# block 1

block_1/clocks.png
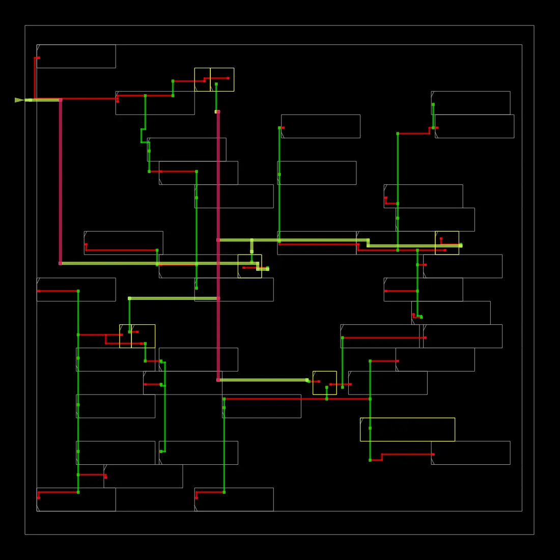

`config.mk`:
```
export PLATFORM = sky130hd
export DESIGN_NAME = note_player
export DESIGN_NICKNAME = d
export VERILOG_FILES = /design/src/rtl/note_player.sv
export SDC_FILE = /design/constraint.sdc
export NUM_CORES = 1
export LEC_CHECK = 0
export CAP_MARGIN = 40
export CORE_UTILIZATION = 47
export CTS_BUF_LIST = sky130_fd_sc_hd__clkbuf_4
export CTS_CLUSTER_DIAMETER = 100
export DETAILED_ROUTE_END_ITERATION = 8
export GPL_TIMING_DRIVEN = 0
export PLACE_DENSITY = 0.88
export SYNTH_ARGS = -nofsm -noshare
export SYNTH_HDL_FRONTEND = slang
export SYNTH_SLANG_ARGS = --single-unit
export TNS_END_PERCENT = 10
```
`constraint.sdc`:
```
create_clock -name clk -period 3.2 [get_ports clk]
set_input_delay 0.64 -clock clk [delete_from_list [all_inputs] [get_ports clk]]
set_output_delay 0.64 -clock clk [all_outputs]
set_load 0.1 [all_outputs]
```
`src/rtl/note_player.sv`:
```
// Per-voice note control: fetches the phase step for a note from the frequency
// ROM, feeds the sine reader while the note lasts, and reports note expiry.
module note_player #(
  parameter int NOTE_W = 6,
  parameter int DUR_W  = 6,
  parameter int STEP_W = 20
) (
  input  logic              clk,
  input  logic              reset,
  input  logic              play_enable,
  input  logic              load_new_note,
  input  logic [NOTE_W-1:0] note_to_load,
  input  logic [DUR_W-1:0]  duration_to_load,
  input  logic              beat,
  input  logic              generate_next_sample,
  input  logic [STEP_W-1:0] freq_step,
  output logic [NOTE_W-1:0] freq_addr,
  output logic [STEP_W-1:0] step_size,
  output logic              generate_next,
  output logic              done_with_note,
  output logic              busy
);

  typedef enum logic [1:0] {S_IDLE, S_ADDR, S_DATA, S_PLAY} state_e;

  state_e              state_q;
  logic [NOTE_W-1:0]   note_q;
  logic [DUR_W-1:0]    dur_q;
  logic [STEP_W-1:0]   step_q;
  logic                done_q;

  always_ff @(posedge clk or posedge reset) begin
    if (reset) begin
      state_q <= S_IDLE;
      note_q  <= '0;
      dur_q   <= '0;
      step_q  <= '0;
      done_q  <= 1'b0;
    end else begin
      done_q <= 1'b0;
      // A load always restarts the fetch; the old step stays on the output
      // until the new ROM word arrives.
      if (load_new_note) begin
        note_q  <= note_to_load;
        dur_q   <= duration_to_load;
        state_q <= S_ADDR;
      end else begin
        case (state_q)
          S_ADDR: state_q <= S_DATA;
          S_DATA: begin
            if (dur_q == '0) begin
              state_q <= S_IDLE;
              step_q  <= '0;
              done_q  <= 1'b1;
            end else begin
              state_q <= S_PLAY;
              step_q  <= (note_q == '0) ? '0 : freq_step;
            end
          end
          S_PLAY: begin
            if (play_enable && beat && (dur_q != '0)) begin
              dur_q <= dur_q - 1'b1;
              if (dur_q == DUR_W'(1)) begin
                state_q <= S_IDLE;
                step_q  <= '0;
                done_q  <= 1'b1;
              end
            end
          end
          default: ;
        endcase
      end
    end
  end

  assign freq_addr      = note_q;
  assign step_size      = step_q;
  assign done_with_note = done_q;
  assign busy           = (state_q != S_IDLE);
  assign generate_next  = generate_next_sample & play_enable & (state_q == S_PLAY);

endmodule

```
# block 2

`config.mk`:
```
export PLATFORM = sky130hd
export DESIGN_NAME = hps_input_capture
export DESIGN_NICKNAME = d
export VERILOG_FILES = /design/src/rtl/hps_input_capture.sv
export SDC_FILE = /design/constraint.sdc
export NUM_CORES = 1
export LEC_CHECK = 0
export CAP_MARGIN = 15
export CORE_ASPECT_RATIO = 1.5
export CORE_MARGIN = 3
export CORE_UTILIZATION = 35
export CTS_CLUSTER_DIAMETER = 100
export DETAILED_ROUTE_END_ITERATION = 8
export HOLD_SLACK_MARGIN = 0.06
export SYNTH_ARGS = -nofsm -noshare
export SYNTH_HDL_FRONTEND = slang
export SYNTH_SLANG_ARGS = --single-unit
```
`constraint.sdc`:
```
create_clock -name clock -period 3.3 [get_ports clock]
set_input_delay 0.33 -clock clock [delete_from_list [all_inputs] [get_ports clock]]
set_output_delay 0.33 -clock clock [all_outputs]
set_load 0.005 [all_outputs]
```
`src/rtl/hps_input_capture.sv`:
```
// FPGA->HPS key input path: 2-flop sync, per-bit debounce, sticky edge capture, level IRQ,
// 4-phase clear handshake. Define HPS_IN_BOTH_EDGES_EN to also capture releases.

module hps_input_capture_lane #(
  parameter int CW              = 20,
  parameter int DEBOUNCE_CYCLES = 1000000,
  parameter int ACTIVE_LOW      = 1
) (
  input  logic clock,
  input  logic reset,
  input  logic raw,
  output logic state,
  output logic set_evt
);
  localparam logic          IDLE = (ACTIVE_LOW != 0);
  localparam logic [CW-1:0] TERM = CW'(DEBOUNCE_CYCLES - 1);

  logic          s1, s2;
  logic          lvl;
  logic          flip;
  logic [CW-1:0] cnt;

  assign lvl  = (ACTIVE_LOW != 0) ? ~s2 : s2;
  assign flip = (lvl != state) && (cnt == TERM);

`ifdef HPS_IN_BOTH_EDGES_EN
  assign set_evt = flip;
`else
  assign set_evt = flip & lvl;
`endif

  always_ff @(posedge clock) begin
    if (reset) begin
      s1    <= IDLE;
      s2    <= IDLE;
      cnt   <= '0;
      state <= 1'b0;
    end else begin
      s1 <= raw;
      s2 <= s1;
      // Any sample matching the accepted state restarts the stability window.
      if (lvl == state) begin
        cnt <= '0;
      end else if (flip) begin
        state <= lvl;
        cnt   <= '0;
      end else begin
        cnt <= cnt + 1'b1;
      end
    end
  end
endmodule

module hps_input_capture #(
  parameter int WIDTH           = 4,
  parameter int DEBOUNCE_CYCLES = 1000000,
  parameter int ACTIVE_LOW      = 1
) (
  input  logic             clock,
  input  logic             reset,
  input  logic [WIDTH-1:0] key_raw,
  input  logic             clr_req,
  input  logic [WIDTH-1:0] clr_mask,
  output logic             clr_ack,
  output logic [WIDTH-1:0] key_state,
  output logic [WIDTH-1:0] key_capture,
  output logic             irq
);
  localparam int CW = (DEBOUNCE_CYCLES < 1) ? 1 : $clog2(DEBOUNCE_CYCLES + 1);

  logic [WIDTH-1:0] set_evt;
  logic [WIDTH-1:0] cap_next;
  logic             do_clr;

  genvar i;
  generate
    for (i = 0; i < WIDTH; i++) begin : g_lane
      hps_input_capture_lane #(
        .CW              (CW),
        .DEBOUNCE_CYCLES (DEBOUNCE_CYCLES),
        .ACTIVE_LOW      (ACTIVE_LOW)
      ) u_lane (
        .clock   (clock),
        .reset   (reset),
        .raw     (key_raw[i]),
        .state   (key_state[i]),
        .set_evt (set_evt[i])
      );
    end
  endgenerate

  // One clear per request: a held clr_req only clears on its first cycle.
  assign do_clr = clr_req & ~clr_ack;

  always_comb begin
    cap_next = key_capture;
    if (do_clr) cap_next = cap_next & ~clr_mask;
    cap_next = cap_next | set_evt;  // set after clear so a coincident event survives
  end

  always_ff @(posedge clock) begin
    if (reset) begin
      key_capture <= '0;
      clr_ack     <= 1'b0;
      irq         <= 1'b0;
    end else begin
      key_capture <= cap_next;
      irq         <= |key_capture;
      if (do_clr)        clr_ack <= 1'b1;
      else if (!clr_req) clr_ack <= 1'b0;
    end
  end
endmodule

```
# block 3

<file path="src/rtl/cpu_isa_pkg.sv">
// Shared ISA definitions for the ControlUnit, fetch_decode_unit and their benches:
// opcodes, PC-source encodings, instruction field positions and the fetch FSM states.
package cpu_isa_pkg;

    localparam logic [5:0] OP_AND  = 6'h00;
    localparam logic [5:0] OP_OR   = 6'h01;
    localparam logic [5:0] OP_ADD  = 6'h02;
    localparam logic [5:0] OP_ADDI = 6'h03;
    localparam logic [5:0] OP_SUB  = 6'h04;
    localparam logic [5:0] OP_LW   = 6'h05;
    localparam logic [5:0] OP_SW   = 6'h06;
    localparam logic [5:0] OP_BEQ  = 6'h07;
    localparam logic [5:0] OP_BNE  = 6'h08;
    localparam logic [5:0] OP_JMP  = 6'h09;
    localparam logic [5:0] OP_CALL = 6'h0A;
    localparam logic [5:0] OP_RET  = 6'h0B;
    localparam logic [5:0] OP_NOP  = 6'h0C;

    localparam logic [1:0] PC_SRC_INC    = 2'd0;
    localparam logic [1:0] PC_SRC_JUMP   = 2'd1;
    localparam logic [1:0] PC_SRC_BRANCH = 2'd2;
    localparam logic [1:0] PC_SRC_RET    = 2'd3;

    localparam int unsigned OPC_MSB = 31;
    localparam int unsigned OPC_LSB = 26;
    localparam int unsigned RD_MSB  = 25;
    localparam int unsigned RD_LSB  = 22;
    localparam int unsigned RS1_MSB = 21;
    localparam int unsigned RS1_LSB = 18;
    localparam int unsigned RS2_MSB = 17;
    localparam int unsigned RS2_LSB = 14;
    localparam int unsigned IMM_MSB = 13;
    localparam int unsigned IMM_LSB = 0;
    localparam int unsigned IMM_W   = IMM_MSB - IMM_LSB + 1;

    typedef enum logic [1:0] {
        StIdle,
        StReq,
        StHold
    } fdu_state_t;

    function automatic logic is_legal_op(input logic [5:0] op);
        logic legal;
        case (op)
            OP_AND, OP_OR, OP_ADD, OP_ADDI, OP_SUB, OP_LW, OP_SW,
            OP_BEQ, OP_BNE, OP_JMP, OP_CALL, OP_RET, OP_NOP: legal = 1'b1;
            default:                                         legal = 1'b0;
        endcase
        return legal;
    endfunction

endpackage

</file>
<file path="src/rtl/fdu_next_pc.sv">
// Next-instruction-address multiplexer; the sequential path wraps from all-ones to zero.
module fdu_next_pc
    import cpu_isa_pkg::*;
#(
    parameter int unsigned ADDR_W = 32
) (
    input  logic [ADDR_W-1:0] pc_i,
    input  logic [1:0]        pc_src_i,
    input  logic [ADDR_W-1:0] jump_target_i,
    input  logic [ADDR_W-1:0] branch_target_i,
    input  logic [ADDR_W-1:0] return_addr_i,
    output logic [ADDR_W-1:0] next_pc_o
);

    localparam logic [ADDR_W-1:0] One = {{(ADDR_W-1){1'b0}}, 1'b1};

    always_comb begin
        next_pc_o = pc_i + One;
        unique case (pc_src_i)
            PC_SRC_INC:    next_pc_o = pc_i + One;
            PC_SRC_JUMP:   next_pc_o = jump_target_i;
            PC_SRC_BRANCH: next_pc_o = branch_target_i;
            PC_SRC_RET:    next_pc_o = return_addr_i;
            default:       next_pc_o = pc_i + One;
        endcase
    end

endmodule

</file>
<file path="src/rtl/fetch_decode_unit.sv">
// Fetch/decode companion of the multi-cycle ControlUnit: PC, IR, imem handshake, field split.
// Optional build macro FDU_ILLEGAL_TRAP_EN maps unknown opcodes to NOP and adds illegal_op.
module fetch_decode_unit
    import cpu_isa_pkg::*;
#(
    parameter int unsigned       ADDR_W   = 32,
    parameter logic [ADDR_W-1:0] RESET_PC = '0
) (
    input  logic              clock,
    input  logic              reset_n,
    input  logic              en_instruction_fetch,
    input  logic              en_instruction_decode,
    input  logic [1:0]        sig_pc_src,
    input  logic              ext_op,
    input  logic [ADDR_W-1:0] jump_target,
    input  logic [ADDR_W-1:0] branch_target,
    input  logic [ADDR_W-1:0] return_addr,
    output logic              imem_req,
    output logic [ADDR_W-1:0] imem_addr,
    input  logic              imem_ack,
    input  logic [31:0]       imem_rdata,
    output logic [5:0]        FunctionCode,
    output logic [3:0]        rd,
    output logic [3:0]        rs1,
    output logic [3:0]        rs2,
    output logic [31:0]       imm_ext,
    output logic [ADDR_W-1:0] pc,
    output logic [ADDR_W-1:0] pc_plus1,
    output logic              fetch_done,
    output logic              protocol_err
`ifdef FDU_ILLEGAL_TRAP_EN
    ,
    output logic              illegal_op
`endif
);

    localparam logic [ADDR_W-1:0] One = {{(ADDR_W-1){1'b0}}, 1'b1};

    fdu_state_t        state_q, state_d;
    logic [ADDR_W-1:0] pc_q, pc_d;
    logic [ADDR_W-1:0] addr_q, addr_d;
    logic              first_q, first_d;
    logic              req_q, req_d;
    logic [31:0]       ir_q, ir_d;
    logic [5:0]        fc_q, fc_d;
    logic [3:0]        rd_q, rd_d;
    logic [3:0]        rs1_q, rs1_d;
    logic [3:0]        rs2_q, rs2_d;
    logic [31:0]       imm_q, imm_d;
    logic              done_q, done_d;
    logic              perr_q, perr_d;
    logic [ADDR_W-1:0] mux_pc;
    logic [ADDR_W-1:0] next_addr;
    logic [5:0]        ir_op;
`ifdef FDU_ILLEGAL_TRAP_EN
    logic              illegal_q, illegal_d;
`endif

    fdu_next_pc #(
        .ADDR_W (ADDR_W)
    ) u_next_pc (
        .pc_i            (pc_q),
        .pc_src_i        (sig_pc_src),
        .jump_target_i   (jump_target),
        .branch_target_i (branch_target),
        .return_addr_i   (return_addr),
        .next_pc_o       (mux_pc)
    );

    // The very first fetch after reset ignores the PC-source select.
    assign next_addr = first_q ? RESET_PC : mux_pc;
    assign ir_op     = ir_q[OPC_MSB:OPC_LSB];

    always_comb begin
        state_d = state_q;
        pc_d    = pc_q;
        addr_d  = addr_q;
        first_d = first_q;
        req_d   = req_q;
        ir_d    = ir_q;
        fc_d    = fc_q;
        rd_d    = rd_q;
        rs1_d   = rs1_q;
        rs2_d   = rs2_q;
        imm_d   = imm_q;
        done_d  = 1'b0;
        perr_d  = perr_q;
`ifdef FDU_ILLEGAL_TRAP_EN
        illegal_d = illegal_q;
`endif

        // Decode reads ir_q, so a same-cycle fetch in HOLD still decodes the old word.
        if (en_instruction_decode) begin
            if (state_q == StHold) begin
                fc_d  = ir_op;
                rd_d  = ir_q[RD_MSB:RD_LSB];
                rs1_d = ir_q[RS1_MSB:RS1_LSB];
                rs2_d = ir_q[RS2_MSB:RS2_LSB];
                imm_d = ext_op ? {{(32-IMM_W){ir_q[IMM_MSB]}}, ir_q[IMM_MSB:IMM_LSB]}
                               : {{(32-IMM_W){1'b0}}, ir_q[IMM_MSB:IMM_LSB]};
`ifdef FDU_ILLEGAL_TRAP_EN
                illegal_d = !is_legal_op(ir_op);
                if (!is_legal_op(ir_op)) begin
                    fc_d = OP_NOP;
                end
`endif
            end else begin
                perr_d = 1'b1;
            end
        end

        unique case (state_q)
            StIdle, StHold: begin
                if (en_instruction_fetch) begin
                    pc_d    = next_addr;
                    addr_d  = next_addr;
                    req_d   = 1'b1;
                    first_d = 1'b0;
                    state_d = StReq;
                end
            end
            StReq: begin
                if (en_instruction_fetch) begin
                    perr_d = 1'b1;
                end
                if (imem_ack) begin
                    ir_d    = imem_rdata;
                    req_d   = 1'b0;
                    done_d  = 1'b1;
                    state_d = StHold;
                end
            end
            default: begin
                state_d = StIdle;
                req_d   = 1'b0;
            end
        endcase
    end

    always_ff @(posedge clock or negedge reset_n) begin
        if (!reset_n) begin
            state_q <= StIdle;
            pc_q    <= RESET_PC;
            addr_q  <= RESET_PC;
            first_q <= 1'b1;
            req_q   <= 1'b0;
            ir_q    <= '0;
            fc_q    <= '0;
            rd_q    <= '0;
            rs1_q   <= '0;
            rs2_q   <= '0;
            imm_q   <= '0;
            done_q  <= 1'b0;
            perr_q  <= 1'b0;
        end else begin
            state_q <= state_d;
            pc_q    <= pc_d;
            addr_q  <= addr_d;
            first_q <= first_d;
            req_q   <= req_d;
            ir_q    <= ir_d;
            fc_q    <= fc_d;
            rd_q    <= rd_d;
            rs1_q   <= rs1_d;
            rs2_q   <= rs2_d;
            imm_q   <= imm_d;
            done_q  <= done_d;
            perr_q  <= perr_d;
        end
    end

`ifdef FDU_ILLEGAL_TRAP_EN
    always_ff @(posedge clock or negedge reset_n) begin
        if (!reset_n) begin
            illegal_q <= 1'b0;
        end else begin
            illegal_q <= illegal_d;
        end
    end

    assign illegal_op = illegal_q;
`endif

    assign imem_req     = req_q;
    assign imem_addr    = addr_q;
    assign FunctionCode = fc_q;
    assign rd           = rd_q;
    assign rs1          = rs1_q;
    assign rs2          = rs2_q;
    assign imm_ext      = imm_q;
    assign pc           = pc_q;
    assign pc_plus1     = pc_q + One;
    assign fetch_done   = done_q;
    assign protocol_err = perr_q;

endmodule

</file>
<file path="config.mk">
export PLATFORM = sky130hd
export DESIGN_NAME = fetch_decode_unit
export DESIGN_NICKNAME = d
export VERILOG_FILES = /design/src/rtl/cpu_isa_pkg.sv /design/src/rtl/fdu_next_pc.sv /design/src/rtl/fetch_decode_unit.sv
export SDC_FILE = /design/constraint.sdc
export NUM_CORES = 1
export LEC_CHECK = 0
export CAP_MARGIN = 20
export CORE_ASPECT_RATIO = 1.4
export CORE_MARGIN = 10
export CORE_UTILIZATION = 39
export DETAILED_ROUTE_END_ITERATION = 7
export GPL_TIMING_DRIVEN = 0
export PLACE_DENSITY = 0.78
export SETUP_SLACK_MARGIN = 0.4
export SYNTH_ARGS = -nofsm -noshare
export SYNTH_HDL_FRONTEND = slang
export SYNTH_HIERARCHICAL = 1
export SYNTH_SLANG_ARGS = --single-unit
</file>
<file path="constraint.sdc">
create_clock -name clock -period 2.2 [get_ports clock]
set_input_delay 0.44 -clock clock [delete_from_list [all_inputs] [get_ports clock]]
set_output_delay 0.44 -clock clock [all_outputs]
set_load 0.02 [all_outputs]
</file>
# block 4

--- src/rtl/spike_event_queue_pkg.sv ---
// Shared types and sizing for the spike event queue and its round-robin arbiter.
package spike_event_queue_pkg;

  localparam int N_PE          = 16;
  localparam int NEURON_ADDR_W = $clog2(N_PE);
  localparam int DEPTH         = 8;
  localparam int PTR_W         = $clog2(DEPTH);
  localparam int COUNT_W       = $clog2(DEPTH + 1);

  typedef logic [NEURON_ADDR_W-1:0] neuron_addr_t;
  typedef logic [N_PE-1:0]          spike_vec_t;
  typedef logic [PTR_W-1:0]         fifo_ptr_t;
  typedef logic [COUNT_W-1:0]       count_t;

  // One-hot ack vector for the PE at address a.
  function automatic spike_vec_t addr_to_onehot(input neuron_addr_t a);
    return spike_vec_t'(1) << a;
  endfunction

  // Round-robin successor of a PE address, wrapping at N_PE.
  function automatic neuron_addr_t next_rr(input neuron_addr_t a);
    return (a == neuron_addr_t'(N_PE - 1)) ? '0 : a + 1'b1;
  endfunction

endpackage

--- src/rtl/spike_event_queue_if.sv ---
// PE request/ack lines and host drain port of the spike event queue.
interface spike_event_queue_if;
  import spike_event_queue_pkg::*;

  spike_vec_t   spike;
  spike_vec_t   spike_done;
  logic         snn_ren;
  neuron_addr_t neuron_addr_out;
  logic         snn_event_n;
  count_t       count;

  // Environment side: PE array plus host reader.
  modport master (
    output spike, snn_ren,
    input  spike_done, neuron_addr_out, snn_event_n, count
  );

  // Queue side.
  modport slave (
    input  spike, snn_ren,
    output spike_done, neuron_addr_out, snn_event_n, count
  );

endinterface

--- src/rtl/spike_event_queue_arbiter.sv ---
// Combinational round-robin arbiter: rotate requests so rr_ptr lands at bit 0,
// pick the lowest set bit, then map that index back to a PE address.
module spike_rr_arbiter
  import spike_event_queue_pkg::*;
(
  input  spike_vec_t   req,
  input  neuron_addr_t rr_ptr,
  output logic         grant_v,
  output neuron_addr_t g
);

  localparam logic [NEURON_ADDR_W:0] N_PE_W = (NEURON_ADDR_W + 1)'(N_PE);

  logic [2*N_PE-1:0]        req_dbl;
  spike_vec_t               rot;
  neuron_addr_t             first;
  logic [NEURON_ADDR_W:0]   sum;

  // Rotate, find-first, unrotate.
  always_comb begin
    req_dbl = {req, req};
    rot     = spike_vec_t'(req_dbl >> rr_ptr);
    first   = '0;
    for (int i = N_PE - 1; i >= 0; i--) begin
      if (rot[i]) first = neuron_addr_t'(i);
    end
    grant_v = |rot;
    sum     = {1'b0, first} + {1'b0, rr_ptr};
    g       = (sum >= N_PE_W) ? neuron_addr_t'(sum - N_PE_W) : neuron_addr_t'(sum);
  end

endmodule

--- src/rtl/spike_event_queue.sv ---
// Spike event queue: round-robin ack of PE spikes into a first-word-fall-through
// FIFO of neuron addresses drained by the host. A full queue holds off acks
// unless the host pops in the same cycle, so nothing is ever dropped.
module spike_event_queue
  import spike_event_queue_pkg::*;
(
  input  logic                clock,
  input  logic                reset,
  spike_event_queue_if.slave  bus
);

  neuron_addr_t mem [DEPTH];
  fifo_ptr_t    wr_ptr;
  fifo_ptr_t    rd_ptr;
  count_t       cnt;
  neuron_addr_t rr_ptr;

  logic         empty;
  logic         full;
  logic         pop;
  logic         push;
  logic         can_push;
  spike_vec_t   req;
  logic         grant_v;
  neuron_addr_t g;

  assign empty    = (cnt == '0);
  assign full     = (cnt == count_t'(DEPTH));
  assign pop      = bus.snn_ren & ~empty;
  assign can_push = ~full | pop;

  // Requests are only offered to the arbiter when an entry can be taken.
  assign req  = (can_push && !reset) ? bus.spike : '0;
  assign push = grant_v;

  spike_rr_arbiter u_arb (
    .req     (req),
    .rr_ptr  (rr_ptr),
    .grant_v (grant_v),
    .g       (g)
  );

  // Mealy ack: the winning PE sees spike_done in the same cycle it is queued.
  always_comb begin
    bus.spike_done = grant_v ? addr_to_onehot(g) : '0;
  end

  assign bus.snn_event_n     = empty;
  assign bus.neuron_addr_out = empty ? '0 : mem[rd_ptr];
  assign bus.count           = cnt;

  // Control state: pointers, occupancy and round-robin position.
  always_ff @(posedge clock) begin
    if (reset) begin
      wr_ptr <= '0;
      rd_ptr <= '0;
      cnt    <= '0;
      rr_ptr <= '0;
    end else begin
      if (push) begin
        wr_ptr <= wr_ptr + 1'b1;
        rr_ptr <= next_rr(g);
      end
      if (pop) rd_ptr <= rd_ptr + 1'b1;
      case ({push, pop})
        2'b10:   cnt <= cnt + 1'b1;
        2'b01:   cnt <= cnt - 1'b1;
        default: cnt <= cnt;
      endcase
    end
  end

  // Storage: write the granted address; grant_v is already low during reset.
  always_ff @(posedge clock) begin
    if (push) mem[wr_ptr] <= g;
  end

  a_ack_onehot : assert property (@(posedge clock) disable iff (reset)
    $onehot0(bus.spike_done));
  a_count_max : assert property (@(posedge clock) disable iff (reset)
    cnt <= count_t'(DEPTH));
  a_no_overflow : assert property (@(posedge clock) disable iff (reset)
    !(push && full && !pop));

endmodule

--- src/flat_wrapper.sv ---
// flat-port wrapper written by rule: the top's interface ports become plain ports
module spike_event_queue_flat import spike_event_queue_pkg::*;
  (clock, reset, bus_spike, bus_snn_ren, bus_spike_done, bus_neuron_addr_out, bus_snn_event_n, bus_count);
  spike_event_queue_if bus_i ();
  input  logic clock;
  input  logic reset;
  input wire logic [$bits(bus_i.spike)-1:0] bus_spike;
  input wire logic [$bits(bus_i.snn_ren)-1:0] bus_snn_ren;
  output wire logic [$bits(bus_i.spike_done)-1:0] bus_spike_done;
  output wire logic [$bits(bus_i.neuron_addr_out)-1:0] bus_neuron_addr_out;
  output wire logic [$bits(bus_i.snn_event_n)-1:0] bus_snn_event_n;
  output wire logic [$bits(bus_i.count)-1:0] bus_count;
  assign bus_i.spike = bus_spike;
  assign bus_i.snn_ren = bus_snn_ren;
  assign bus_spike_done = bus_i.spike_done;
  assign bus_neuron_addr_out = bus_i.neuron_addr_out;
  assign bus_snn_event_n = bus_i.snn_event_n;
  assign bus_count = bus_i.count;
  spike_event_queue u_core (.clock(clock), .reset(reset), .bus(bus_i));
endmodule
--- config.mk ---
export PLATFORM = sky130hd
export DESIGN_NAME = spike_event_queue_flat
export DESIGN_NICKNAME = d
export VERILOG_FILES = /design/src/rtl/spike_event_queue_pkg.sv /design/src/rtl/spike_event_queue_if.sv /design/src/rtl/spike_event_queue_arbiter.sv /design/src/rtl/spike_event_queue.sv /design/src/flat_wrapper.sv
export SDC_FILE = /design/constraint.sdc
export NUM_CORES = 1
export LEC_CHECK = 0
export CAP_MARGIN = 0
export CORE_ASPECT_RATIO = 1.2
export CORE_MARGIN = 4
export CORE_UTILIZATION = 46
export CTS_CLUSTER_DIAMETER = 120
export DETAILED_ROUTE_END_ITERATION = 12
export PLACE_DENSITY = 0.74
export SLEW_MARGIN = 25
export SYNTH_ARGS = -nofsm -noshare
export SYNTH_HDL_FRONTEND = slang
export SYNTH_SLANG_ARGS = --single-unit
--- constraint.sdc ---
create_clock -name clock -period 7.6 [get_ports clock]
set_input_delay 1.52 -clock clock [delete_from_list [all_inputs] [get_ports clock]]
set_output_delay 1.52 -clock clock [all_outputs]
set_load 0.01 [all_outputs]

==> screenshots <==
Port wiring.
panel A
(3 px per um)
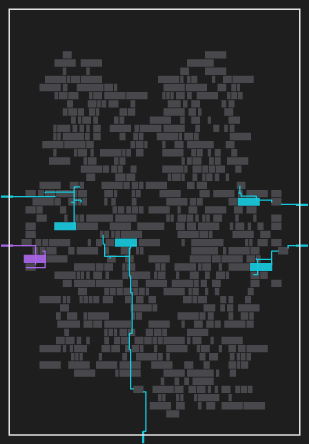
panel B
(6 px per um)
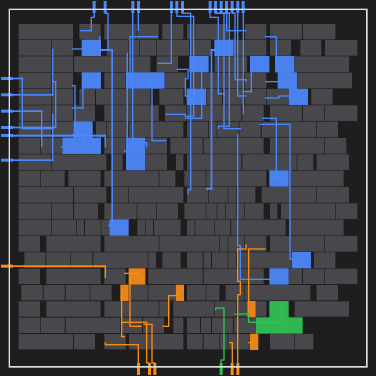
panel C
(3 px per um)
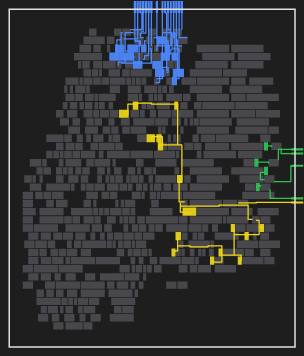
panel D
(2 px per um)
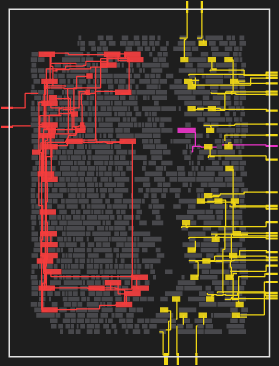
- block 1 = panel B
- block 2 = panel A
- block 3 = panel D
- block 4 = panel C
The one with the fewest cells is panel B.
The one with the most cells is panel D.

block_4/wires.png
(4 px per um) Two of the layers only.
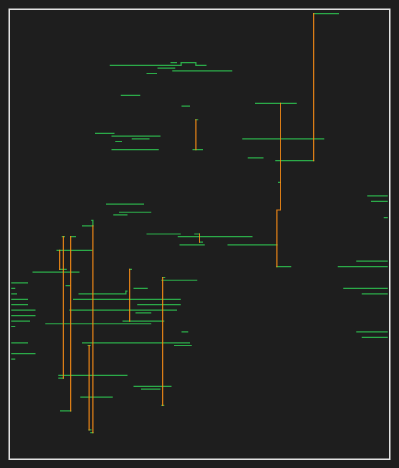
layer	color	wire length
metal 4	orange	289 um
metal 3	green	543 um
GRT Total Usage: 0.200
WL/cell: 17.5 um
vias: 3734

==> changes_impl.md, block 4 <==
## Flow update

- Status: finished, final reports clean
- Fin Hold WS: 0.536 ns
- Drt pass-1 iters: 5
- Dominant combinational family: multiplexers
- Crit path max-delay family: buffers and inverters
- Yosys cell count: 404
- Core Util, Final: 0.607
- CP most frequent cell: buf_4
- Post-route ant nets: 0
- Ant. Diodes: 0
- Crit Path Category: in -> out
- Grt ovf: 0
- Net Sw Frac: 0.446
- Setup Fix Bufs, Post-CTS: 2
- Area Overhead vs Synth: 27.2%
- Clock buffer depth: 2
- H-tree depth: 2
- Yosys aoi share: 0.153
- Rows: 37
- R2R Path Start: u_core.rr_ptr[0]
- Post-synth seq share: 0.313
- Max Cap Viol: 0
- GR peak layer: met2
- M3 GR Usage: 0.0194
- Met3 wire length: 543 um
- Sink Count: 49
- Filler instances: 724
- TNS Setup: 0 ns
- Flop2flop setup slack: 2.26 ns
- Mapped Area: 0.00415 mm2
- Die X: 94.8 um
- Highest clock rate: 134 MHz
- Post-DP HPWL: 8.10 mm
- Final Critical Period: 7.45 ns
- Worst Setup SP: bus_spike[2]
- Layout cells sized above 1: 0.310
- Placer Congestion: 0.933
- Mapped Nets: 438
- Min-delay src: u_core.bus.count[3]
- Crit path depth: 22
- Hold Path End: u_core.bus.count[3]
- Critical R2R Capture: u_core.rr_ptr[0]
- Slew @ Worst Pin: 1.00 ns
[block 4: power groups by stage]
stage                     Clock [mW]  Sequential (mW)  Combinational [mW]
after floorplan                    0            0.478                1.15
after global placement             0            0.538                1.63
after detailed placement           0            0.543                1.67
after CTS                      0.189            0.538                1.65
after global routing           0.206            0.552                1.90
final                          0.187            0.536                1.74
[block 4: flip-flops by register name, indices dropped and copies added, names as in the netlist, named ones only]
name and count:
u_core.bus.count 4, u_core.wr_ptr 3, u_core.rr_ptr 4, u_core.rd_ptr 3, u_core.mem 32
[block 4: stage by stage]
step,total power [mW],worst slack [ns]
final,2.46,0.152
after global routing,2.66,-0.109
after CTS,2.38,0.0107
after detailed placement,2.21,-0.235
after global placement,2.17,-0.107
after floorplan,1.63,0.876
[block 4: layout make-up]
type                    count  area, um2  share of cell area
multi-input cells         317       2760               0.523
flip-flops and latches     49       1300               0.246
clock buffers               7       86.3              0.0163
well taps                 117        146              0.0277
repair buffers            108        903               0.171
inverters                  14       52.6             0.00994
clock inverters             1       30.0             0.00568
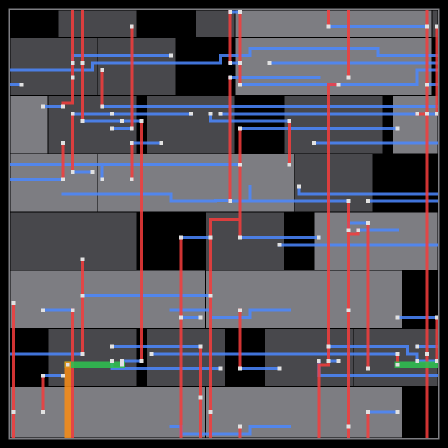
block_3/detail.png
Window x 87 to 107, y 120 to 140 um. Cells in gray, sequential cells in the stronger gray; small squares are vias.
layer	color
metal 3	green
metal 1	blue
metal 2	red
metal 4	orange
cells with their middle in the window	19
most frequent	dfrtp_1 (7), mux2_2 (6), clkdlybuf4s50_1 (4)
netlist names of flops here include	`ir_q` (4)
sequential cells in the window	7

block_3/clocks.png
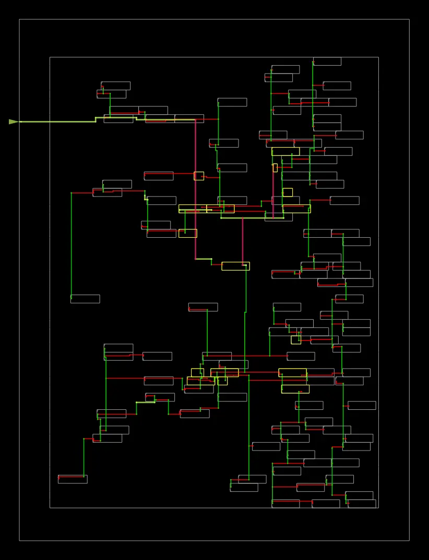
clock skew: 0.0117 ns
CLK BUF: 10
Sink Count: 103
clock latency (worst-skew pair): 0.34 ns

==> changes_impl.md, block 3 <==
## Flow update

- Ys flop type: dfrtp_1
- Mapped Nets: 741
- Multi-In Gates: 417
- Area share, top type: 0.391
- Die height: 173 um
- Reg2Reg Depth: 10
- Synthesized netlist cell count: 603
- Total Routed Length: 28.7 mm
- Clock network power: 1.61 mW
- Synth cell count leaders: dfrtp_1, mux2_2, nand2_1
- Status: finished, violations left
- GR peak layer: met2
- Setup Viol. Count Final: 55
- CP max FO: 6
- Mapped Area: 0.00653 mm2
- Max_slew headroom: 0.386
- Pwr Total: 12.5 mW
- Max Cap Viol: 0
- Synth area leader: dfrtp_1
- Violated checks: negative setup slack
- Final worst slack: -0.443 ns
- Final Critical Period: 2.64 ns
- Top cells excl fill/tap: clkdlybuf4s50_1, buf_4, buf_6
==> block 3: worst register-to-register path: cells and delay by family, from the launching register on <==
family | cells | cell delay [ns]
flip-flops | 1 | 0.45
AND/OR/NAND/NOR | 4 | 0.94
AND-OR/OR-AND | 2 | 0.26
multiplexers | 1 | 0.47
buffers and inverters | 3 | 0.38
==> block 3: logic make-up (layout without fill, tap and decap cells) <==
group | count (synthesis) | count (layout) | synth area share
multiplexers | 99 | 99 | 0.220
AND/OR/NAND/NOR | 215 | 216 | 0.185
buffers and inverters | 84 | 508 | 0.0834
XOR/XNOR | 55 | 55 | 0.0738
AND-OR/OR-AND | 45 | 45 | 0.0387
flip-flops | 103 | 103 | 0.395
adder cells (fa/ha/maj) | 2 | 2 | 0.00383
==> block 3: sequential cells by signal, indices dropped and copies added (netlist names) <==
register and flops:
rs1 4, protocol_err 1, imm_ext 15, FunctionCode 6, first_q 1, imem_req 1, ir_q 32, imem_addr 32
fetch_done 1, state_q 2, rd 4, rs2 4
==> block 3: what timing repair did <==
action,4_1_cts,5_1_grt
hold buffers,0,0
cloned,1,0
pin swaps,59,40
resized,463,145
buffers inserted,109,16
setup endpoints to repair,202,121
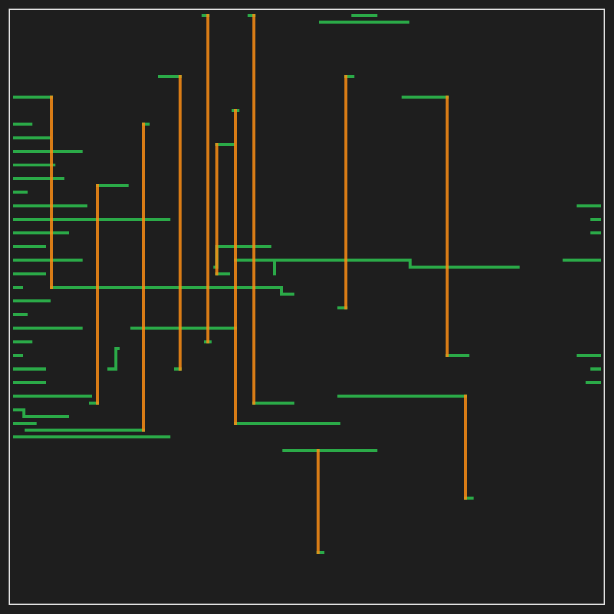
block_1/wires.png
(10 px per um) Two of the layers only.
layer	color	wire length
metal 4	orange	286 um
metal 3	green	282 um

Notes on block_1/clocks.png above:
Sink Count: 35
Num CTS Buffers: 5
clock latency (worst-skew pair): 0.35 ns
Seq cells: 35
clock skew: 0.00746 ns

==> changes_impl.md, block 1 <==
## Flow update

- Final Max-Slew Violation Tally: 0
- Min-delay src: step_size[9]
- Syn. warnings: 0
- Count leader, synth: dfrtp_1
- NonClk Buf Share: 0.417
- Nonclk buf count: 102
- Setup Viol. Count Final: 0
- Clock share of power: 0.141
- Port Buffers: 66
- Hold bufs inserted after CTS: 0
- Pint: 1.19 mW
- CLK BUF: 5
- Worst Setup SP: play_enable
- Via density: 5.32
- GRT Total Usage: 0.339
- Status: finished, final reports clean
- Clock buffer depth: 2
- Ant. Diodes: 0
- Tap cells: 44
- Drc violations: 0
- Top cells by area: dfrtp_1, a22o_1, mux2_2
==> block 1: worst max-delay path, cell delays in order <==
cell and delay (ns):
clkdlybuf4s50_1 0.54, and4_1 0.21, clkdlybuf4s50_1 0.51, buf_8 0.20
==> block 1: per-stage QoR <==
| stage | setup WS, ns | cell area (um2) |
|---|---|---|
| final | 0.455 | 2830 |
| after global routing | 0.390 | 2830 |
| after CTS | 0.446 | 2830 |
| after detailed placement | 0.461 | 2750 |
| after global placement | 0.0326 | 2260 |
| after floorplan | 1.11 | 1550 |
==> block 1: power by group through the flow <==
stage                     clock [mW]  combinational (mW)  sequential [mW]
after floorplan                    0               0.144             1.18
after global placement             0               0.966            0.598
after detailed placement           0                1.30            0.613
after CTS                      0.318                1.30            0.609
after global routing           0.336                1.33            0.615
final                          0.314                1.30            0.613
==> block 1: registers in the layout (all words and copies together) (netlist names) <==
name            flops
freq_addr           6
state_q             2
step_size          20
done_with_note      1
dur_q               6
==> block 1: per-layer routing <==
metal  GRT usage  up-vias
met3       0.107       26
li1            -      655
met1       0.310      689
met4       0.187        0
met2       0.647       66
met5           0        -
block_2/layer_met2.png
(3 px per um)
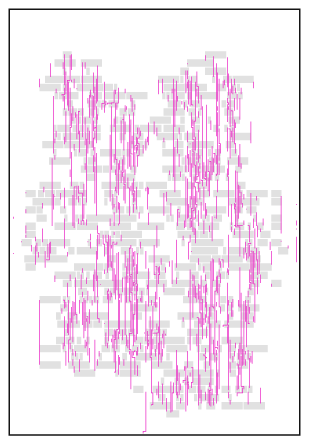
share of all routed wire	47%
main direction	vertical
longest straight run	32.6 um
nets with wire on the layer	422
wire length on this layer	3850 um

==> changes_impl.md, block 2 <==
## Flow update

- Combinational gate area: 0.00214 mm2
- Slew @ Worst Pin: 0.688 ns
- Worst EP arrival: 2.74 ns
- Seq cells: 98
- Status: finished, final reports clean
- M3 GR Usage: 0.0276
- Post-route ant nets: 0
- Worst Setup SP: g_lane[0].u_lane.cnt[8]
- H-tree depth: 3
- I/O pin count: 21
- Basic Gates by Area: 0.293
- Pwr Total: 2.29 mW
- Placer Congestion: 0.782
- Hold Path End: g_lane[2].u_lane.s2
- Dominant combinational family: simple AND/OR/NAND/NOR gates
- Drt pass-1 iters: 5
- Setup Viol. Count Final: 0
- Pre-CTS setup slack: 0.802 ns
- Worst hold path class: reg -> reg
- Hold path cells: 1
- NonClk Buf Share: 0.0456
[block 2: cells in the mapped netlist, types with 2 or more instances]
cell type and instances:
dfxtp_1 98, nor2_1 72, xnor2_1 29, a21oi_1 28, nand3_1 27, nand2_1 25
xor2_1 25, nand4_1 20, inv_1 18, o21ai_0 12, or4_1 12, nor3_1 11
nor4_1 11, or2_2 11, buf_4 10, or3_1 10, and4_1 7, o31ai_1 7
or4b_2 6, clkbuf_1 5, a211o_1 4, a311oi_1 4, ha_1 4, buf_2 3
or3_2 3, a31o_2 2, a32oi_1 2, and2_1 2, and3_1 2, nand2b_1 2
nor2b_1 2
[block 2: worst reg2reg max path, stage by stage (launching register included)]
cell     delay, ns
dfxtp_1       0.37
or4b_2        0.67
nor4_1        0.57
a211o_1       0.66
nor2_1        0.12
[block 2: layer usage]
metal	up-vias	part of all wire
met2	46	0.47
met3	12	0.043
met5	-	0
li1	1745	-
met1	1547	0.46
met4	0	0.025
[block 2: where the power goes]
group          switching, mW  internal, mW
logic                 0.0183        0.0189
registers            0.00439          1.19
clock network          0.470         0.593
total                  0.492          1.80

# block 5

block_5/layer_met2.png
(1 px per um)
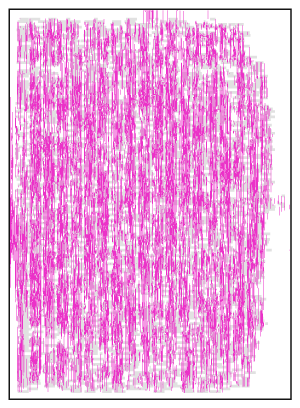

===== src/rtl/rv_pkg.sv =====
// Shared RV32 core definitions: architectural sizes and the register-file
// clear/run state encoding.
package rv_pkg;

    localparam int XLEN       = 32;
    localparam int REG_COUNT  = 32;
    localparam int REG_ADDR_W = 5;

    typedef enum logic [0:0] {
        RF_CLEAR = 1'b0,
        RF_RUN   = 1'b1
    } rf_state_t;

endpackage


===== src/rtl/reg_file_scoreboard.sv =====
// Pending-write scoreboard: one busy bit per register, set on issue and
// cleared on writeback, with per-read-port lookups that see the same-cycle writeback.
module reg_file_scoreboard #(
    parameter int DEPTH  = 32,
    parameter int NUM_RD = 2,
    parameter int ADDR_W = 5
) (
    input  logic                     clk,
    input  logic                     clr,
    input  logic                     set_en,
    input  logic [ADDR_W-1:0]        set_addr,
    input  logic                     clr_en,
    input  logic [ADDR_W-1:0]        clr_addr,
    input  logic [NUM_RD*ADDR_W-1:0] rd_addr,
    output logic [NUM_RD-1:0]        rd_busy
);

    logic [DEPTH-1:0] busy_q;
    logic [DEPTH-1:0] busy_d;

    // Next busy vector: a newer issue to the same register outranks its writeback.
    always_comb begin
        busy_d = busy_q;
        for (int i = 0; i < DEPTH; i++) begin
            if (set_en && (set_addr == ADDR_W'(i))) begin
                busy_d[i] = 1'b1;
            end else if (clr_en && (clr_addr == ADDR_W'(i))) begin
                busy_d[i] = 1'b0;
            end else begin
                busy_d[i] = busy_q[i];
            end
        end
    end

    // Busy bit register with synchronous clear.
    always_ff @(posedge clk) begin
        if (clr) begin
            busy_q <= {DEPTH{1'b0}};
        end else begin
            busy_q <= busy_d;
        end
    end

    for (genvar k = 0; k < NUM_RD; k++) begin : g_lookup
        logic [ADDR_W-1:0] ra_s;
        assign ra_s       = rd_addr[k*ADDR_W +: ADDR_W];
        assign rd_busy[k] = busy_q[ra_s] & ~(clr_en & (clr_addr == ra_s));
    end

endmodule


===== src/rtl/reg_file_mp.sv =====
// Multi-read-port integer register file for the ID stage: write->read bypass,
// optional hardwired-zero entry 0, post-reset clear sweep and pending-write scoreboard.
module reg_file_mp
    import rv_pkg::*;
#(
    parameter int  DATA_W    = XLEN,
    parameter int  DEPTH     = REG_COUNT,
    parameter int  NUM_RD    = 2,
    parameter int  ZERO_REG0 = 1,
    localparam int ADDR_W    = $clog2(DEPTH)
) (
    input  logic                     CLK,
    input  logic                     RESET,
    input  logic [DATA_W-1:0]        IN,
    input  logic [ADDR_W-1:0]        INADDRESS,
    input  logic                     WRITE,
    input  logic                     ISSUE_EN,
    input  logic [ADDR_W-1:0]        ISSUE_ADDR,
    input  logic [NUM_RD*ADDR_W-1:0] OUT_ADDR,
    output logic [NUM_RD*DATA_W-1:0] OUT_DATA,
    output logic [NUM_RD-1:0]        OUT_BUSY,
    output logic                     READY
);

    localparam logic [ADDR_W-1:0] LAST_IDX = ADDR_W'(DEPTH - 1);
    localparam logic [ADDR_W-1:0] ZERO_IDX = {ADDR_W{1'b0}};
    localparam logic              HAS_ZERO = (ZERO_REG0 != 0);

    rf_state_t         state_q;
    rf_state_t         state_d;
    logic [ADDR_W-1:0] clr_ptr_q;
    logic [ADDR_W-1:0] clr_ptr_d;
    logic              ready_q;
    logic              ready_d;

    logic [DATA_W-1:0] mem_q [DEPTH];

    logic              run_s;
    logic              wr_en_s;
    logic              issue_en_s;
    logic              mem_we_s;
    logic [ADDR_W-1:0] mem_wa_s;
    logic [DATA_W-1:0] mem_wd_s;
    logic [NUM_RD-1:0] sb_busy_s;

    // Writes and issues only take effect in RUN; entry 0 may be hardwired.
    assign run_s      = (state_q == RF_RUN);
    assign wr_en_s    = run_s & WRITE & ~(HAS_ZERO & (INADDRESS == ZERO_IDX));
    assign issue_en_s = run_s & ISSUE_EN & ~(HAS_ZERO & (ISSUE_ADDR == ZERO_IDX));
    assign READY      = ready_q;

    // Clear-sweep FSM: walk every entry once, then run.
    always_comb begin
        state_d   = state_q;
        clr_ptr_d = clr_ptr_q;
        ready_d   = ready_q;
        case (state_q)
            RF_CLEAR: begin
                clr_ptr_d = clr_ptr_q + ADDR_W'(1'b1);
                if (clr_ptr_q == LAST_IDX) begin
                    state_d = RF_RUN;
                    ready_d = 1'b1;
                end else begin
                    state_d = RF_CLEAR;
                    ready_d = 1'b0;
                end
            end
            RF_RUN: begin
                state_d = RF_RUN;
                ready_d = 1'b1;
            end
            default: begin
                state_d   = RF_CLEAR;
                clr_ptr_d = ZERO_IDX;
                ready_d   = 1'b0;
            end
        endcase
    end

    // FSM state, sweep pointer and READY register; reset restarts the sweep.
    always_ff @(posedge CLK) begin
        if (RESET) begin
            state_q   <= RF_CLEAR;
            clr_ptr_q <= ZERO_IDX;
            ready_q   <= 1'b0;
        end else begin
            state_q   <= state_d;
            clr_ptr_q <= clr_ptr_d;
            ready_q   <= ready_d;
        end
    end

    // Single storage write port shared by the sweep and writeback.
    always_comb begin
        mem_we_s = 1'b0;
        mem_wa_s = ZERO_IDX;
        mem_wd_s = {DATA_W{1'b0}};
        if (state_q == RF_CLEAR) begin
            mem_we_s = 1'b1;
            mem_wa_s = clr_ptr_q;
            mem_wd_s = {DATA_W{1'b0}};
        end else if (wr_en_s) begin
            mem_we_s = 1'b1;
            mem_wa_s = INADDRESS;
            mem_wd_s = IN;
        end else begin
            mem_we_s = 1'b0;
        end
    end

    // Register storage.
    always_ff @(posedge CLK) begin
        if (mem_we_s) begin
            mem_q[mem_wa_s] <= mem_wd_s;
        end
    end

    reg_file_scoreboard #(
        .DEPTH  (DEPTH),
        .NUM_RD (NUM_RD),
        .ADDR_W (ADDR_W)
    ) u_scoreboard (
        .clk      (CLK),
        .clr      (RESET),
        .set_en   (issue_en_s),
        .set_addr (ISSUE_ADDR),
        .clr_en   (wr_en_s),
        .clr_addr (INADDRESS),
        .rd_addr  (OUT_ADDR),
        .rd_busy  (sb_busy_s)
    );

    for (genvar k = 0; k < NUM_RD; k++) begin : g_rd
        logic [ADDR_W-1:0] ra_s;
        logic              zero_hit_s;
        logic [DATA_W-1:0] rd_data_s;

        assign ra_s       = OUT_ADDR[k*ADDR_W +: ADDR_W];
        assign zero_hit_s = HAS_ZERO & (ra_s == ZERO_IDX);

        // Read mux: zero during the sweep or for x0, then bypass, then storage.
        always_comb begin
            rd_data_s = {DATA_W{1'b0}};
            if (!run_s || zero_hit_s) begin
                rd_data_s = {DATA_W{1'b0}};
            end else if (wr_en_s && (INADDRESS == ra_s)) begin
                rd_data_s = IN;
            end else begin
                rd_data_s = mem_q[ra_s];
            end
        end

        assign OUT_DATA[k*DATA_W +: DATA_W] = rd_data_s;
        assign OUT_BUSY[k]                  = run_s & ~zero_hit_s & sb_busy_s[k];
    end

endmodule


===== config.mk =====
export PLATFORM = sky130hd
export DESIGN_NAME = reg_file_mp
export DESIGN_NICKNAME = d
export VERILOG_FILES = /design/src/rtl/rv_pkg.sv /design/src/rtl/reg_file_scoreboard.sv /design/src/rtl/reg_file_mp.sv
export SDC_FILE = /design/constraint.sdc
export NUM_CORES = 1
export LEC_CHECK = 0
export CORE_ASPECT_RATIO = 1.4
export CORE_MARGIN = 5
export CORE_UTILIZATION = 50
export DETAILED_ROUTE_END_ITERATION = 12
export PLACE_DENSITY_LB_ADDON = 0.08
export SLEW_MARGIN = 20
export SYNTH_ARGS = -nofsm -noshare
export SYNTH_HDL_FRONTEND = slang
export SYNTH_SLANG_ARGS = --single-unit

===== constraint.sdc =====
create_clock -name CLK -period 9.2 [get_ports CLK]
set_input_delay 1.84 -clock CLK [delete_from_list [all_inputs] [get_ports CLK]]
set_output_delay 1.84 -clock CLK [all_outputs]
set_load 0.02 [all_outputs]

# block 6

$ cat config.mk
export PLATFORM = sky130hd
export DESIGN_NAME = bp_reg_file
export DESIGN_NICKNAME = d
export VERILOG_FILES = /design/src/rtl/bp_reg_file.sv
export SDC_FILE = /design/constraint.sdc
export NUM_CORES = 1
export LEC_CHECK = 0
export ABC_AREA = 1
export CAP_MARGIN = 25
export CORE_ASPECT_RATIO = 0.75
export CORE_MARGIN = 2
export CORE_UTILIZATION = 35
export CTS_CLUSTER_DIAMETER = 200
export DETAILED_ROUTE_END_ITERATION = 8
export PLACE_DENSITY = 0.66
export SKIP_CTS_REPAIR_TIMING = 1
export SYNTH_ARGS = -nofsm -noshare
export SYNTH_HDL_FRONTEND = slang
export SYNTH_SLANG_ARGS = --single-unit
$ cat constraint.sdc
create_clock -name i_clk -period 3.1 [get_ports i_clk]
set_input_delay 0.465 -clock i_clk [delete_from_list [all_inputs] [get_ports i_clk]]
set_output_delay 0.465 -clock i_clk [all_outputs]
set_load 0.01 [all_outputs]
$ cat src/rtl/bp_reg_file.sv
`default_nettype none
// ============================================================================
//  Module   : bp_reg_file
//  Purpose  : Register file addressed over a BytePipe byte stream. A command
//             byte (bit7 = write, bits[6:0] = address) is followed, for
//             writes, by one data byte per burst phase. Every read or write
//             data phase returns one response byte (the pre-write value).
//             Address 0 reads VALUE0 and, when written, loads the burst count.
//  Ports    : i_clk / i_rst     clock, asynchronous active-high reset
//             i_cg              clock gate, all state holds when low
//             i_bp_data/valid   upstream byte stream, o_bp_ready back-pressure
//             o_bp_data/valid   response byte stream, i_bp_ready back-pressure
//             i_hw              hardware-sourced register values
//             o_reg             stored register contents
//             o_wrStrobe        one-cycle pulse per written register
//  Revision : 1.0  initial release
// ============================================================================
module bp_reg_file #(
  parameter int                 N_REG    = 8,
  parameter logic [7:0]         VALUE0   = 8'h00,
  parameter logic [N_REG*8-1:0] WR_MASK  = {N_REG*8{1'b1}},
  parameter logic [N_REG*8-1:0] HW_MASK  = {N_REG*8{1'b0}},
  parameter logic [N_REG*8-1:0] RST_VAL  = {N_REG*8{1'b0}},
  parameter int                 AUTO_INC = 1
) (
  input  logic               i_clk,
  input  logic               i_rst,
  input  logic               i_cg,
  input  logic [7:0]         i_bp_data,
  input  logic               i_bp_valid,
  output logic               o_bp_ready,
  output logic [7:0]         o_bp_data,
  output logic               o_bp_valid,
  input  logic               i_bp_ready,
  input  logic [N_REG*8-1:0] i_hw,
  output logic [N_REG*8-1:0] o_reg,
  output logic [N_REG-1:0]   o_wrStrobe
);

  localparam logic [1:0] ST_CMD    = 2'd0;
  localparam logic [1:0] ST_WDATA  = 2'd1;
  localparam logic [1:0] ST_RBURST = 2'd2;

  localparam logic [6:0] C_LAST_ADDR = 7'(N_REG);

  logic [1:0]         state_q, state_d;
  logic [6:0]         addr_q, addr_d;
  logic [7:0]         burst_q, burst_d;
  logic [N_REG*8-1:0] regs_q, regs_d;
  logic [N_REG-1:0]   strobe_q, strobe_d;
  logic               bp_valid_q, bp_valid_d;
  logic [7:0]         bp_data_q, bp_data_d;

  logic               in_fire;
  logic               out_fire;
  logic               slot_free;
  logic               load;
  logic [6:0]         rd_addr;
  logic [6:0]         step_addr;
  logic [7:0]         rd_val;
  logic [N_REG*8-1:0] merged;

  assign slot_free  = i_cg && (!bp_valid_q || i_bp_ready);
  assign o_bp_ready = (state_q != ST_RBURST) && (!bp_valid_q || i_bp_ready);
  assign in_fire    = i_cg && i_bp_valid && o_bp_ready;
  assign out_fire   = i_cg && bp_valid_q && i_bp_ready;

  assign o_bp_valid = bp_valid_q;
  assign o_bp_data  = bp_data_q;
  assign o_reg      = regs_q;
  assign o_wrStrobe = strobe_q & {N_REG{i_cg}};

  // In CMD the address arrives with the byte being accepted; afterwards it
  // comes from the latched/stepped address.
  assign rd_addr = (state_q == ST_CMD) ? i_bp_data[6:0] : addr_q;
  assign merged  = (regs_q & ~HW_MASK) | (i_hw & HW_MASK);

  always_comb begin
    rd_val = 8'h00;
    if (rd_addr == 7'd0) begin
      rd_val = VALUE0;
    end
    for (int i = 0; i < N_REG; i++) begin
      if (rd_addr == 7'(i + 1)) begin
        rd_val = merged[i*8 +: 8];
      end
    end
  end

  // Burst address step: wraps back to 1 after the last register, and an
  // out-of-range address that rolls over 127 also lands on 1, never 0.
  always_comb begin
    step_addr = rd_addr;
    if (AUTO_INC != 0) begin
      if ((rd_addr == C_LAST_ADDR) || (rd_addr == 7'h7F)) begin
        step_addr = 7'd1;
      end else begin
        step_addr = rd_addr + 7'd1;
      end
    end
  end

  // Next-state logic
  always_comb begin
    state_d = state_q;
    case (state_q)
      ST_CMD: begin
        if (in_fire) begin
          if (i_bp_data[7]) begin
            state_d = ST_WDATA;
          end else if (burst_q > 8'd1) begin
            state_d = ST_RBURST;
          end
        end
      end
      ST_WDATA: begin
        if (in_fire && ((addr_q == 7'd0) || (burst_q <= 8'd1))) begin
          state_d = ST_CMD;
        end
      end
      ST_RBURST: begin
        if (slot_free && (burst_q <= 8'd1)) begin
          state_d = ST_CMD;
        end
      end
      default: state_d = ST_CMD;
    endcase
  end

  // Datapath / output logic
  always_comb begin
    addr_d     = addr_q;
    burst_d    = burst_q;
    regs_d     = regs_q;
    strobe_d   = '0;
    bp_valid_d = bp_valid_q && !out_fire;
    bp_data_d  = bp_data_q;
    load       = 1'b0;
    case (state_q)
      ST_CMD: begin
        if (in_fire) begin
          addr_d = i_bp_data[6:0];
          if (!i_bp_data[7]) begin
            load = 1'b1;
            if (burst_q != 8'd0) begin
              burst_d = burst_q - 8'd1;
              addr_d  = step_addr;
            end
          end
        end
      end
      ST_WDATA: begin
        if (in_fire) begin
          load = 1'b1;
          for (int i = 0; i < N_REG; i++) begin
            if (addr_q == 7'(i + 1)) begin
              regs_d[i*8 +: 8] = (regs_q[i*8 +: 8] & ~WR_MASK[i*8 +: 8]) |
                                 (i_bp_data & WR_MASK[i*8 +: 8]);
              strobe_d[i]      = 1'b1;
            end
          end
          // Address 0 loads the burst count and never consumes a burst.
          if (addr_q == 7'd0) begin
            burst_d = i_bp_data;
          end else if (burst_q != 8'd0) begin
            burst_d = burst_q - 8'd1;
            addr_d  = step_addr;
          end
        end
      end
      ST_RBURST: begin
        if (slot_free) begin
          load    = 1'b1;
          burst_d = burst_q - 8'd1;
          addr_d  = step_addr;
        end
      end
      default: ;
    endcase
    if (load) begin
      bp_valid_d = 1'b1;
      bp_data_d  = rd_val;
    end
  end

  always_ff @(posedge i_clk or posedge i_rst) begin
    if (i_rst) begin
      state_q <= ST_CMD;
    end else begin
      state_q <= state_d;
    end
  end

  always_ff @(posedge i_clk or posedge i_rst) begin
    if (i_rst) begin
      addr_q     <= 7'd0;
      burst_q    <= 8'd0;
      regs_q     <= RST_VAL;
      strobe_q   <= '0;
      bp_valid_q <= 1'b0;
      bp_data_q  <= 8'h00;
    end else begin
      addr_q     <= addr_d;
      burst_q    <= burst_d;
      regs_q     <= regs_d;
      strobe_q   <= strobe_d;
      bp_valid_q <= bp_valid_d;
      bp_data_q  <= bp_data_d;
    end
  end

endmodule
`default_nettype wire

block_5/detail.png
Window x 200 to 220, y 281 to 301 um. Cells in gray, sequential cells in the stronger gray; small squares are vias.
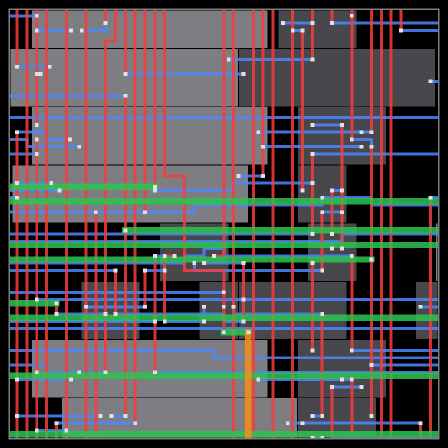
layer	color
metal 3	green
metal 1	blue
metal 4	orange
metal 2	red
netlist names of flops here include	`mem_q` (6)
cells with their middle in the window	17
sequential cells in the window	6
most frequent	edfxtp_1 (6), mux2i_1 (2), mux2_2 (2)

Notes on block_5/layer_met2.png above:
main direction	vertical
longest straight run	119 um
Total Routed Length: 181 mm
vias: 33900
GR Layer Usage met2: 0.515

==> changes_impl.md, block 5 <==
## Flow update

- Status: finished, final reports clean
- GRT Total Usage: 0.326
- Clock buf/inv share: 0.0592
- I/O pin count: 123
- Final period utilization: 0.877
- Synth flops: 1062
- Post-route ant nets: 0
- Crit Path Category: in -> out
- FP Util: 0.505
- Met1 Use GR: 0.439
- CP Cell Sequence: clkdlybuf4s50_1 > nor4_4 > a21o_4 > and3b_4 > or4b_1 > o21ai_1 > clkdlybuf4s50_1
- Drc violations: 0
- Slew @ Worst Pin: 1.17 ns
- Top sig layer: met5
- First-pass GRT wire length: 254 mm
- Final Hold Fails: 0
- WP data required: 7.36 ns
- Layout cells sized above 1: 0.251
- Rows: 138
- Worst hold path class: reg -> reg
-- block 5: metrics by stage --
stage	power (mW)	worst slack (ns)	cell area (um2)	utilization	hold slack, ns
2_1_floorplan	5.91	3.63	51200	-	0.451
4_1_cts	10.5	1.20	58100	0.573	0.484
3_5_place_dp	6.24	1.23	54600	0.539	0.474
6_report	10.5	1.13	58100	0.573	0.494
3_3_place_gp	6.23	1.27	54500	0.538	0.467
5_1_grt	10.8	1.13	58100	0.573	0.520
-- block 5: cell families after synthesis --
group / count (synthesis) / synth area share
AND/OR/NAND/NOR: 382 / 0.0388
XOR/XNOR: 12 / 0.00205
flip-flops: 1062 / 0.616
adder cells (fa/ha/maj): 2 / 0.000489
buffers and inverters: 268 / 0.0246
multiplexers: 853 / 0.238
AND-OR/OR-AND: 629 / 0.0801
-- block 5: tightest hold or removal path, cell delays in order (launching register included) --
cell     delay, ns
dfxtp_1       0.31
o21ai_0       0.07
a21oi_1       0.06
-- block 5: power breakdown --
group | internal (mW) | switching, mW | total, mW
Sequential | 5.28 | 0.0242 | 5.31
Clock | 2.43 | 1.92 | 4.35
Combinational | 0.318 | 0.532 | 0.850
Total | 8.03 | 2.48 | 10.5
block_6/clocks.png
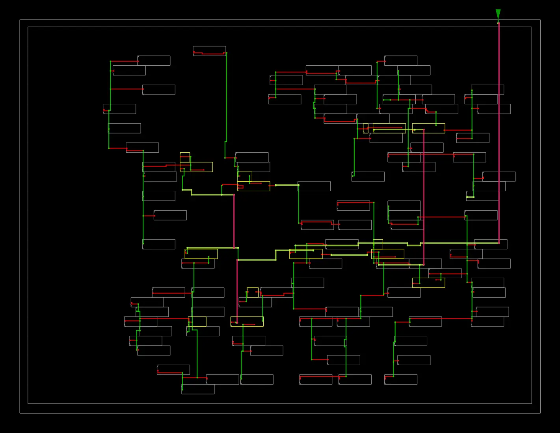
Seq cells: 98
Num CTS Buffers: 9
clock latency (worst-skew pair): 0.35 ns
Sink Count: 98

block_6/io_fan.png
(2 px per um)
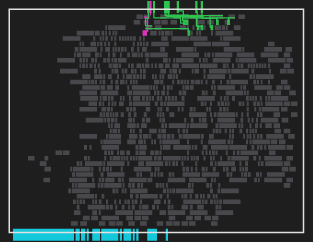
port	color	bits	direction	edge	end cells	buffers
`i_hw`	cyan	64	input	south	0	0
`o_wrStrobe`	green	8	output	north	8	8
`o_bp_ready`	magenta	1	output	north	1	1

==> changes_impl.md, block 6 <==
## Flow update

- Port Buffers: 94
- P_leak: 3.33 nW
- PwrDens: 663 mW/mm2
- Area share, top type: 0.461
- CLK BUF: 11
- Status: finished, final reports clean
- RSZ-0062 raised after global routing: false
- Max VDD drop: 0.000305 V
- Crit path max-delay family: simple AND/OR/NAND/NOR gates
- Die height: 111 um
- FP Util: 0.354
- Nets: 923
- Synth area leader: dfrtp_1
- Dominant combinational family: simple AND/OR/NAND/NOR gates
- Critical R2R Capture: o_bp_data[5]
- Via density: 4.88
- Mux share: 0
- Worst Setup SP: state_q[0]
- Top cells excl fill/tap: nand2_1, inv_1, o21ai_0
- Combinational gate area: 0.00238 mm2
- Drc violations: 0
- I/O pin count: 159
- Hold path cells: 2
- CP Launch Type: flop
- Post-route ant nets: 0
block 6: routing by layer:
layer	GRT usage	wire length [um]	vias to the layer above
met5	0	0	-
met1	0.300	7860	2370
met3	0.0543	1200	17
met4	0.0563	258	0
li1	-	-	2525
met2	0.299	7000	196
block 6: synth_stat cells:
cell,count
nand2_1,229
buf_6,3
o211ai_1,2
dfrtp_1,98
nand3_4,1
o21ai_1,4
nand3_1,25
a22oi_1,5
or2_2,2
nor4_1,1
clkbuf_1,6
and3_1,2
o21ai_2,1
inv_1,103
o21ai_0,103
xor2_1,5
inv_2,5
clkinv_1,1
nor3_1,10
nand4_1,3
nor2_2,6
nor2_1,33
o221ai_1,1
a21oi_2,2
nor2_4,4
a21oi_1,42
nand2_2,6
o32ai_1,1
buf_4,1
buf_2,6
ha_1,9
nand3_2,1
a21boi_0,2
block 6: report_power, final:
part           internal (mW)  total [mW]  switching, mW  leakage [nW]
clock network          0.571        1.07          0.503         0.130
logic                  0.704        1.97           1.27          1.91
registers               1.43        1.54          0.111          1.29

# block 7

block_7/clocks.png
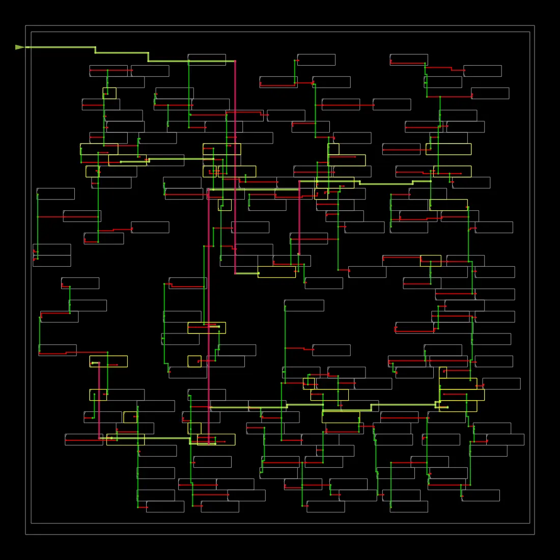

--- src/rtl/sd_card_pkg.sv ---
// Shared definitions for the SD-card SPI command path: command indices,
// CRC7 polynomial, R1 bit positions and the command engine state encoding.
package sd_card_pkg;

  localparam logic [5:0] CMD0  = 6'd0;
  localparam logic [5:0] CMD8  = 6'd8;
  localparam logic [5:0] CMD16 = 6'd16;
  localparam logic [5:0] CMD17 = 6'd17;
  localparam logic [5:0] CMD24 = 6'd24;
  localparam logic [5:0] CMD41 = 6'd41;
  localparam logic [5:0] CMD55 = 6'd55;
  localparam logic [5:0] CMD58 = 6'd58;

  localparam logic [6:0] CRC7_POLY = 7'h09;

  localparam int R1_IDLE        = 0;
  localparam int R1_ILLEGAL_CMD = 2;
  localparam int R1_CRC_ERR     = 3;

  typedef enum logic [2:0] {IDLE, SEND, WAIT, READ, TRAIL, DONE} state_t;

  // 0 means a plain R1; anything past the engine's capacity is cut back.
  function automatic logic [2:0] clamp_resp_bytes(input logic [2:0] n, input int max_n);
    if (n == 3'd0) return 3'd1;
    if (int'(n) > max_n) return 3'(max_n);
    return n;
  endfunction

endpackage

--- src/rtl/sd_crc7.sv ---
// Serial CRC7 (x^7 + x^3 + 1), one message bit per enabled clock.
module sd_crc7
  import sd_card_pkg::*;
(
  input  logic       i_clk,
  input  logic       i_rst,
  input  logic       i_clr,
  input  logic       i_en,
  input  logic       i_bit,
  output logic [6:0] o_crc
);

  logic fb;
  assign fb = i_bit ^ o_crc[6];

  always_ff @(posedge i_clk or posedge i_rst) begin
    if (i_rst)       o_crc <= '0;
    else if (i_clr)  o_crc <= '0;
    else if (i_en)   o_crc <= {o_crc[5:0], 1'b0} ^ (fb ? CRC7_POLY : 7'h00);
  end

endmodule

--- src/rtl/sd_spi_cmd_engine.sv ---
// SD SPI command engine: frames a command with CRC7, drives SCLK/MOSI/CS_N
// in mode 0 and captures an R1 plus up to four trailing response bytes.
module sd_spi_cmd_engine
  import sd_card_pkg::*;
#(
  parameter int CLK_DIV        = 4,
  parameter int NCR_MAX        = 8,
  parameter int RESP_BYTES_MAX = 5
) (
  input  logic        i_clk,
  input  logic        i_rst,
  input  logic        i_send_cmd,
  input  logic [5:0]  i_cmd_index,
  input  logic [31:0] i_cmd_arg,
  input  logic [2:0]  i_resp_bytes,
  input  logic        i_keep_cs,
  input  logic        i_miso,
  output logic        o_sclk,
  output logic        o_mosi,
  output logic        o_cs_n,
  output logic        o_busy,
  output logic        o_cmd_done,
  output logic        o_timeout,
  output logic [7:0]  o_response_status,
  output logic [31:0] o_response_ext
);

  localparam int DIV_W    = (CLK_DIV > 1) ? $clog2(CLK_DIV) : 1;
  localparam int NCR_BITS = NCR_MAX * 8;
  localparam int NCR_W    = $clog2(NCR_BITS + 1);

  state_t           state;
  logic [DIV_W-1:0] div_cnt;
  logic [5:0]       bit_cnt;
  logic [NCR_W-1:0] ncr_cnt;
  logic [38:0]      frame_sr;
  logic [38:0]      resp_sr;
  logic [2:0]       resp_bytes;
  logic             keep_cs;
  logic [6:0]       crc;

  logic        active, tick, rise, fall;
  logic        crc_clr, crc_en;
  logic [39:0] resp_next;
  logic [5:0]  resp_bits;
  logic [7:0]  status_next;
  logic [31:0] ext_mask;

  assign active    = state inside {SEND, WAIT, READ, TRAIL};
  assign tick      = active && (div_cnt == DIV_W'(CLK_DIV - 1));
  assign rise      = tick && !o_sclk;
  assign fall      = tick && o_sclk;
  assign crc_clr   = (state == IDLE) && i_send_cmd;
  // The card samples each bit on the rise; the CRC follows the same bits,
  // so it has settled a half-period before the first CRC bit is driven.
  assign crc_en    = (state == SEND) && rise && (bit_cnt < 6'd40);
  assign resp_next = {resp_sr, i_miso};
  assign resp_bits = {resp_bytes, 3'b000};

  // R1 sits just above the trailing bytes; everything above it is still zero.
  always_comb begin
    status_next = 8'(resp_next >> (resp_bits - 6'd8));
    ext_mask    = (32'h1 << (resp_bits - 6'd8)) - 32'h1;
  end

  sd_crc7 u_crc7 (
    .i_clk (i_clk),
    .i_rst (i_rst),
    .i_clr (crc_clr),
    .i_en  (crc_en),
    .i_bit (o_mosi),
    .o_crc (crc)
  );

  always_ff @(posedge i_clk or posedge i_rst) begin
    if (i_rst) begin
      state             <= IDLE;
      div_cnt           <= '0;
      bit_cnt           <= '0;
      ncr_cnt           <= '0;
      frame_sr          <= '0;
      resp_sr           <= '0;
      resp_bytes        <= 3'd1;
      keep_cs           <= 1'b0;
      o_sclk            <= 1'b0;
      o_mosi            <= 1'b1;
      o_cs_n            <= 1'b1;
      o_busy            <= 1'b0;
      o_cmd_done        <= 1'b0;
      o_timeout         <= 1'b0;
      o_response_status <= 8'hFF;
      o_response_ext    <= '0;
    end else begin
      o_cmd_done <= 1'b0;

      if (active) begin
        if (tick) begin
          div_cnt <= '0;
          o_sclk  <= ~o_sclk;
        end else begin
          div_cnt <= div_cnt + DIV_W'(1);
        end
      end else begin
        div_cnt <= '0;
        o_sclk  <= 1'b0;
      end

      case (state)
        IDLE: if (i_send_cmd) begin
          frame_sr   <= {1'b1, i_cmd_index, i_cmd_arg};
          resp_bytes <= clamp_resp_bytes(i_resp_bytes, RESP_BYTES_MAX);
          keep_cs    <= i_keep_cs;
          resp_sr    <= '0;
          bit_cnt    <= '0;
          o_busy     <= 1'b1;
          o_cs_n     <= 1'b0;
          o_mosi     <= 1'b0;
          state      <= SEND;
        end

        // bit_cnt = position of the bit now on MOSI (0 = start bit).
        SEND: if (fall) begin
          if (bit_cnt == 6'd47) begin
            o_mosi  <= 1'b1;
            bit_cnt <= '0;
            ncr_cnt <= '0;
            state   <= WAIT;
          end else begin
            bit_cnt <= bit_cnt + 6'd1;
            if (bit_cnt == 6'd39) begin
              o_mosi   <= crc[6];
              frame_sr <= {crc[5:0], 1'b1, 32'h0};
            end else begin
              o_mosi   <= frame_sr[38];
              frame_sr <= {frame_sr[37:0], 1'b0};
            end
          end
        end

        WAIT: if (rise) begin
          if (!i_miso) begin
            resp_sr <= resp_next[38:0];
            bit_cnt <= 6'd1;
            state   <= READ;
          end else if (ncr_cnt == NCR_W'(NCR_BITS - 1)) begin
            o_timeout         <= 1'b1;
            o_response_status <= 8'hFF;
            o_response_ext    <= '0;
            bit_cnt           <= '0;
            state             <= TRAIL;
          end else begin
            ncr_cnt <= ncr_cnt + NCR_W'(1);
          end
        end

        READ: if (rise) begin
          resp_sr <= resp_next[38:0];
          if (bit_cnt == resp_bits - 6'd1) begin
            o_timeout         <= 1'b0;
            o_response_status <= status_next;
            o_response_ext    <= resp_next[31:0] & ext_mask;
            bit_cnt           <= '0;
            state             <= TRAIL;
          end else begin
            bit_cnt <= bit_cnt + 6'd1;
          end
        end

        // Entered on a rise: the first fall closes the last response bit,
        // the next eight are the trailing clocks.
        TRAIL: if (fall) begin
          if (bit_cnt == 6'd8) begin
            if (!keep_cs) o_cs_n <= 1'b1;
            state <= DONE;
          end else begin
            bit_cnt <= bit_cnt + 6'd1;
          end
        end

        DONE: begin
          o_cmd_done <= 1'b1;
          o_busy     <= 1'b0;
          state      <= IDLE;
        end

        default: state <= IDLE;
      endcase
    end
  end

endmodule

--- config.mk ---
export PLATFORM = sky130hd
export DESIGN_NAME = sd_spi_cmd_engine
export DESIGN_NICKNAME = d
export VERILOG_FILES = /design/src/rtl/sd_card_pkg.sv /design/src/rtl/sd_crc7.sv /design/src/rtl/sd_spi_cmd_engine.sv
export SDC_FILE = /design/constraint.sdc
export NUM_CORES = 1
export LEC_CHECK = 0
export CORE_UTILIZATION = 50
export DETAILED_ROUTE_END_ITERATION = 16
export PLACE_DENSITY = 0.76
export SLEW_MARGIN = 25
export SYNTH_ARGS = -nofsm -noshare
export SYNTH_HDL_FRONTEND = slang
export SYNTH_SLANG_ARGS = --single-unit
--- constraint.sdc ---
create_clock -name i_clk -period 5.05 [get_ports i_clk]
set_input_delay 1.01 -clock i_clk [delete_from_list [all_inputs] [get_ports i_clk]]
set_output_delay 1.01 -clock i_clk [all_outputs]
set_load 0.05 [all_outputs]
# block 8

`src/rtl/gowin_trx_pkg.sv`:
```
// Shared constants and encodings for the transceiver audio path.
// Used by the sideband combiner / AGC stage and its gain controller.
package gowin_trx_pkg;

   localparam int   AUDIO_WIDTH = 32'd16;
   localparam int   GAIN_FRAC   = 32'd8;
   localparam int   UNITY_GAIN  = 32'd256;

   localparam logic SB_USB      = 1'b0;
   localparam logic SB_LSB      = 1'b1;

   typedef enum logic [1:0] {
      ST_DECAY  = 2'd0,
      ST_ATTACK = 2'd1,
      ST_HANG   = 2'd2
   } agc_state_e;

endpackage

```
`src/rtl/ssb_audio_agc_gain_ctrl.sv`:
```
// Peak/hang/decay AGC gain controller with manual-gain bypass.
// Evaluates one finished audio sample per sample_valid and updates the gain register.
module agc_gain_ctrl
   import gowin_trx_pkg::*;
#(
   parameter int OUT_WIDTH    = AUDIO_WIDTH,
   parameter int GAIN_WIDTH   = 32'd16,
   parameter int GAIN_INIT    = UNITY_GAIN,
   parameter int GAIN_MIN     = 32'd1,
   parameter int GAIN_MAX     = 32'd65535,
   parameter int TARGET       = 32'd16384,
   parameter int ATTACK_SHIFT = 32'd4,
   parameter int DECAY_SHIFT  = 32'd12,
   parameter int HANG_SAMPLES = 32'd2048
) (
   input  logic                  clk,
   input  logic                  rst_n,
   input  logic                  sample_valid,
   input  logic [OUT_WIDTH-1:0]  sample,
   input  logic                  agc_en,
   input  logic [GAIN_WIDTH-1:0] man_gain,
   output logic [GAIN_WIDTH-1:0] gain
);

   localparam int HANG_W = $clog2(HANG_SAMPLES + 32'd1) + 32'd1;

   localparam logic [OUT_WIDTH-1:0]  OUT_MIN_V = {1'b1, {(OUT_WIDTH-1){1'b0}}};
   localparam logic [OUT_WIDTH-1:0]  OUT_MAX_V = {1'b0, {(OUT_WIDTH-1){1'b1}}};
   localparam logic [OUT_WIDTH-1:0]  ONE_O     = {{(OUT_WIDTH-1){1'b0}}, 1'b1};
   localparam logic [OUT_WIDTH-1:0]  TARGET_V  = TARGET[OUT_WIDTH-1:0];
   localparam logic [GAIN_WIDTH-1:0] GINIT_V   = GAIN_INIT[GAIN_WIDTH-1:0];
   localparam logic [GAIN_WIDTH-1:0] GMIN_V    = GAIN_MIN[GAIN_WIDTH-1:0];
   localparam logic [GAIN_WIDTH-1:0] GMAX_V    = GAIN_MAX[GAIN_WIDTH-1:0];
   localparam logic [GAIN_WIDTH:0]   ONE_G     = {{GAIN_WIDTH{1'b0}}, 1'b1};
   localparam logic [HANG_W-1:0]     HANG_V    = HANG_SAMPLES[HANG_W-1:0];
   localparam logic [HANG_W-1:0]     ONE_H     = {{(HANG_W-1){1'b0}}, 1'b1};

   agc_state_e            state_r, state_n;
   logic [GAIN_WIDTH-1:0] gain_r, gain_n;
   logic [HANG_W-1:0]     hang_r, hang_n;
   logic [OUT_WIDTH-1:0]  mag_s;
   logic [GAIN_WIDTH:0]   att_s, dec_s;
   logic [GAIN_WIDTH-1:0] att_g_s, dec_g_s;

   // Magnitude of the output sample; the most negative code folds onto full scale.
   always_comb begin
      mag_s = sample;
      if (sample == OUT_MIN_V) begin
         mag_s = OUT_MAX_V;
      end else if (sample[OUT_WIDTH-1]) begin
         mag_s = ~sample + ONE_O;
      end else begin
         mag_s = sample;
      end
   end

   // Attack/decay steps one bit wider than the gain so the clamps never see a wrapped value.
   always_comb begin
      att_s   = {1'b0, gain_r} - {1'b0, gain_r >> ATTACK_SHIFT} - ONE_G;
      dec_s   = {1'b0, gain_r} + {1'b0, gain_r >> DECAY_SHIFT} + ONE_G;
      att_g_s = att_s[GAIN_WIDTH-1:0];
      dec_g_s = dec_s[GAIN_WIDTH-1:0];
      if (att_s[GAIN_WIDTH] || (att_s < {1'b0, GMIN_V})) begin
         att_g_s = GMIN_V;
      end else begin
         att_g_s = att_s[GAIN_WIDTH-1:0];
      end
      if (dec_s > {1'b0, GMAX_V}) begin
         dec_g_s = GMAX_V;
      end else begin
         dec_g_s = dec_s[GAIN_WIDTH-1:0];
      end
   end

   // Next state, gain and hang count, evaluated once per finished sample.
   always_comb begin
      state_n = state_r;
      gain_n  = gain_r;
      hang_n  = hang_r;
      if (sample_valid) begin
         if (!agc_en) begin
            state_n = ST_DECAY;
            gain_n  = man_gain;
            hang_n  = {HANG_W{1'b0}};
         end else if (mag_s > TARGET_V) begin
            state_n = ST_ATTACK;
            gain_n  = att_g_s;
            hang_n  = HANG_V;
         end else if (hang_r != {HANG_W{1'b0}}) begin
            state_n = ST_HANG;
            hang_n  = hang_r - ONE_H;
         end else begin
            state_n = ST_DECAY;
            gain_n  = dec_g_s;
         end
      end else begin
         state_n = state_r;
      end
   end

   // State, gain and hang registers.
   always_ff @(posedge clk or negedge rst_n) begin
      if (!rst_n) begin
         state_r <= ST_DECAY;
         gain_r  <= GINIT_V;
         hang_r  <= {HANG_W{1'b0}};
      end else begin
         state_r <= state_n;
         gain_r  <= gain_n;
         hang_r  <= hang_n;
      end
   end

   assign gain = gain_r;

endmodule

```
`src/rtl/ssb_audio_agc.sv`:
```
// Sideband combiner (I +/- Q) with AGC or manual gain and saturation to audio width.
// Output appears four clocks after the data_ready strobe; one sample per clock sustained.
module ssb_audio_agc
   import gowin_trx_pkg::*;
#(
   parameter int DATA_WIDTH   = 32'd32,
   parameter int OUT_WIDTH    = AUDIO_WIDTH,
   parameter int GAIN_WIDTH   = 32'd16,
   parameter int GAIN_FRAC    = gowin_trx_pkg::GAIN_FRAC,
   parameter int IN_SHIFT     = 32'd17,
   parameter int GAIN_INIT    = UNITY_GAIN,
   parameter int GAIN_MIN     = 32'd1,
   parameter int GAIN_MAX     = 32'd65535,
   parameter int TARGET       = 32'd16384,
   parameter int ATTACK_SHIFT = 32'd4,
   parameter int DECAY_SHIFT  = 32'd12,
   parameter int HANG_SAMPLES = 32'd2048
) (
   input  logic                         clk,
   input  logic                         rst_n,
   input  logic                         data_ready,
   input  logic signed [DATA_WIDTH-1:0] I_in,
   input  logic signed [DATA_WIDTH-1:0] Q_in,
   input  logic                         sideband,
   input  logic                         agc_en,
   input  logic        [GAIN_WIDTH-1:0] man_gain,
   output logic signed [OUT_WIDTH-1:0]  audio_out,
   output logic                         audio_valid,
   output logic        [GAIN_WIDTH-1:0] gain_out,
   output logic                         overload
);

   localparam int SUM_W  = DATA_WIDTH + 32'd1;
   localparam int PROD_W = DATA_WIDTH + GAIN_WIDTH + 32'd2;
   localparam int SHIFT  = GAIN_FRAC + IN_SHIFT;

   localparam logic signed [PROD_W-1:0] OUT_MAX_P = {{(PROD_W-OUT_WIDTH+1){1'b0}}, {(OUT_WIDTH-1){1'b1}}};
   localparam logic signed [PROD_W-1:0] OUT_MIN_P = {{(PROD_W-OUT_WIDTH+1){1'b1}}, {(OUT_WIDTH-1){1'b0}}};
   localparam logic [OUT_WIDTH-1:0]     OUT_MAX_O = {1'b0, {(OUT_WIDTH-1){1'b1}}};
   localparam logic [OUT_WIDTH-1:0]     OUT_MIN_O = {1'b1, {(OUT_WIDTH-1){1'b0}}};

   logic                     dr_r, v1_r, v2_r, valid_r, ovf_r;
   logic signed [SUM_W-1:0]  i_ext_s, q_ext_s, sum_s, sum_r;
   logic signed [PROD_W-1:0] prod_a_s, prod_b_s, prod_s, prod_r, y_s;
   logic [OUT_WIDTH-1:0]     sat_s, audio_r;
   logic                     ovf_s;
   logic [GAIN_WIDTH-1:0]    gain_s;

   // Sideband selection on the live Hilbert outputs; the extra bit keeps I +/- Q exact.
   always_comb begin
      i_ext_s = {I_in[DATA_WIDTH-1], I_in};
      q_ext_s = {Q_in[DATA_WIDTH-1], Q_in};
      if (sideband == SB_USB) begin
         sum_s = i_ext_s + q_ext_s;
      end else begin
         sum_s = i_ext_s - q_ext_s;
      end
   end

   // Gain multiply: the gain is treated as a non-negative signed operand.
   always_comb begin
      prod_a_s = {{(PROD_W-SUM_W){sum_r[SUM_W-1]}}, sum_r};
      prod_b_s = {{(PROD_W-GAIN_WIDTH){1'b0}}, gain_s};
      prod_s   = prod_a_s * prod_b_s;
   end

   // Scale back to audio width with floor rounding and clip to the signed output range.
   always_comb begin
      y_s   = prod_r >>> SHIFT;
      sat_s = y_s[OUT_WIDTH-1:0];
      ovf_s = 1'b0;
      if (y_s > OUT_MAX_P) begin
         sat_s = OUT_MAX_O;
         ovf_s = 1'b1;
      end else if (y_s < OUT_MIN_P) begin
         sat_s = OUT_MIN_O;
         ovf_s = 1'b1;
      end else begin
         sat_s = y_s[OUT_WIDTH-1:0];
         ovf_s = 1'b0;
      end
   end

   // Pipeline: strobe delay, capture+sum, product, saturated output.
   always_ff @(posedge clk or negedge rst_n) begin
      if (!rst_n) begin
         dr_r    <= 1'b0;
         v1_r    <= 1'b0;
         v2_r    <= 1'b0;
         valid_r <= 1'b0;
         ovf_r   <= 1'b0;
         sum_r   <= {SUM_W{1'b0}};
         prod_r  <= {PROD_W{1'b0}};
         audio_r <= {OUT_WIDTH{1'b0}};
      end else begin
         dr_r    <= data_ready;
         v1_r    <= dr_r;
         v2_r    <= v1_r;
         valid_r <= v2_r;
         if (dr_r) begin
            sum_r <= sum_s;
         end
         if (v1_r) begin
            prod_r <= prod_s;
         end
         if (v2_r) begin
            audio_r <= sat_s;
            ovf_r   <= ovf_s;
         end
      end
   end

   agc_gain_ctrl #(
      .OUT_WIDTH    (OUT_WIDTH),
      .GAIN_WIDTH   (GAIN_WIDTH),
      .GAIN_INIT    (GAIN_INIT),
      .GAIN_MIN     (GAIN_MIN),
      .GAIN_MAX     (GAIN_MAX),
      .TARGET       (TARGET),
      .ATTACK_SHIFT (ATTACK_SHIFT),
      .DECAY_SHIFT  (DECAY_SHIFT),
      .HANG_SAMPLES (HANG_SAMPLES)
   ) u_gain_ctrl (
      .clk          (clk),
      .rst_n        (rst_n),
      .sample_valid (valid_r),
      .sample       (audio_r),
      .agc_en       (agc_en),
      .man_gain     (man_gain),
      .gain         (gain_s)
   );

   assign audio_out   = audio_r;
   assign audio_valid = valid_r;
   assign overload    = ovf_r;
   assign gain_out    = gain_s;

endmodule

```
`config.mk`:
```
export PLATFORM = sky130hd
export DESIGN_NAME = ssb_audio_agc
export DESIGN_NICKNAME = d
export VERILOG_FILES = /design/src/rtl/gowin_trx_pkg.sv /design/src/rtl/ssb_audio_agc_gain_ctrl.sv /design/src/rtl/ssb_audio_agc.sv
export SDC_FILE = /design/constraint.sdc
export NUM_CORES = 2
export LEC_CHECK = 0
export CAP_MARGIN = 20
export CORE_ASPECT_RATIO = 2
export CORE_MARGIN = 2
export CORE_UTILIZATION = 34
export CTS_CLUSTER_SIZE = 14
export DETAILED_ROUTE_END_ITERATION = 12
export PLACE_DENSITY = 0.62
export SKIP_LAST_GASP = 1
export SLEW_MARGIN = 10
export SYNTH_ARGS = -nofsm -noshare
export SYNTH_HDL_FRONTEND = slang
export SYNTH_HIERARCHICAL = 1
export SYNTH_SLANG_ARGS = --single-unit
```
`constraint.sdc`:
```
create_clock -name clk -period 17.05 [get_ports clk]
set_input_delay 3.41 -clock clk [delete_from_list [all_inputs] [get_ports clk]]
set_output_delay 3.41 -clock clk [all_outputs]
set_load 0.01 [all_outputs]
```
block_7/io_fan.png
(3 px per um)
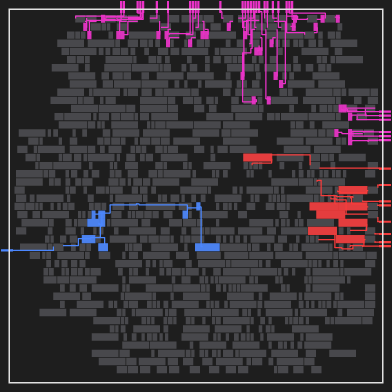
port	color	bits	direction	edge	end cells	buffers	wire
`i_cmd_arg`	magenta	32	input	26 north, 6 east	32	32	531 um
`o_response_status`	red	8	output	east	8	8	160 um
`i_miso`	blue	1	input	west	9	1	101 um
Port Buffers: 91
I/O pin count: 92

About block_7/clocks.png:
Num CTS Buffers: 17
Seq cells: 153

==> changes_impl.md, block 7 <==
## Flow update

- Status: finished, final reports clean
- Reg clk slew, reported paths: 0.06 ns
- CLK BUF: 18
- Final Max-Slew Violation Tally: 0
- Mapped Area: 0.00744 mm2
- Post-DP HPWL: 10.8 mm
- Combinational gate area: 0.00330 mm2
- Final period utilization: 0.641
- CTS tree: built
- Hold path cells: 1
- Slew @ Worst Pin: 0.796 ns
- Clock buf/inv share: 0.0667
- Clock latency (worst-skew pair): 0.43 ns
- Post-route ant nets: 0
- CP Launch Type: flop
- Via density: 5.54
- Area after DPL: 0.00841 mm2
- Post-synth seq share: 0.517
- Layout cells sized above 1: 0.0877
- Sequential share of cell area: 0.427
- Mapped Nets: 859
- Ys flop type: dfrtp_1
- Hold bufs inserted after CTS: 0
- Placer Congestion: 0.834
- Worst hold path class: reg -> reg
- Yosys aoi share: 0.188
- Drt pass-1 iters: 5
- Filler instances: 1272
- Sink Count: 153
- Vias in the first global route: 5474
- Nets: 921
- FP Util: 0.512
- Setup Fix Bufs, Post-CTS: 0
- Log Warnings: 30
==> block 7: synth_stat cells, drive strengths merged (2+ instances only) <==
cell    count
mux4        8
or2         2
dfrtp     142
o21ai     101
a22o        3
and3        4
a21oi      43
a211oi      7
clkbuf     30
and4b       2
nand3      44
xor2        2
a32o        2
o211ai      3
ha         10
nor2b       5
buf        27
dfstp      11
and2        3
nand2     204
nor2       31
mux2i      13
nor4        2
nor3        6
o41ai       3
a221oi      8
nand2b      5
inv        12
a31oi       3
a21o       40
o21a        3
xnor2       6
nand3b      2
==> block 7: worst max-delay path, stage by stage, from the launching register on <==
cell     delay, ns
dfstp_2       0.69
inv_1         0.12
ha_1          0.22
ha_1          0.35
xor2_1        0.23
o41ai_4       0.42
nand3_2       0.35
buf_4         0.42
o41ai_1       0.32
==> block 7: logic make-up after synthesis <==
kind of cell,count (synthesis)
buffers and inverters,69
AOI/OAI and AO/OA,225
adders and majority gates,10
xor gates and xnor gates,8
and+or+nand+nor,316
DFF,153
muxes,22
block_8/layer_met2.png
(1 px per um)
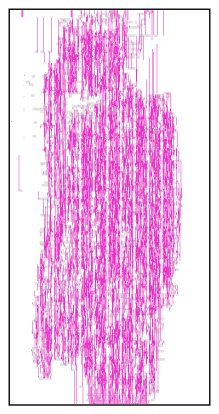
nets with wire on the layer	3296
share of all routed wire	60%
main direction	vertical
GR Layer Usage met2: 0.414
vias: 20500
Total Routed Length: 73.9 mm

==> changes_impl.md, block 8 <==
## Flow update

- GR peak layer: met2
- WL/cell: 18.5 um
- Met2 WL post-DR: 44.2 mm
- Vias in the first global route: 22900
- WP data required: 17.35 ns
- Synth Area per Inst: 8.88 um2
- Synth area leader: fa_1
- Status: finished, final reports clean
- Top cells by area: fa_1, dfrtp_1, inv_1
- Top cells excl fill/tap: inv_1, fa_1, nand2_1
- DR iter-0 viols: 908
- Port Buffers: 118
- Layout cells sized above 1: 0.0438
- Num CTS Buffers: 9
- Via density: 5.14
- Rows: 143
- Die X: 199 um
- Count leader, synth: inv_1
- Largest net degree at the start of global routing: 58
- TNS Setup: 0 ns
- Hold path cells: 1
- Post-synth seq share: 0.104
- Final Max-Slew Violation Tally: 0
- Grt ovf: 0
- Synth async-reset ratio: 1.00
-- block 8: cell type report --
type,instances,area [um2],area share
Inverter,623,2340,0.0821
Multi-Input combinational cell,2070,20400,0.716
Sequential cell,108,2710,0.0950
Tap cell,1015,1270,0.0446
Clock buffer,10,229,0.00804
Timing Repair Buffer,154,1450,0.0509
Clock inverter,6,82.6,0.00290
-- block 8: through the flow --
stage | instance area [um2] | util | setup WS (ns)
3_5_place_dp | 28200 | 0.372 | 9.09
2_1_floorplan | 25900 | - | 10.10
6_report | 28500 | 0.376 | 9.49
5_1_grt | 28500 | 0.376 | 9.04
4_1_cts | 28500 | 0.376 | 9.53
3_3_place_gp | 28200 | 0.372 | 9.11
-- block 8: cell families (layout without fill, tap and decap cells) --
logic type	after synthesis	count (layout)	synth area share
compound gates	367	367	0.0977
buf+inv	737	793	0.107
fa+ha+maj	672	672	0.471
xor+xnor	101	101	0.0342
simple gates	886	886	0.166
flops	108	108	0.104
mux	44	44	0.0189
-- block 8: sequential cells by signal (all words and copies together) (netlist names) --
name                count
sum_r                  33
prod_r                 25
v2_r                    1
u_gain_ctrl/hang_r     13
dr_r                    1
audio_valid             1
v1_r                    1
audio_out              16
overload                1
u_gain_ctrl/gain       16

# block 9

block_9/io_fan.png
(4 px per um)
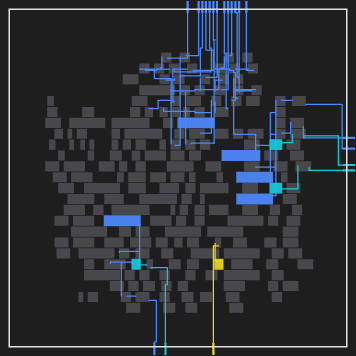

[config.mk]
export PLATFORM = sky130hd
export DESIGN_NAME = datapath_controller
export DESIGN_NICKNAME = d
export VERILOG_FILES = /design/src/rtl/datapath_controller.sv
export SDC_FILE = /design/constraint.sdc
export NUM_CORES = 1
export LEC_CHECK = 0
export CELL_PAD_IN_SITES_DETAIL_PLACEMENT = 1
export CELL_PAD_IN_SITES_GLOBAL_PLACEMENT = 1
export CORE_MARGIN = 8
export CORE_UTILIZATION = 27
export DETAILED_ROUTE_END_ITERATION = 10
export GPL_ROUTABILITY_DRIVEN = 0
export GPL_TIMING_DRIVEN = 0
export PLACE_DENSITY = 0.8
export SLEW_MARGIN = 20
export SYNTH_ARGS = -nofsm -noshare
export SYNTH_HDL_FRONTEND = slang
export SYNTH_SLANG_ARGS = --single-unit
[constraint.sdc]
create_clock -name clk -period 1.8 [get_ports clk]
set_input_delay 0.36 -clock clk [delete_from_list [all_inputs] [get_ports clk]]
set_output_delay 0.36 -clock clk [all_outputs]
set_load 0.02 [all_outputs]
[src/rtl/datapath_controller.sv]
// Instruction sequencer for the 16-bit register/ALU datapath.
// It latches one instruction per start/ready handshake into the IR. A Moore FSM then
// walks that instruction through decode, register read, execute and write-back.
// Every strobe is decoded from the state and IR registers only.
module datapath_controller #(
    parameter int unsigned WIDTH      = 16,
    parameter int unsigned SIZE       = 8,
    // The register fields in the instruction are 3 bits wide, so this must stay at 3.
    localparam int unsigned ADDR_WIDTH = $clog2(SIZE)
) (
    input  logic                  clk,
    input  logic                  reset_n,
    input  logic                  s,
    input  logic [15:0]           instr,
    output logic                  w,
    output logic                  illegal,
    output logic [1:0]            vsel,
    output logic [ADDR_WIDTH-1:0] writenum,
    output logic [ADDR_WIDTH-1:0] readnum1,
    output logic [ADDR_WIDTH-1:0] readnum2,
    output logic                  write,
    output logic                  loada,
    output logic                  loadb,
    output logic                  loadc,
    output logic                  loads,
    output logic                  asel,
    output logic                  bsel,
    output logic [1:0]            shift,
    output logic [1:0]            aluop,
    output logic [WIDTH-1:0]      sximm5,
    output logic [WIDTH-1:0]      sximm8
);

    typedef enum logic [2:0] {
        StIdle,
        StDecode,
        StWimm,
        StRead,
        StExec,
        StWb
    } state_e;

    state_e      state_q, state_d;
    logic [15:0] ir_q, ir_d;

    // IR field views
    logic [2:0]            op3;
    logic [1:0]            op;
    logic [ADDR_WIDTH-1:0] rn, rd, rm;
    logic [1:0]            sh;

    assign op3 = ir_q[15:13];
    assign op  = ir_q[12:11];
    assign rn  = ir_q[10:8];
    assign rd  = ir_q[7:5];
    assign sh  = ir_q[4:3];
    assign rm  = ir_q[2:0];

    logic is_mov_imm, is_mov_reg, is_alu, is_cmp, is_legal;

    assign is_mov_imm = (op3 == 3'b110) && (op == 2'b10);
    assign is_mov_reg = (op3 == 3'b110) && (op == 2'b00);
    assign is_alu     = (op3 == 3'b101);
    assign is_cmp     = is_alu && (op == 2'b01);
    assign is_legal   = is_mov_imm || is_mov_reg || is_alu;

    assign sximm5 = {{(WIDTH - 5){ir_q[4]}}, ir_q[4:0]};
    assign sximm8 = {{(WIDTH - 8){ir_q[7]}}, ir_q[7:0]};

    // Next-state and IR capture; s and instr matter only while idle.
    always_comb begin
        state_d = state_q;
        ir_d    = ir_q;
        unique case (state_q)
            StIdle: begin
                if (s) begin
                    ir_d    = instr;
                    state_d = StDecode;
                end
            end
            StDecode: begin
                if (is_mov_imm) begin
                    state_d = StWimm;
                end else if (is_legal) begin
                    state_d = StRead;
                end else begin
                    state_d = StIdle;
                end
            end
            StWimm:  state_d = StIdle;
            StRead:  state_d = StExec;
            StExec:  state_d = is_cmp ? StIdle : StWb;
            StWb:    state_d = StIdle;
            default: state_d = StIdle;
        endcase
    end

    // State and IR registers; reset aborts any instruction in flight.
    always_ff @(posedge clk or negedge reset_n) begin
        if (!reset_n) begin
            state_q <= StIdle;
            ir_q    <= '0;
        end else begin
            state_q <= state_d;
            ir_q    <= ir_d;
        end
    end

    // Moore strobe decode: each state drives only its own strobes, everything else is 0.
    always_comb begin
        w        = 1'b0;
        illegal  = 1'b0;
        vsel     = 2'b00;
        writenum = '0;
        readnum1 = '0;
        readnum2 = '0;
        write    = 1'b0;
        loada    = 1'b0;
        loadb    = 1'b0;
        loadc    = 1'b0;
        loads    = 1'b0;
        asel     = 1'b0;
        bsel     = 1'b0;
        shift    = 2'b00;
        aluop    = 2'b00;
        unique case (state_q)
            StIdle: begin
                w = 1'b1;
            end
            StDecode: begin
                illegal = !is_legal;
            end
            StWimm: begin
                vsel     = 2'b01;
                writenum = rn;
                write    = 1'b1;
            end
            StRead: begin
                readnum1 = rn;
                readnum2 = rm;
                loada    = 1'b1;
                loadb    = 1'b1;
            end
            StExec: begin
                bsel  = 1'b1;
                shift = sh;
                // MOV reg passes the shifted B operand straight through the ALU.
                asel  = !is_mov_reg;
                aluop = is_mov_reg ? 2'b00 : op;
                loads = is_cmp;
                loadc = !is_cmp;
            end
            StWb: begin
                vsel     = 2'b00;
                writenum = rd;
                write    = 1'b1;
            end
            default: begin
                w = 1'b0;
            end
        endcase
    end

endmodule

# block 10

--- config.mk ---
export PLATFORM = sky130hd
export DESIGN_NAME = pipe_stage_buf
export DESIGN_NICKNAME = d
export VERILOG_FILES = /design/src/rtl/pipe_stage_buf.sv
export SDC_FILE = /design/constraint.sdc
export NUM_CORES = 1
export LEC_CHECK = 0
export CORE_MARGIN = 5
export CORE_UTILIZATION = 47
export DETAILED_ROUTE_END_ITERATION = 10
export PLACE_DENSITY_LB_ADDON = 0.05
export REMOVE_ABC_BUFFERS = 1
export SKIP_LAST_GASP = 1
export SLEW_MARGIN = 0
export SYNTH_ARGS = -nofsm -noshare
export SYNTH_HDL_FRONTEND = slang
export SYNTH_SLANG_ARGS = --single-unit
--- constraint.sdc ---
create_clock -name clk -period 1.6 [get_ports clk]
set_clock_uncertainty 0.05 [all_clocks]
set_input_delay 0.32 -clock clk [delete_from_list [all_inputs] [get_ports clk]]
set_output_delay 0.32 -clock clk [all_outputs]
set_load 0.1 [all_outputs]
--- src/rtl/pipe_stage_buf.sv ---
// Purpose : DEPTH-stage valid/ready register pipeline with collapsing bubbles, flush and occupancy count.
// Latency : DEPTH cycles from input transfer to out_valid when there is no backpressure; one transfer per cycle.
// Backpres: an empty stage always accepts, so stalls propagate upstream only through full stages; in_ready drops when stage 0 cannot move.
//
// Ports:
//   clk        - single clock, all state on rising edge
//   reset      - synchronous active-low reset (priority over flush and handshakes)
//   flush      - invalidates every stage at the next edge; payload flops hold
//   in_valid / in_ready / in_data    - upstream handshake and payload
//   out_valid / out_ready / out_data - downstream handshake; payload comes straight from the last stage flops
//   occ        - registered count of valid stages (0..DEPTH)
//   stall_cnt  - saturating count of cycles with out_valid && !out_ready
//
// Optional feature: define PIPE_STALL_CNT_EN to build the stall counter;
// otherwise stall_cnt is tied to zero and no counter flops exist.
module pipe_stage_buf #(
  parameter int WIDTH = 32,
  parameter int DEPTH = 2
) (
  input  logic             clk,
  input  logic             reset,
  input  logic             flush,
  input  logic             in_valid,
  output logic             in_ready,
  input  logic [WIDTH-1:0] in_data,
  output logic             out_valid,
  input  logic             out_ready,
  output logic [WIDTH-1:0] out_data,
  output logic [2:0]       occ,
  output logic [15:0]      stall_cnt
);

  logic [DEPTH-1:0] v_q;
  logic [DEPTH-1:0] v_d;
  logic [DEPTH-1:0] load;
  logic [WIDTH-1:0] d_q [DEPTH];
  logic [WIDTH-1:0] d_d [DEPTH];
  logic [2:0]       occ_q;
  logic [2:0]       occ_d;

  // A stage loads when it is empty or when its content moves downstream.
  // Evaluated from the output end backwards so an empty stage anywhere
  // opens the path for everything upstream of it (bubble collapse).
  always_comb begin
    logic nxt;
    load = '0;
    nxt  = !v_q[DEPTH-1] || out_ready;
    load[DEPTH-1] = nxt;
    for (int i = DEPTH - 2; i >= 0; i--) begin
      nxt     = !v_q[i] || nxt;
      load[i] = nxt;
    end
  end

  assign in_ready = load[0] && !flush && reset;

  always_comb begin
    v_d = v_q;
    for (int i = 0; i < DEPTH; i++) begin
      d_d[i] = d_q[i];
    end
    if (flush) begin
      // Payload flops keep their contents; only the valid bits drop.
      v_d = '0;
    end else begin
      if (load[0]) begin
        v_d[0] = in_valid && in_ready;
        d_d[0] = in_data;
      end
      for (int i = 1; i < DEPTH; i++) begin
        if (load[i]) begin
          v_d[i] = v_q[i-1];
          d_d[i] = d_q[i-1];
        end
      end
    end
    occ_d = '0;
    for (int i = 0; i < DEPTH; i++) begin
      occ_d = occ_d + 3'(v_d[i]);
    end
  end

  always_ff @(posedge clk) begin
    if (!reset) begin
      v_q   <= '0;
      occ_q <= '0;
      for (int i = 0; i < DEPTH; i++) begin
        d_q[i] <= '0;
      end
    end else begin
      v_q   <= v_d;
      occ_q <= occ_d;
      for (int i = 0; i < DEPTH; i++) begin
        d_q[i] <= d_d[i];
      end
    end
  end

  assign out_valid = v_q[DEPTH-1];
  assign out_data  = d_q[DEPTH-1];
  assign occ       = occ_q;

`ifdef PIPE_STALL_CNT_EN
  logic [15:0] stall_q;
  logic [15:0] stall_d;

  // Flush does not clear the counter; only reset does.
  always_comb begin
    stall_d = stall_q;
    if (v_q[DEPTH-1] && !out_ready && (stall_q != 16'hFFFF)) begin
      stall_d = stall_q + 16'd1;
    end
  end

  always_ff @(posedge clk) begin
    if (!reset) begin
      stall_q <= '0;
    end else begin
      stall_q <= stall_d;
    end
  end

  assign stall_cnt = stall_q;
`else
  assign stall_cnt = '0;
`endif

endmodule

# block 11

--- config.mk ---
export PLATFORM = sky130hd
export DESIGN_NAME = truth_table_sweeper
export DESIGN_NICKNAME = d
export VERILOG_FILES = /design/src/rtl/truth_table_sweeper.sv
export SDC_FILE = /design/constraint.sdc
export NUM_CORES = 1
export LEC_CHECK = 0
export ABC_AREA = 0
export CORE_AREA = 8 8 76 78
export CTS_BUF_LIST = sky130_fd_sc_hd__clkbuf_4 sky130_fd_sc_hd__clkbuf_8 sky130_fd_sc_hd__clkbuf_16
export DETAILED_ROUTE_END_ITERATION = 10
export DIE_AREA = 0 0 84 86
export GPL_ROUTABILITY_DRIVEN = 0
export PLACE_DENSITY_LB_ADDON = 0.12
export SYNTH_ARGS = -nofsm -noshare
export SYNTH_HDL_FRONTEND = slang
export SYNTH_SLANG_ARGS = --single-unit
--- constraint.sdc ---
create_clock -name clk -period 1.95 [get_ports clk]
set_input_delay 0.2925 -clock clk [delete_from_list [all_inputs] [get_ports clk]]
set_output_delay 0.2925 -clock clk [all_outputs]
set_load 0.01 [all_outputs]
--- src/rtl/truth_table_sweeper.sv ---
`default_nettype none
// ============================================================================
// truth_table_sweeper: sweeps all 16 vectors of a 4-input function, captures
// its truth table and compares it against EXPECTED.        Rev 1.0
// ============================================================================
module truth_table_sweeper #(
    parameter logic [15:0] EXPECTED = 16'hDF03,
    parameter int unsigned SETTLE   = 1
) (
    input  logic        clk,
    input  logic        rst,
    input  logic        start,
    input  logic        f_in,
    output logic [3:0]  vec_out,
    output logic        busy,
    output logic        done,
    output logic        pass,
    output logic [15:0] captured,
    output logic [4:0]  fail_count,
    output logic [3:0]  first_fail,
    output logic        first_fail_valid
);
    localparam logic [1:0] S_IDLE   = 2'd0;
    localparam logic [1:0] S_DRIVE  = 2'd1;
    localparam logic [1:0] S_SAMPLE = 2'd2;
    localparam logic [1:0] S_DONE   = 2'd3;
    localparam logic [3:0] SETTLE_LAST = 4'(SETTLE - 1);

    logic [1:0]  state_q, state_d;
    logic [3:0]  cnt_q, cnt_d;
    logic [3:0]  vec_q, vec_d;
    logic [15:0] captured_q, captured_d;
    logic [4:0]  fail_count_q, fail_count_d;
    logic [3:0]  first_fail_q, first_fail_d;
    logic        ffv_q, ffv_d;
    logic        pass_q, pass_d;
    logic        mismatch;
    logic        accept;

    always_ff @(posedge clk or posedge rst) begin
        if (rst) begin
            state_q      <= S_IDLE;
            cnt_q        <= 4'd0;
            vec_q        <= 4'd0;
            captured_q   <= 16'd0;
            fail_count_q <= 5'd0;
            first_fail_q <= 4'd0;
            ffv_q        <= 1'b0;
            pass_q       <= 1'b0;
        end else begin
            state_q      <= state_d;
            cnt_q        <= cnt_d;
            vec_q        <= vec_d;
            captured_q   <= captured_d;
            fail_count_q <= fail_count_d;
            first_fail_q <= first_fail_d;
            ffv_q        <= ffv_d;
            pass_q       <= pass_d;
        end
    end

    assign accept = ((state_q == S_IDLE) || (state_q == S_DONE)) && start;

    always_comb begin
        state_d = state_q;
        case (state_q)
            S_IDLE, S_DONE: if (start) state_d = S_DRIVE;
            S_DRIVE:        if (cnt_q == SETTLE_LAST) state_d = S_SAMPLE;
            S_SAMPLE:       state_d = (vec_q == 4'd15) ? S_DONE : S_DRIVE;
            default:        state_d = S_IDLE;
        endcase
    end

    always_comb begin
        cnt_d        = cnt_q;
        vec_d        = vec_q;
        captured_d   = captured_q;
        fail_count_d = fail_count_q;
        first_fail_d = first_fail_q;
        ffv_d        = ffv_q;
        pass_d       = pass_q;
        mismatch     = (f_in != EXPECTED[vec_q]);
        if (accept) begin
            cnt_d        = 4'd0;
            vec_d        = 4'd0;
            captured_d   = 16'd0;
            fail_count_d = 5'd0;
            first_fail_d = 4'd0;
            ffv_d        = 1'b0;
            pass_d       = 1'b0;
        end else if (state_q == S_DRIVE) begin
            cnt_d = cnt_q + 4'd1;
        end else if (state_q == S_SAMPLE) begin
            captured_d[vec_q] = f_in;
            if (mismatch) begin
                fail_count_d = fail_count_q + 5'd1;
                if (!ffv_q) begin
                    first_fail_d = vec_q;
                    ffv_d        = 1'b1;
                end
            end
            if (vec_q != 4'd15) begin
                vec_d = vec_q + 4'd1;
                cnt_d = 4'd0;
            end else begin
                // verdict includes the vector-15 compare made on this same edge
                pass_d = (fail_count_d == 5'd0);
            end
        end
    end

    always_comb begin
        busy             = (state_q == S_DRIVE) || (state_q == S_SAMPLE);
        done             = (state_q == S_DONE);
        pass             = pass_q;
        vec_out          = vec_q;
        captured         = captured_q;
        fail_count       = fail_count_q;
        first_fail       = first_fail_q;
        first_fail_valid = ffv_q;
    end
endmodule
`default_nettype wire

block_10/io_fan.png
(4 px per um)
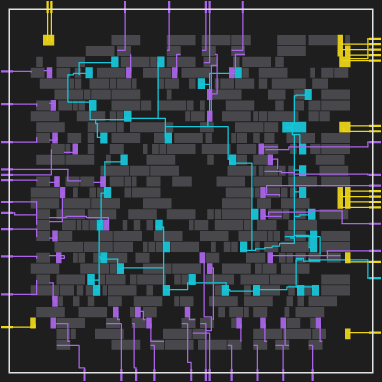
port	color	bits	direction	edge	end cells	buffers	wire
`flush`	cyan	1	input	east	35	4	405 um
`in_data`	purple	32	input	11 south, 11 west, 5 east, 5 north	32	32	622 um
`stall_cnt`	yellow	16	output	13 east, 2 north, 1 west	16	0	105 um

block_10/wires.png
(6 px per um) Two of the layers only.
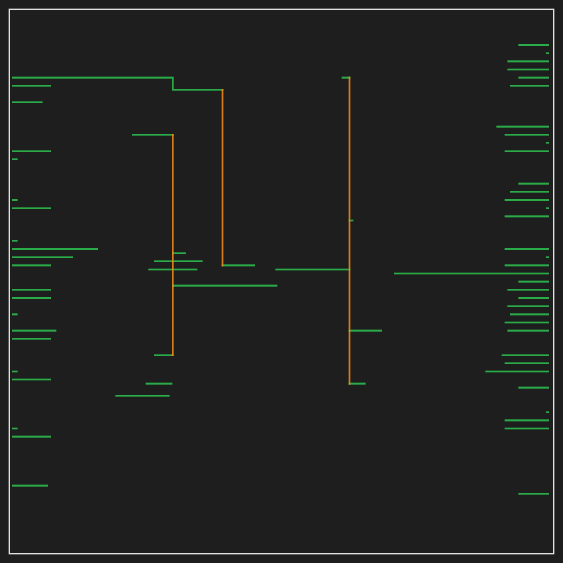
layer	color	wire length
metal 3	green	433 um
metal 4	orange	117 um
WL/cell: 14.1 um
GRT Total Usage: 0.168
vias: 2383

==> changes_impl.md, block 10 <==
## Flow update

- Sequential share of power: 0.437
- Placer Congestion: 0.732
- Via density: 5.06
- CP max FO: 4
- Synthesized netlist cell count: 353
- Reg clk slew, reported paths: 0.07 ns
- Die height: 90.5 um
- M3 GR Usage: 0.0442
- Clock buffer depth: 2
- Final Critical Period: 1.53 ns
- Status: finished, final reports clean
- Net Sw Frac: 0.296
- RSZ-0062 raised after global routing: false
- Pint: 2.94 mW
- Sequential group power: 1.83 mW
- Total Routed Length: 6.66 mm
- Max power group: registers
- Post-synth seq share: 0.447
- Ys flop type: dfxtp_1
- Dominant combinational family: buffers and inverters
- Area after DPL: 0.00390 mm2
- Worst EP arrival: 1.16 ns
- Met1 Use GR: 0.221
- Combinational share of power: 0.203
- First-pass GRT wire length: 11.3 mm
- Psw: 1.24 mW
- Fin cells: 471
- Num CTS Buffers: 9
- Area Overhead vs Synth: 35.7%
- Worst Setup SP: v_q[1]
- Layout cells sized above 1: 0.185
- GR peak layer: met2
- Combinational power: 0.848 mW
- Final Hold Fails: 0
-- block 10: state kept, by name, summed over array words and instances, names as in the netlist --
name / cells
d_q: 64
occ: 2
v_q: 2
-- block 10: stage by stage --
| step | power, mW | setup WS [ns] | util | TNS (ns) | hold WS [ns] |
|---|---|---|---|---|---|
| global placement | 2.71 | -0.125 | 0.618 | -3.31 | 0.393 |
| finish | 4.18 | 0.0668 | 0.654 | 0 | 0.287 |
| floorplan | 2.38 | -1.48 | - | -81.71 | 0.385 |
| detailed placement | 2.72 | -0.131 | 0.618 | -4.66 | 0.399 |
| CTS | 4.22 | 0.0387 | 0.654 | 0 | 0.263 |
| global route | 4.35 | 0.00305 | 0.654 | 0 | 0.276 |
-- block 10: cell type report --
class	count	area [um2]
clock buffers	13	179
clock inverters	3	42.5
fillers	539	2180
inverters	2	8.76
multi-input cells	222	1210
flip-flops and latches	68	1370
well taps	77	96.3
repair buffers	86	1230
-- block 10: metal layers --
layer / share of wire / up-vias / wire [um]
met1: 0.44 / 1120 / 2960
met5: 0 / - / 0
li1: - / 1180 / -
met3: 0.065 / 11 / 433
met2: 0.47 / 72 / 3150
met4: 0.017 / 0 / 116
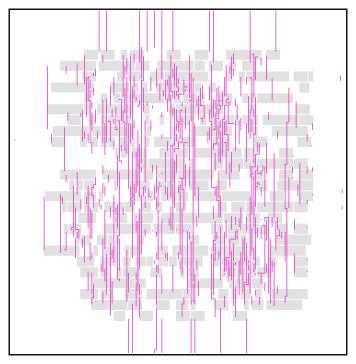
block_11/layer_met2.png
(4 px per um)
wire length on this layer	2410 um
nets with wire on the layer	244
longest straight run	50.7 um
main direction	vertical
Total Routed Length: 5.27 mm
vias: 1858
GR Layer Usage met2: 0.236

block_11/wires.png
(6 px per um) Two of the layers only.
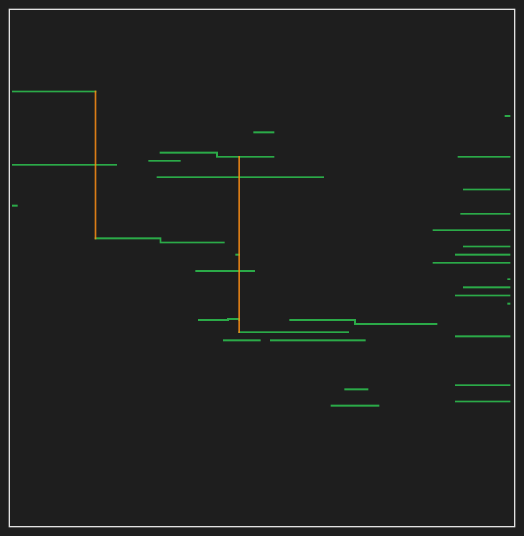
layer	color	wire length
metal 3	green	313 um
metal 4	orange	53.7 um

==> changes_impl.md, block 11 <==
## Flow update

- Status: finished, final reports clean
- WP data required: 2.15 ns
- Setup Viol. Count Final: 0
- WL/cell: 15.6 um
- Crit path max-delay family: AND-OR/OR-AND gates
- Tap cells: 54
- Yosys cell count: 222
- Area reported by Yosys stat: 0.00208 mm2
- Final Hold Fails: 0
- Combinational fraction of the cell area: 0.386
- Post-synth seq share: 0.446
- Clk root buf: clkbuf_8
- Final Critical Period: 1.88 ns
- Pre-CTS setup slack: -0.231 ns
- RSZ-0062 raised after global routing: false
- Port Buffers: 36
- Met2 WL post-DR: 2.41 mm
- H-tree depth: 2
- Synth cell count leaders: dfrtp_1, o21ai_0, nor2_1
- Layout cells sized above 1: 0.169
- Rows: 25
- Die height: 86 um
- Area after DPL: 0.00268 mm2
- Crit Path Category: reg -> reg
block 11: cell families after synthesis:
| family | count (synthesis) |
|---|---|
| buffers and inverters | 22 |
| AND-OR/OR-AND | 81 |
| multiplexers | 3 |
| flip-flops | 37 |
| AND/OR/NAND/NOR | 66 |
| adder cells (fa/ha/maj) | 11 |
| XOR/XNOR | 2 |
block 11: sequential cells by signal (all words and copies together), names as in the netlist:
register          cells
first_fail            4
fail_count            5
vec_out               4
state_q               2
pass                  1
captured             16
cnt_q                 4
first_fail_valid      1
block 11: power groups by stage:
stage          combinational, mW  clock [mW]  sequential [mW]
5_1_grt                     2.60       0.590             1.25
2_1_floorplan               1.27           0             1.30
3_3_place_gp                2.30           0             1.22
6_report                    2.32       0.551             1.21
4_1_cts                     2.32       0.564             1.21
3_5_place_dp                2.32           0             1.22
block 11: path summary, 6_finish.rpt:
path / startpoint / end / slack, ns
setup / recovery: vec_out[1] / pass / 0.07
hold / removal: rst / first_fail[1] / 0.41
setup reg to reg: vec_out[1] / pass / 0.07
hold reg to reg: first_fail[0] / first_fail[0] / 0.50
max in group asynchronous: rst / vec_out[1] / 1.19
min in group clk: first_fail[0] / first_fail[0] / 0.50
block_9/clocks.png
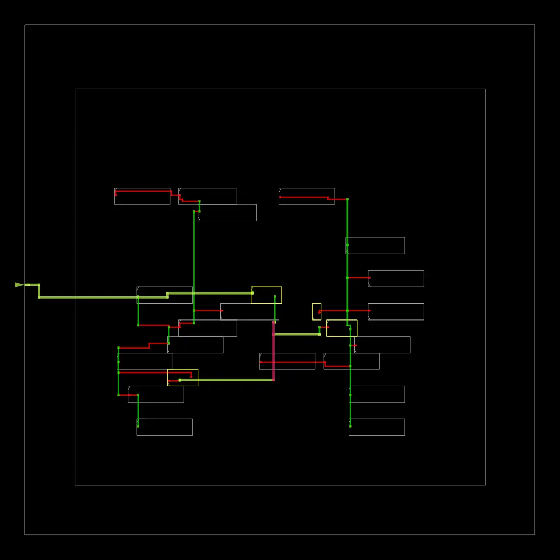
Num CTS Buffers: 3
Seq cells: 19
clock latency (worst-skew pair): 0.26 ns
Sink Count: 19

About block_9/io_fan.png:
port	color	bits	direction	edge	end cells	buffers	wire
`readnum2`	cyan	3	output	2 east, 1 south	3	3	67.3 um
`write`	yellow	1	output	south	1	1	31.8 um
`sximm5`	blue	16	output	13 north, 2 east, 1 south	5	32	618 um

==> changes_impl.md, block 9 <==
## Flow update

- Min-delay src: ir_q[10]
- Setup Viol. Count Final: 2
- Setup crit end kind: output port
- Net Sw Frac: 0.411
- Clock buffer depth: 2
- Nonclk buf count: 124
- Status: finished, violations left
- Flop2flop setup slack: 0.17 ns
- Highest clock rate: 545 MHz
- Sequential group power: 0.959 mW
- Violated checks: negative setup slack
- Die X: 84.0 um
- Psw: 1.79 mW
- Rows: 24
- Initial antenna violation count: 0
- Area Overhead vs Synth: 78.0%
- PwrDens: 1960 mW/mm2
- Clock skew: 0.00842 ns
- Final period utilization: 1.02
- CP max FO: 8
- Synth flops: 19
- Max power group: combinational logic
- Dominant class by area: non-clock buffers
- Clock buf/inv share: 0.0203
- Vias in the first global route: 1235
- Max reg flops: 16
- Pwr Total: 4.35 mW
- Final worst slack: -0.0340 ns
- Total Routed Length: 4.22 mm
block 9: metrics by stage:
| stage | worst slack, ns | utilization |
|---|---|---|
| 6_report | -0.0340 | 0.503 |
| 5_1_grt | -0.0932 | 0.503 |
| 4_1_cts | -0.0890 | 0.478 |
| 3_5_place_dp | -0.542 | 0.464 |
| 3_3_place_gp | -0.471 | 0.464 |
| 2_1_floorplan | 0.0784 | - |
block 9: worst max-delay path by stage:
| stage | from | to | slack, ns | depth (start not counted) |
|---|---|---|---|---|
| final | state_q[1] | writenum[0] | -0.03 | 4 |
| after global routing | state_q[1] | writenum[0] | -0.09 | 4 |
| after CTS | state_q[2] | readnum1[2] | -0.09 | 4 |
| after detailed placement | state_q[2] | readnum1[2] | -0.54 | 4 |
| after global placement | state_q[2] | readnum1[2] | -0.47 | 4 |
| after floorplan | state_q[2] | readnum1[0] | 0.08 | 3 |
block 9: critical path: stages (launching register included):
cell and delay, ns:
dfrtp_2 0.47, nor3b_4 0.32, buf_4 0.16, a22o_1 0.14, buf_6 0.12
block 9: routing by layer:
metal  routed length [um]  share of wire  vias up
li1                     -              -      530
met1                 1540           0.36      512
met2                 2400           0.57       38
met3                  245          0.058        5
met4                   35         0.0083        0
met5                    0              0        -

==> notes/layouts.md <==
Pictures saved along the way, in no particular order.

Layout detail.
shot_01.png
Window x 58 to 78, y 58 to 78 um. Cells in gray, sequential cells in the stronger gray; small squares are vias.
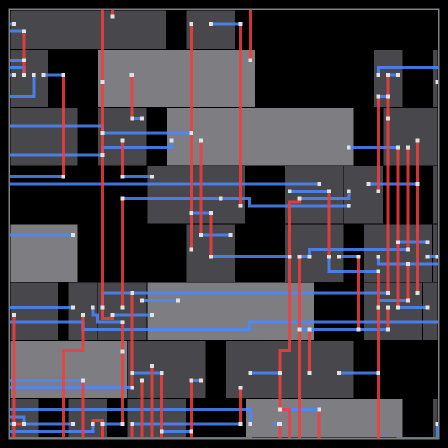
shot_02.png
Window x 53 to 73, y 53 to 73 um. Cells in gray, sequential cells in the stronger gray; small squares are vias.
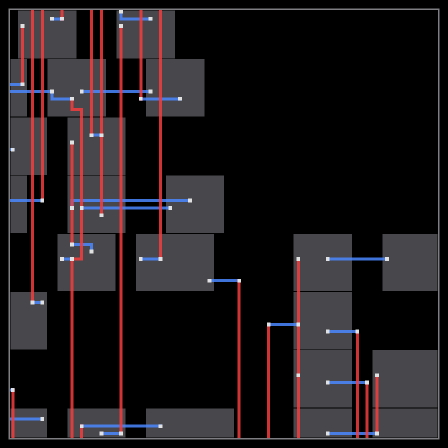
shot_03.png
Window x 53 to 73, y 54 to 74 um. Cells in gray, sequential cells in the stronger gray; small squares are vias.
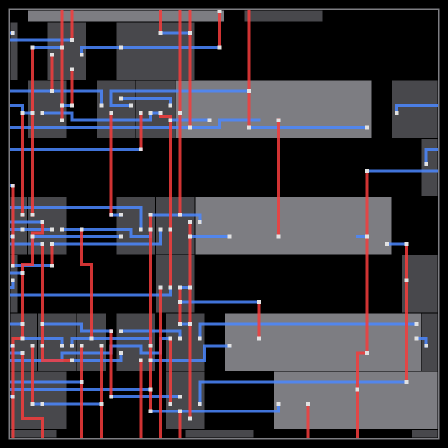
- shot_01.png = block 10
- shot_03.png = block 11
- shot_02.png = block 9

Key to shot_03.png:
layer	color
metal 2	red
metal 1	blue
cells with their middle in the window	21
netlist names of flops here include	`captured` (3), `first_fail` (1)
sequential cells in the window	4
most frequent	o21ai_0 (8), a21oi_1 (4), dfrtp_1 (4)


# block 12

<file path="config.mk">
export PLATFORM = sky130hd
export DESIGN_NAME = mem_arbiter
export DESIGN_NICKNAME = d
export VERILOG_FILES = /design/src/rtl/mem_arbiter_pkg.sv /design/src/rtl/mem_arbiter_resp_tag_pipe.sv /design/src/rtl/mem_arbiter.sv
export SDC_FILE = /design/constraint.sdc
export NUM_CORES = 1
export LEC_CHECK = 0
export CAP_MARGIN = 20
export CORE_AREA = 2 2 125 127
export CTS_BUF_LIST = sky130_fd_sc_hd__clkbuf_8 sky130_fd_sc_hd__clkbuf_16
export CTS_CLUSTER_SIZE = 28
export DETAILED_ROUTE_END_ITERATION = 10
export DIE_AREA = 0 0 127 129
export PLACE_DENSITY = 0.67
export REMOVE_ABC_BUFFERS = 1
export SYNTH_ARGS = -nofsm -noshare
export SYNTH_HDL_FRONTEND = slang
export SYNTH_HIERARCHICAL = 1
export SYNTH_SLANG_ARGS = --single-unit
</file>
<file path="constraint.sdc">
create_clock -name clk -period 5.92 [get_ports clk]
set_clock_uncertainty 0.15 [all_clocks]
set_input_delay 0.888 -clock clk [delete_from_list [all_inputs] [get_ports clk]]
set_output_delay 0.888 -clock clk [all_outputs]
set_load 0.02 [all_outputs]
</file>
<file path="src/rtl/mem_arbiter_pkg.sv">
// Shared definitions for the two-master data RAM arbiter.
package mem_arbiter_pkg;

  // Master port indices, also used as the tag "port" field.
  localparam logic M0 = 1'b0;
  localparam logic M1 = 1'b1;

  // Supported RAM read latency range.
  localparam int LAT_MIN = 1;
  localparam int LAT_MAX = 4;

  // Read response tag carried alongside an in-flight RAM read.
  typedef struct packed {
    logic v;
    logic port;
  } tag_t;

endpackage

</file>
<file path="src/rtl/mem_arbiter_resp_tag_pipe.sv">
// LAT-deep shift register of read tags; the last stage lines up with ram_rdata.
module resp_tag_pipe
  import mem_arbiter_pkg::*;
#(
  parameter int LAT = 1
) (
  input  logic clk,
  input  logic rst,
  input  tag_t tag_in,
  output tag_t tag_out
);

  tag_t [LAT-1:0] stg;

  // Shift tags one stage per cycle; reset drops every in-flight read.
  always_ff @(posedge clk) begin
    if (rst) begin
      stg <= '0;
    end else begin
      stg[0] <= tag_in;
      for (int i = 1; i < LAT; i++) stg[i] <= stg[i-1];
    end
  end

  assign tag_out = stg[LAT-1];

endmodule

</file>
<file path="src/rtl/mem_arbiter.sv">
// Round-robin arbiter sharing one synchronous data RAM between two masters.
// Reads are tagged with the issuing master and routed back LAT cycles later.
module mem_arbiter
  import mem_arbiter_pkg::*;
#(
  parameter int LAT = 1  // RAM read latency, LAT_MIN..LAT_MAX
) (
  input  logic        clk,
  input  logic        rst,
  input  logic [31:0] m0_addr,
  input  logic [3:0]  m0_oe,
  input  logic [3:0]  m0_we,
  input  logic [31:0] m0_wdata,
  output logic [31:0] m0_rdata,
  output logic        m0_valid,
  output logic        m0_ready,
  input  logic [31:0] m1_addr,
  input  logic [3:0]  m1_oe,
  input  logic [3:0]  m1_we,
  input  logic [31:0] m1_wdata,
  output logic [31:0] m1_rdata,
  output logic        m1_valid,
  output logic        m1_ready,
  output logic [31:0] ram_addr,
  output logic [3:0]  ram_oe,
  output logic [3:0]  ram_we,
  output logic [31:0] ram_wdata,
  input  logic [31:0] ram_rdata
);

  logic        last;
  logic [1:0]  pend;
  logic [31:0] hold0, hold1;
  logic        req0, req1, gnt0, gnt1, rsp0, rsp1;
  tag_t        tag_in, tag_out;

  assign req0 = |m0_oe;
  assign req1 = |m1_oe;

  // Ready looks only at the other master's request, never the own one, so the
  // processor's stall logic cannot form a combinational loop through here.
  always_comb begin
    m0_ready = !rst & !pend[M0] & !(req1 & !pend[M1] & (last == M0));
    m1_ready = !rst & !pend[M1] & !(req0 & !pend[M0] & (last == M1));
  end

  assign gnt0 = req0 & m0_ready;
  assign gnt1 = req1 & m1_ready;

  // Route the granted master to the RAM; idle cycles park address/data on m0.
  always_comb begin
    ram_addr  = m0_addr;
    ram_wdata = m0_wdata;
    ram_oe    = '0;
    ram_we    = '0;
    if (gnt1) begin
      ram_addr  = m1_addr;
      ram_wdata = m1_wdata;
      ram_oe    = m1_oe;
      ram_we    = m1_we;
    end else if (gnt0) begin
      ram_oe = m0_oe;
      ram_we = m0_we;
    end
  end

  // Only reads get a tag; writes complete silently.
  always_comb begin
    tag_in.v    = (gnt0 & ~(|m0_we)) | (gnt1 & ~(|m1_we));
    tag_in.port = gnt1 ? M1 : M0;
  end

  resp_tag_pipe #(.LAT(LAT)) u_tag_pipe (
    .clk     (clk),
    .rst     (rst),
    .tag_in  (tag_in),
    .tag_out (tag_out)
  );

  assign rsp0 = !rst & tag_out.v & (tag_out.port == M0);
  assign rsp1 = !rst & tag_out.v & (tag_out.port == M1);

  // Response data passes straight through in the valid cycle, else the held word.
  always_comb begin
    m0_valid = rsp0;
    m1_valid = rsp1;
    m0_rdata = rsp0 ? ram_rdata : hold0;
    m1_rdata = rsp1 ? ram_rdata : hold1;
  end

  // Round-robin pointer, outstanding-read flags and held read words.
  always_ff @(posedge clk) begin
    if (rst) begin
      last  <= M1;
      pend  <= '0;
      hold0 <= '0;
      hold1 <= '0;
    end else begin
      if (gnt0)      last <= M0;
      else if (gnt1) last <= M1;

      if (gnt0 & ~(|m0_we)) pend[M0] <= 1'b1;
      else if (rsp0)        pend[M0] <= 1'b0;
      if (gnt1 & ~(|m1_we)) pend[M1] <= 1'b1;
      else if (rsp1)        pend[M1] <= 1'b0;

      if (rsp0) hold0 <= ram_rdata;
      if (rsp1) hold1 <= ram_rdata;
    end
  end

endmodule

</file>
block_12/clocks.png
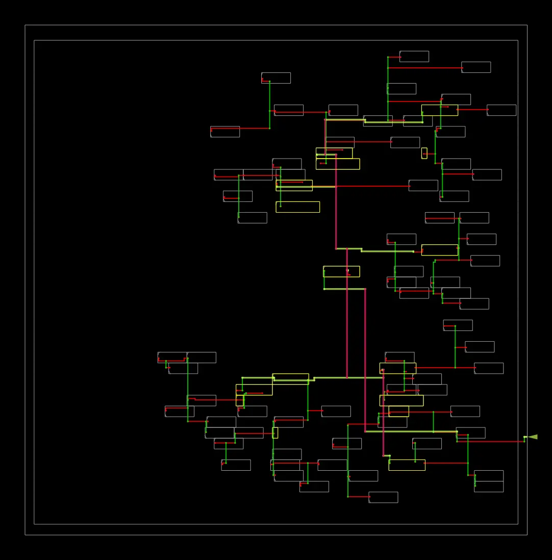
Num CTS Buffers: 9
clock network power: 0.611 mW
Seq cells: 69

block_12/io_fan.png
(3 px per um)
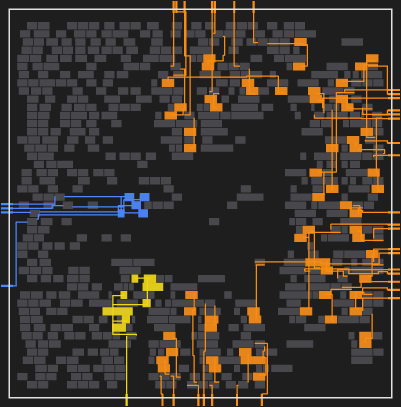
port	color	bits	direction	edge	end cells	buffers	wire
`m0_we`	blue	4	input	west	5	4	190 um
`ram_rdata`	orange	32	input	18 east, 7 north, 7 south	64	32	1130 um
`rst`	yellow	1	input	south	10	1	75.7 um

block_12/layer_met2.png
(3 px per um)
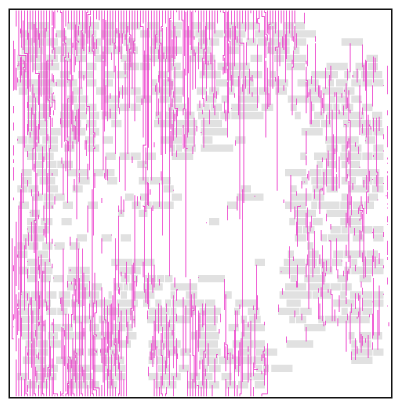
wire length on this layer	8490 um
nets with wire on the layer	731
main direction	vertical
share of all routed wire	51%
GR Layer Usage met2: 0.350
Total Routed Length: 16.5 mm

==> changes_impl.md <==
## Flow update

- Status: finished, final reports clean
- WL/cell: 20.0 um
- Non-clk invs: 3
- Ant. Diodes: 3
- DR iter-0 viols: 101
- Post-Place Cells: 804
- Port Buffers: 317
- H-tree depth: 3
- Crit Path Category: in -> out
- CLK BUF: 10
- Most frequent logic cell in the layout: clkdlybuf4s50_1
- Clock share of power: 0.389
- Combinational power: 0.489 mW
- GRT Total Usage: 0.195
- Sink Count: 69
- RSZ-0062 raised after global routing: false
- PwrDens: 213 mW/mm2
- Sequential group power: 0.471 mW
- Clock latency (worst-skew pair): 0.33 ns
- Drc violations: 0
- Top cells by area: dfxtp_1, mux2_2, and2_1
- Top cells excl fill/tap: clkdlybuf4s50_1, mux2_2, dfxtp_1
- WP data required: 4.88 ns
- Post_cts resized: 0
- Pwr Total: 1.57 mW
- I/O pin count: 318
- Net Sw Frac: 0.254
- Post-route cell area: 0.00739 mm2
- Synth area leader: dfxtp_1
- Max_slew headroom: 0.630
- Sequential share of power: 0.300
- Synth cell count leaders: mux2_2, dfxtp_1, and2_1
- Sequential share of cell area: 0.187
- Largest net degree at the start of global routing: 55
- Flop2flop setup slack: 3.89 ns
- Reg clk slew, reported paths: 0.05 ns
- Drt pass-1 iters: 6
- Vias in the first global route: 3811
- Yosys cell count: 315
-- worst min-delay path: cells and delay by family (launching register included) --
kind               cells  cell delay [ns]
AOI/OAI and AO/OA      1             0.07
and+or+nand+nor        1             0.06
DFF                    1             0.32
-- per-layer routing --
layer | global-route usage | share of wire | vias up
met3 | 0.0919 | 0.10 | 29
li1 | - | - | 1735
met4 | 0.0763 | 0.030 | 2
met5 | 0 | 0.00079 | -
met1 | 0.196 | 0.35 | 1650
met2 | 0.350 | 0.51 | 177
-- logic make-up after synthesis --
family                 Yosys count  synth area share
DFF                             69             0.372
muxes                          128             0.405
buffers and inverters           24            0.0435
AOI/OAI and AO/OA               16            0.0424
and+or+nand+nor                 78             0.137
-- worst paths after layout --
| check | endpoint | depth (start not counted) | from |
|---|---|---|---|
| setup / recovery | ram_wdata[19] | 6 | m1_oe[0] |
| hold / removal | pend[1] | 2 | pend[1] |
| setup reg to reg | hold0[8] | 4 | u_tag_pipe/tag_out[1] |
| hold reg to reg | pend[1] | 2 | pend[1] |
-- state kept, by name (all words and copies together) (netlist names) --
register,cells
last,1
pend,2
hold1,32
hold0,32
u_tag_pipe/tag_out,2


==> layout pictures side by side <==
Met2 routing.
picture 1
(2 px per um)
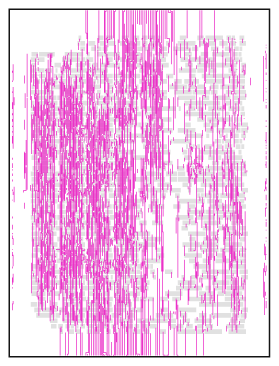
picture 2
(4 px per um)
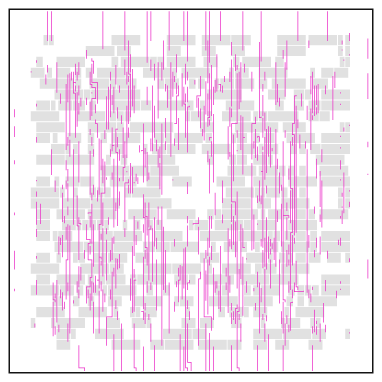
picture 3
(3 px per um)
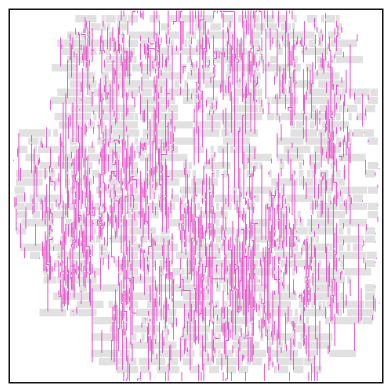
picture 4
(3 px per um)
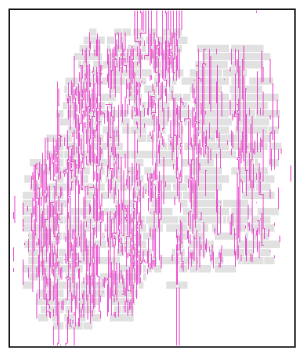
picture 5
(2 px per um)
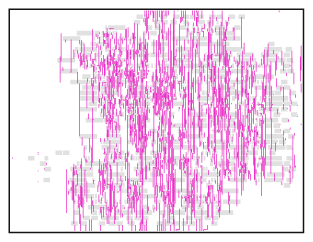
picture 6
(6 px per um)
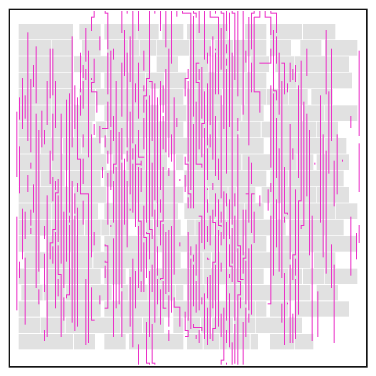
Block 7 is picture 3.
Block 1 is picture 6.
Block 4 is picture 4.
Block 3 is picture 1.
Block 6 is picture 5.
Block 10 is picture 2.
- smallest die: picture 6
- largest die: picture 1

Key to picture 2:
main direction	vertical
longest straight run	39.6 um
share of all routed wire	47%
nets with wire on the layer	353
wire length on this layer	3150 um


==> notes/layouts.md <==
Pictures saved along the way, in no particular order.

Layout detail.
image #1
Window x 62 to 82, y 96 to 116 um. Cells in gray, sequential cells in the stronger gray; small squares are vias.
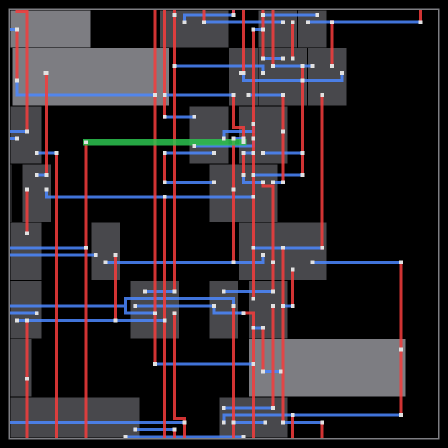
image #2
Window x 85 to 105, y 87 to 107 um. Cells in gray, sequential cells in the stronger gray; small squares are vias.
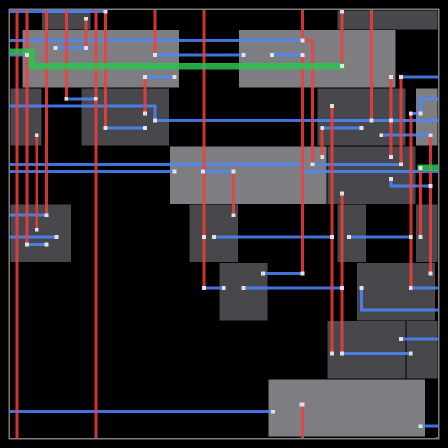
image #3
Window x 61 to 81, y 74 to 94 um. Cells in gray, sequential cells in the stronger gray; small squares are vias.
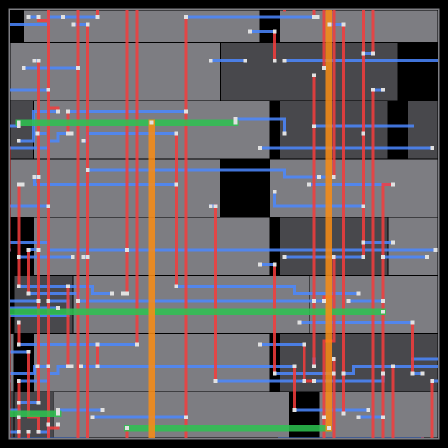
image #4
Window x 100 to 120, y 73 to 93 um. Cells in gray, sequential cells in the stronger gray; small squares are vias.
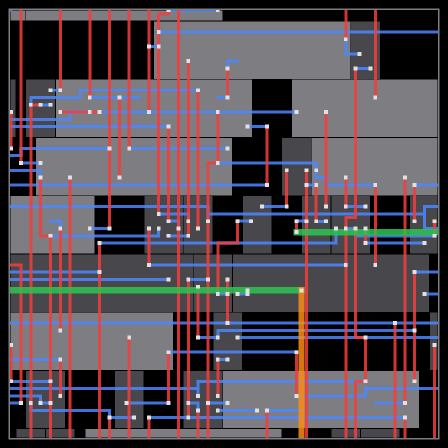
image #5
Window x 35 to 55, y 35 to 55 um. Cells in gray, sequential cells in the stronger gray; small squares are vias.
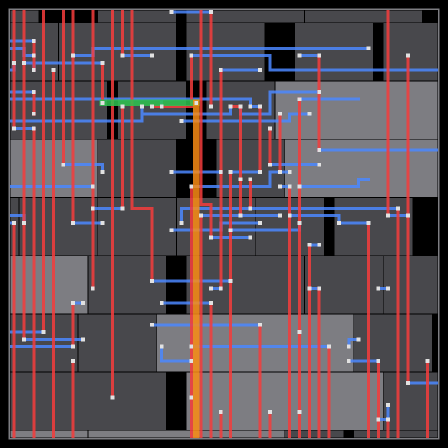
image #6
Window x 83 to 103, y 83 to 103 um. Cells in gray, sequential cells in the stronger gray; small squares are vias.
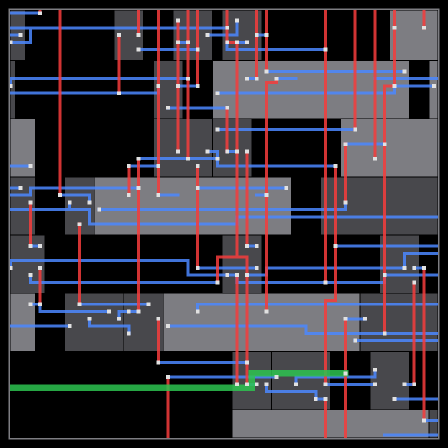
block 2: image #1
block 1: image #5
block 4: image #3
block 6: image #4
block 7: image #6
block 12: image #2

Power and IR drop assume default switching activity.
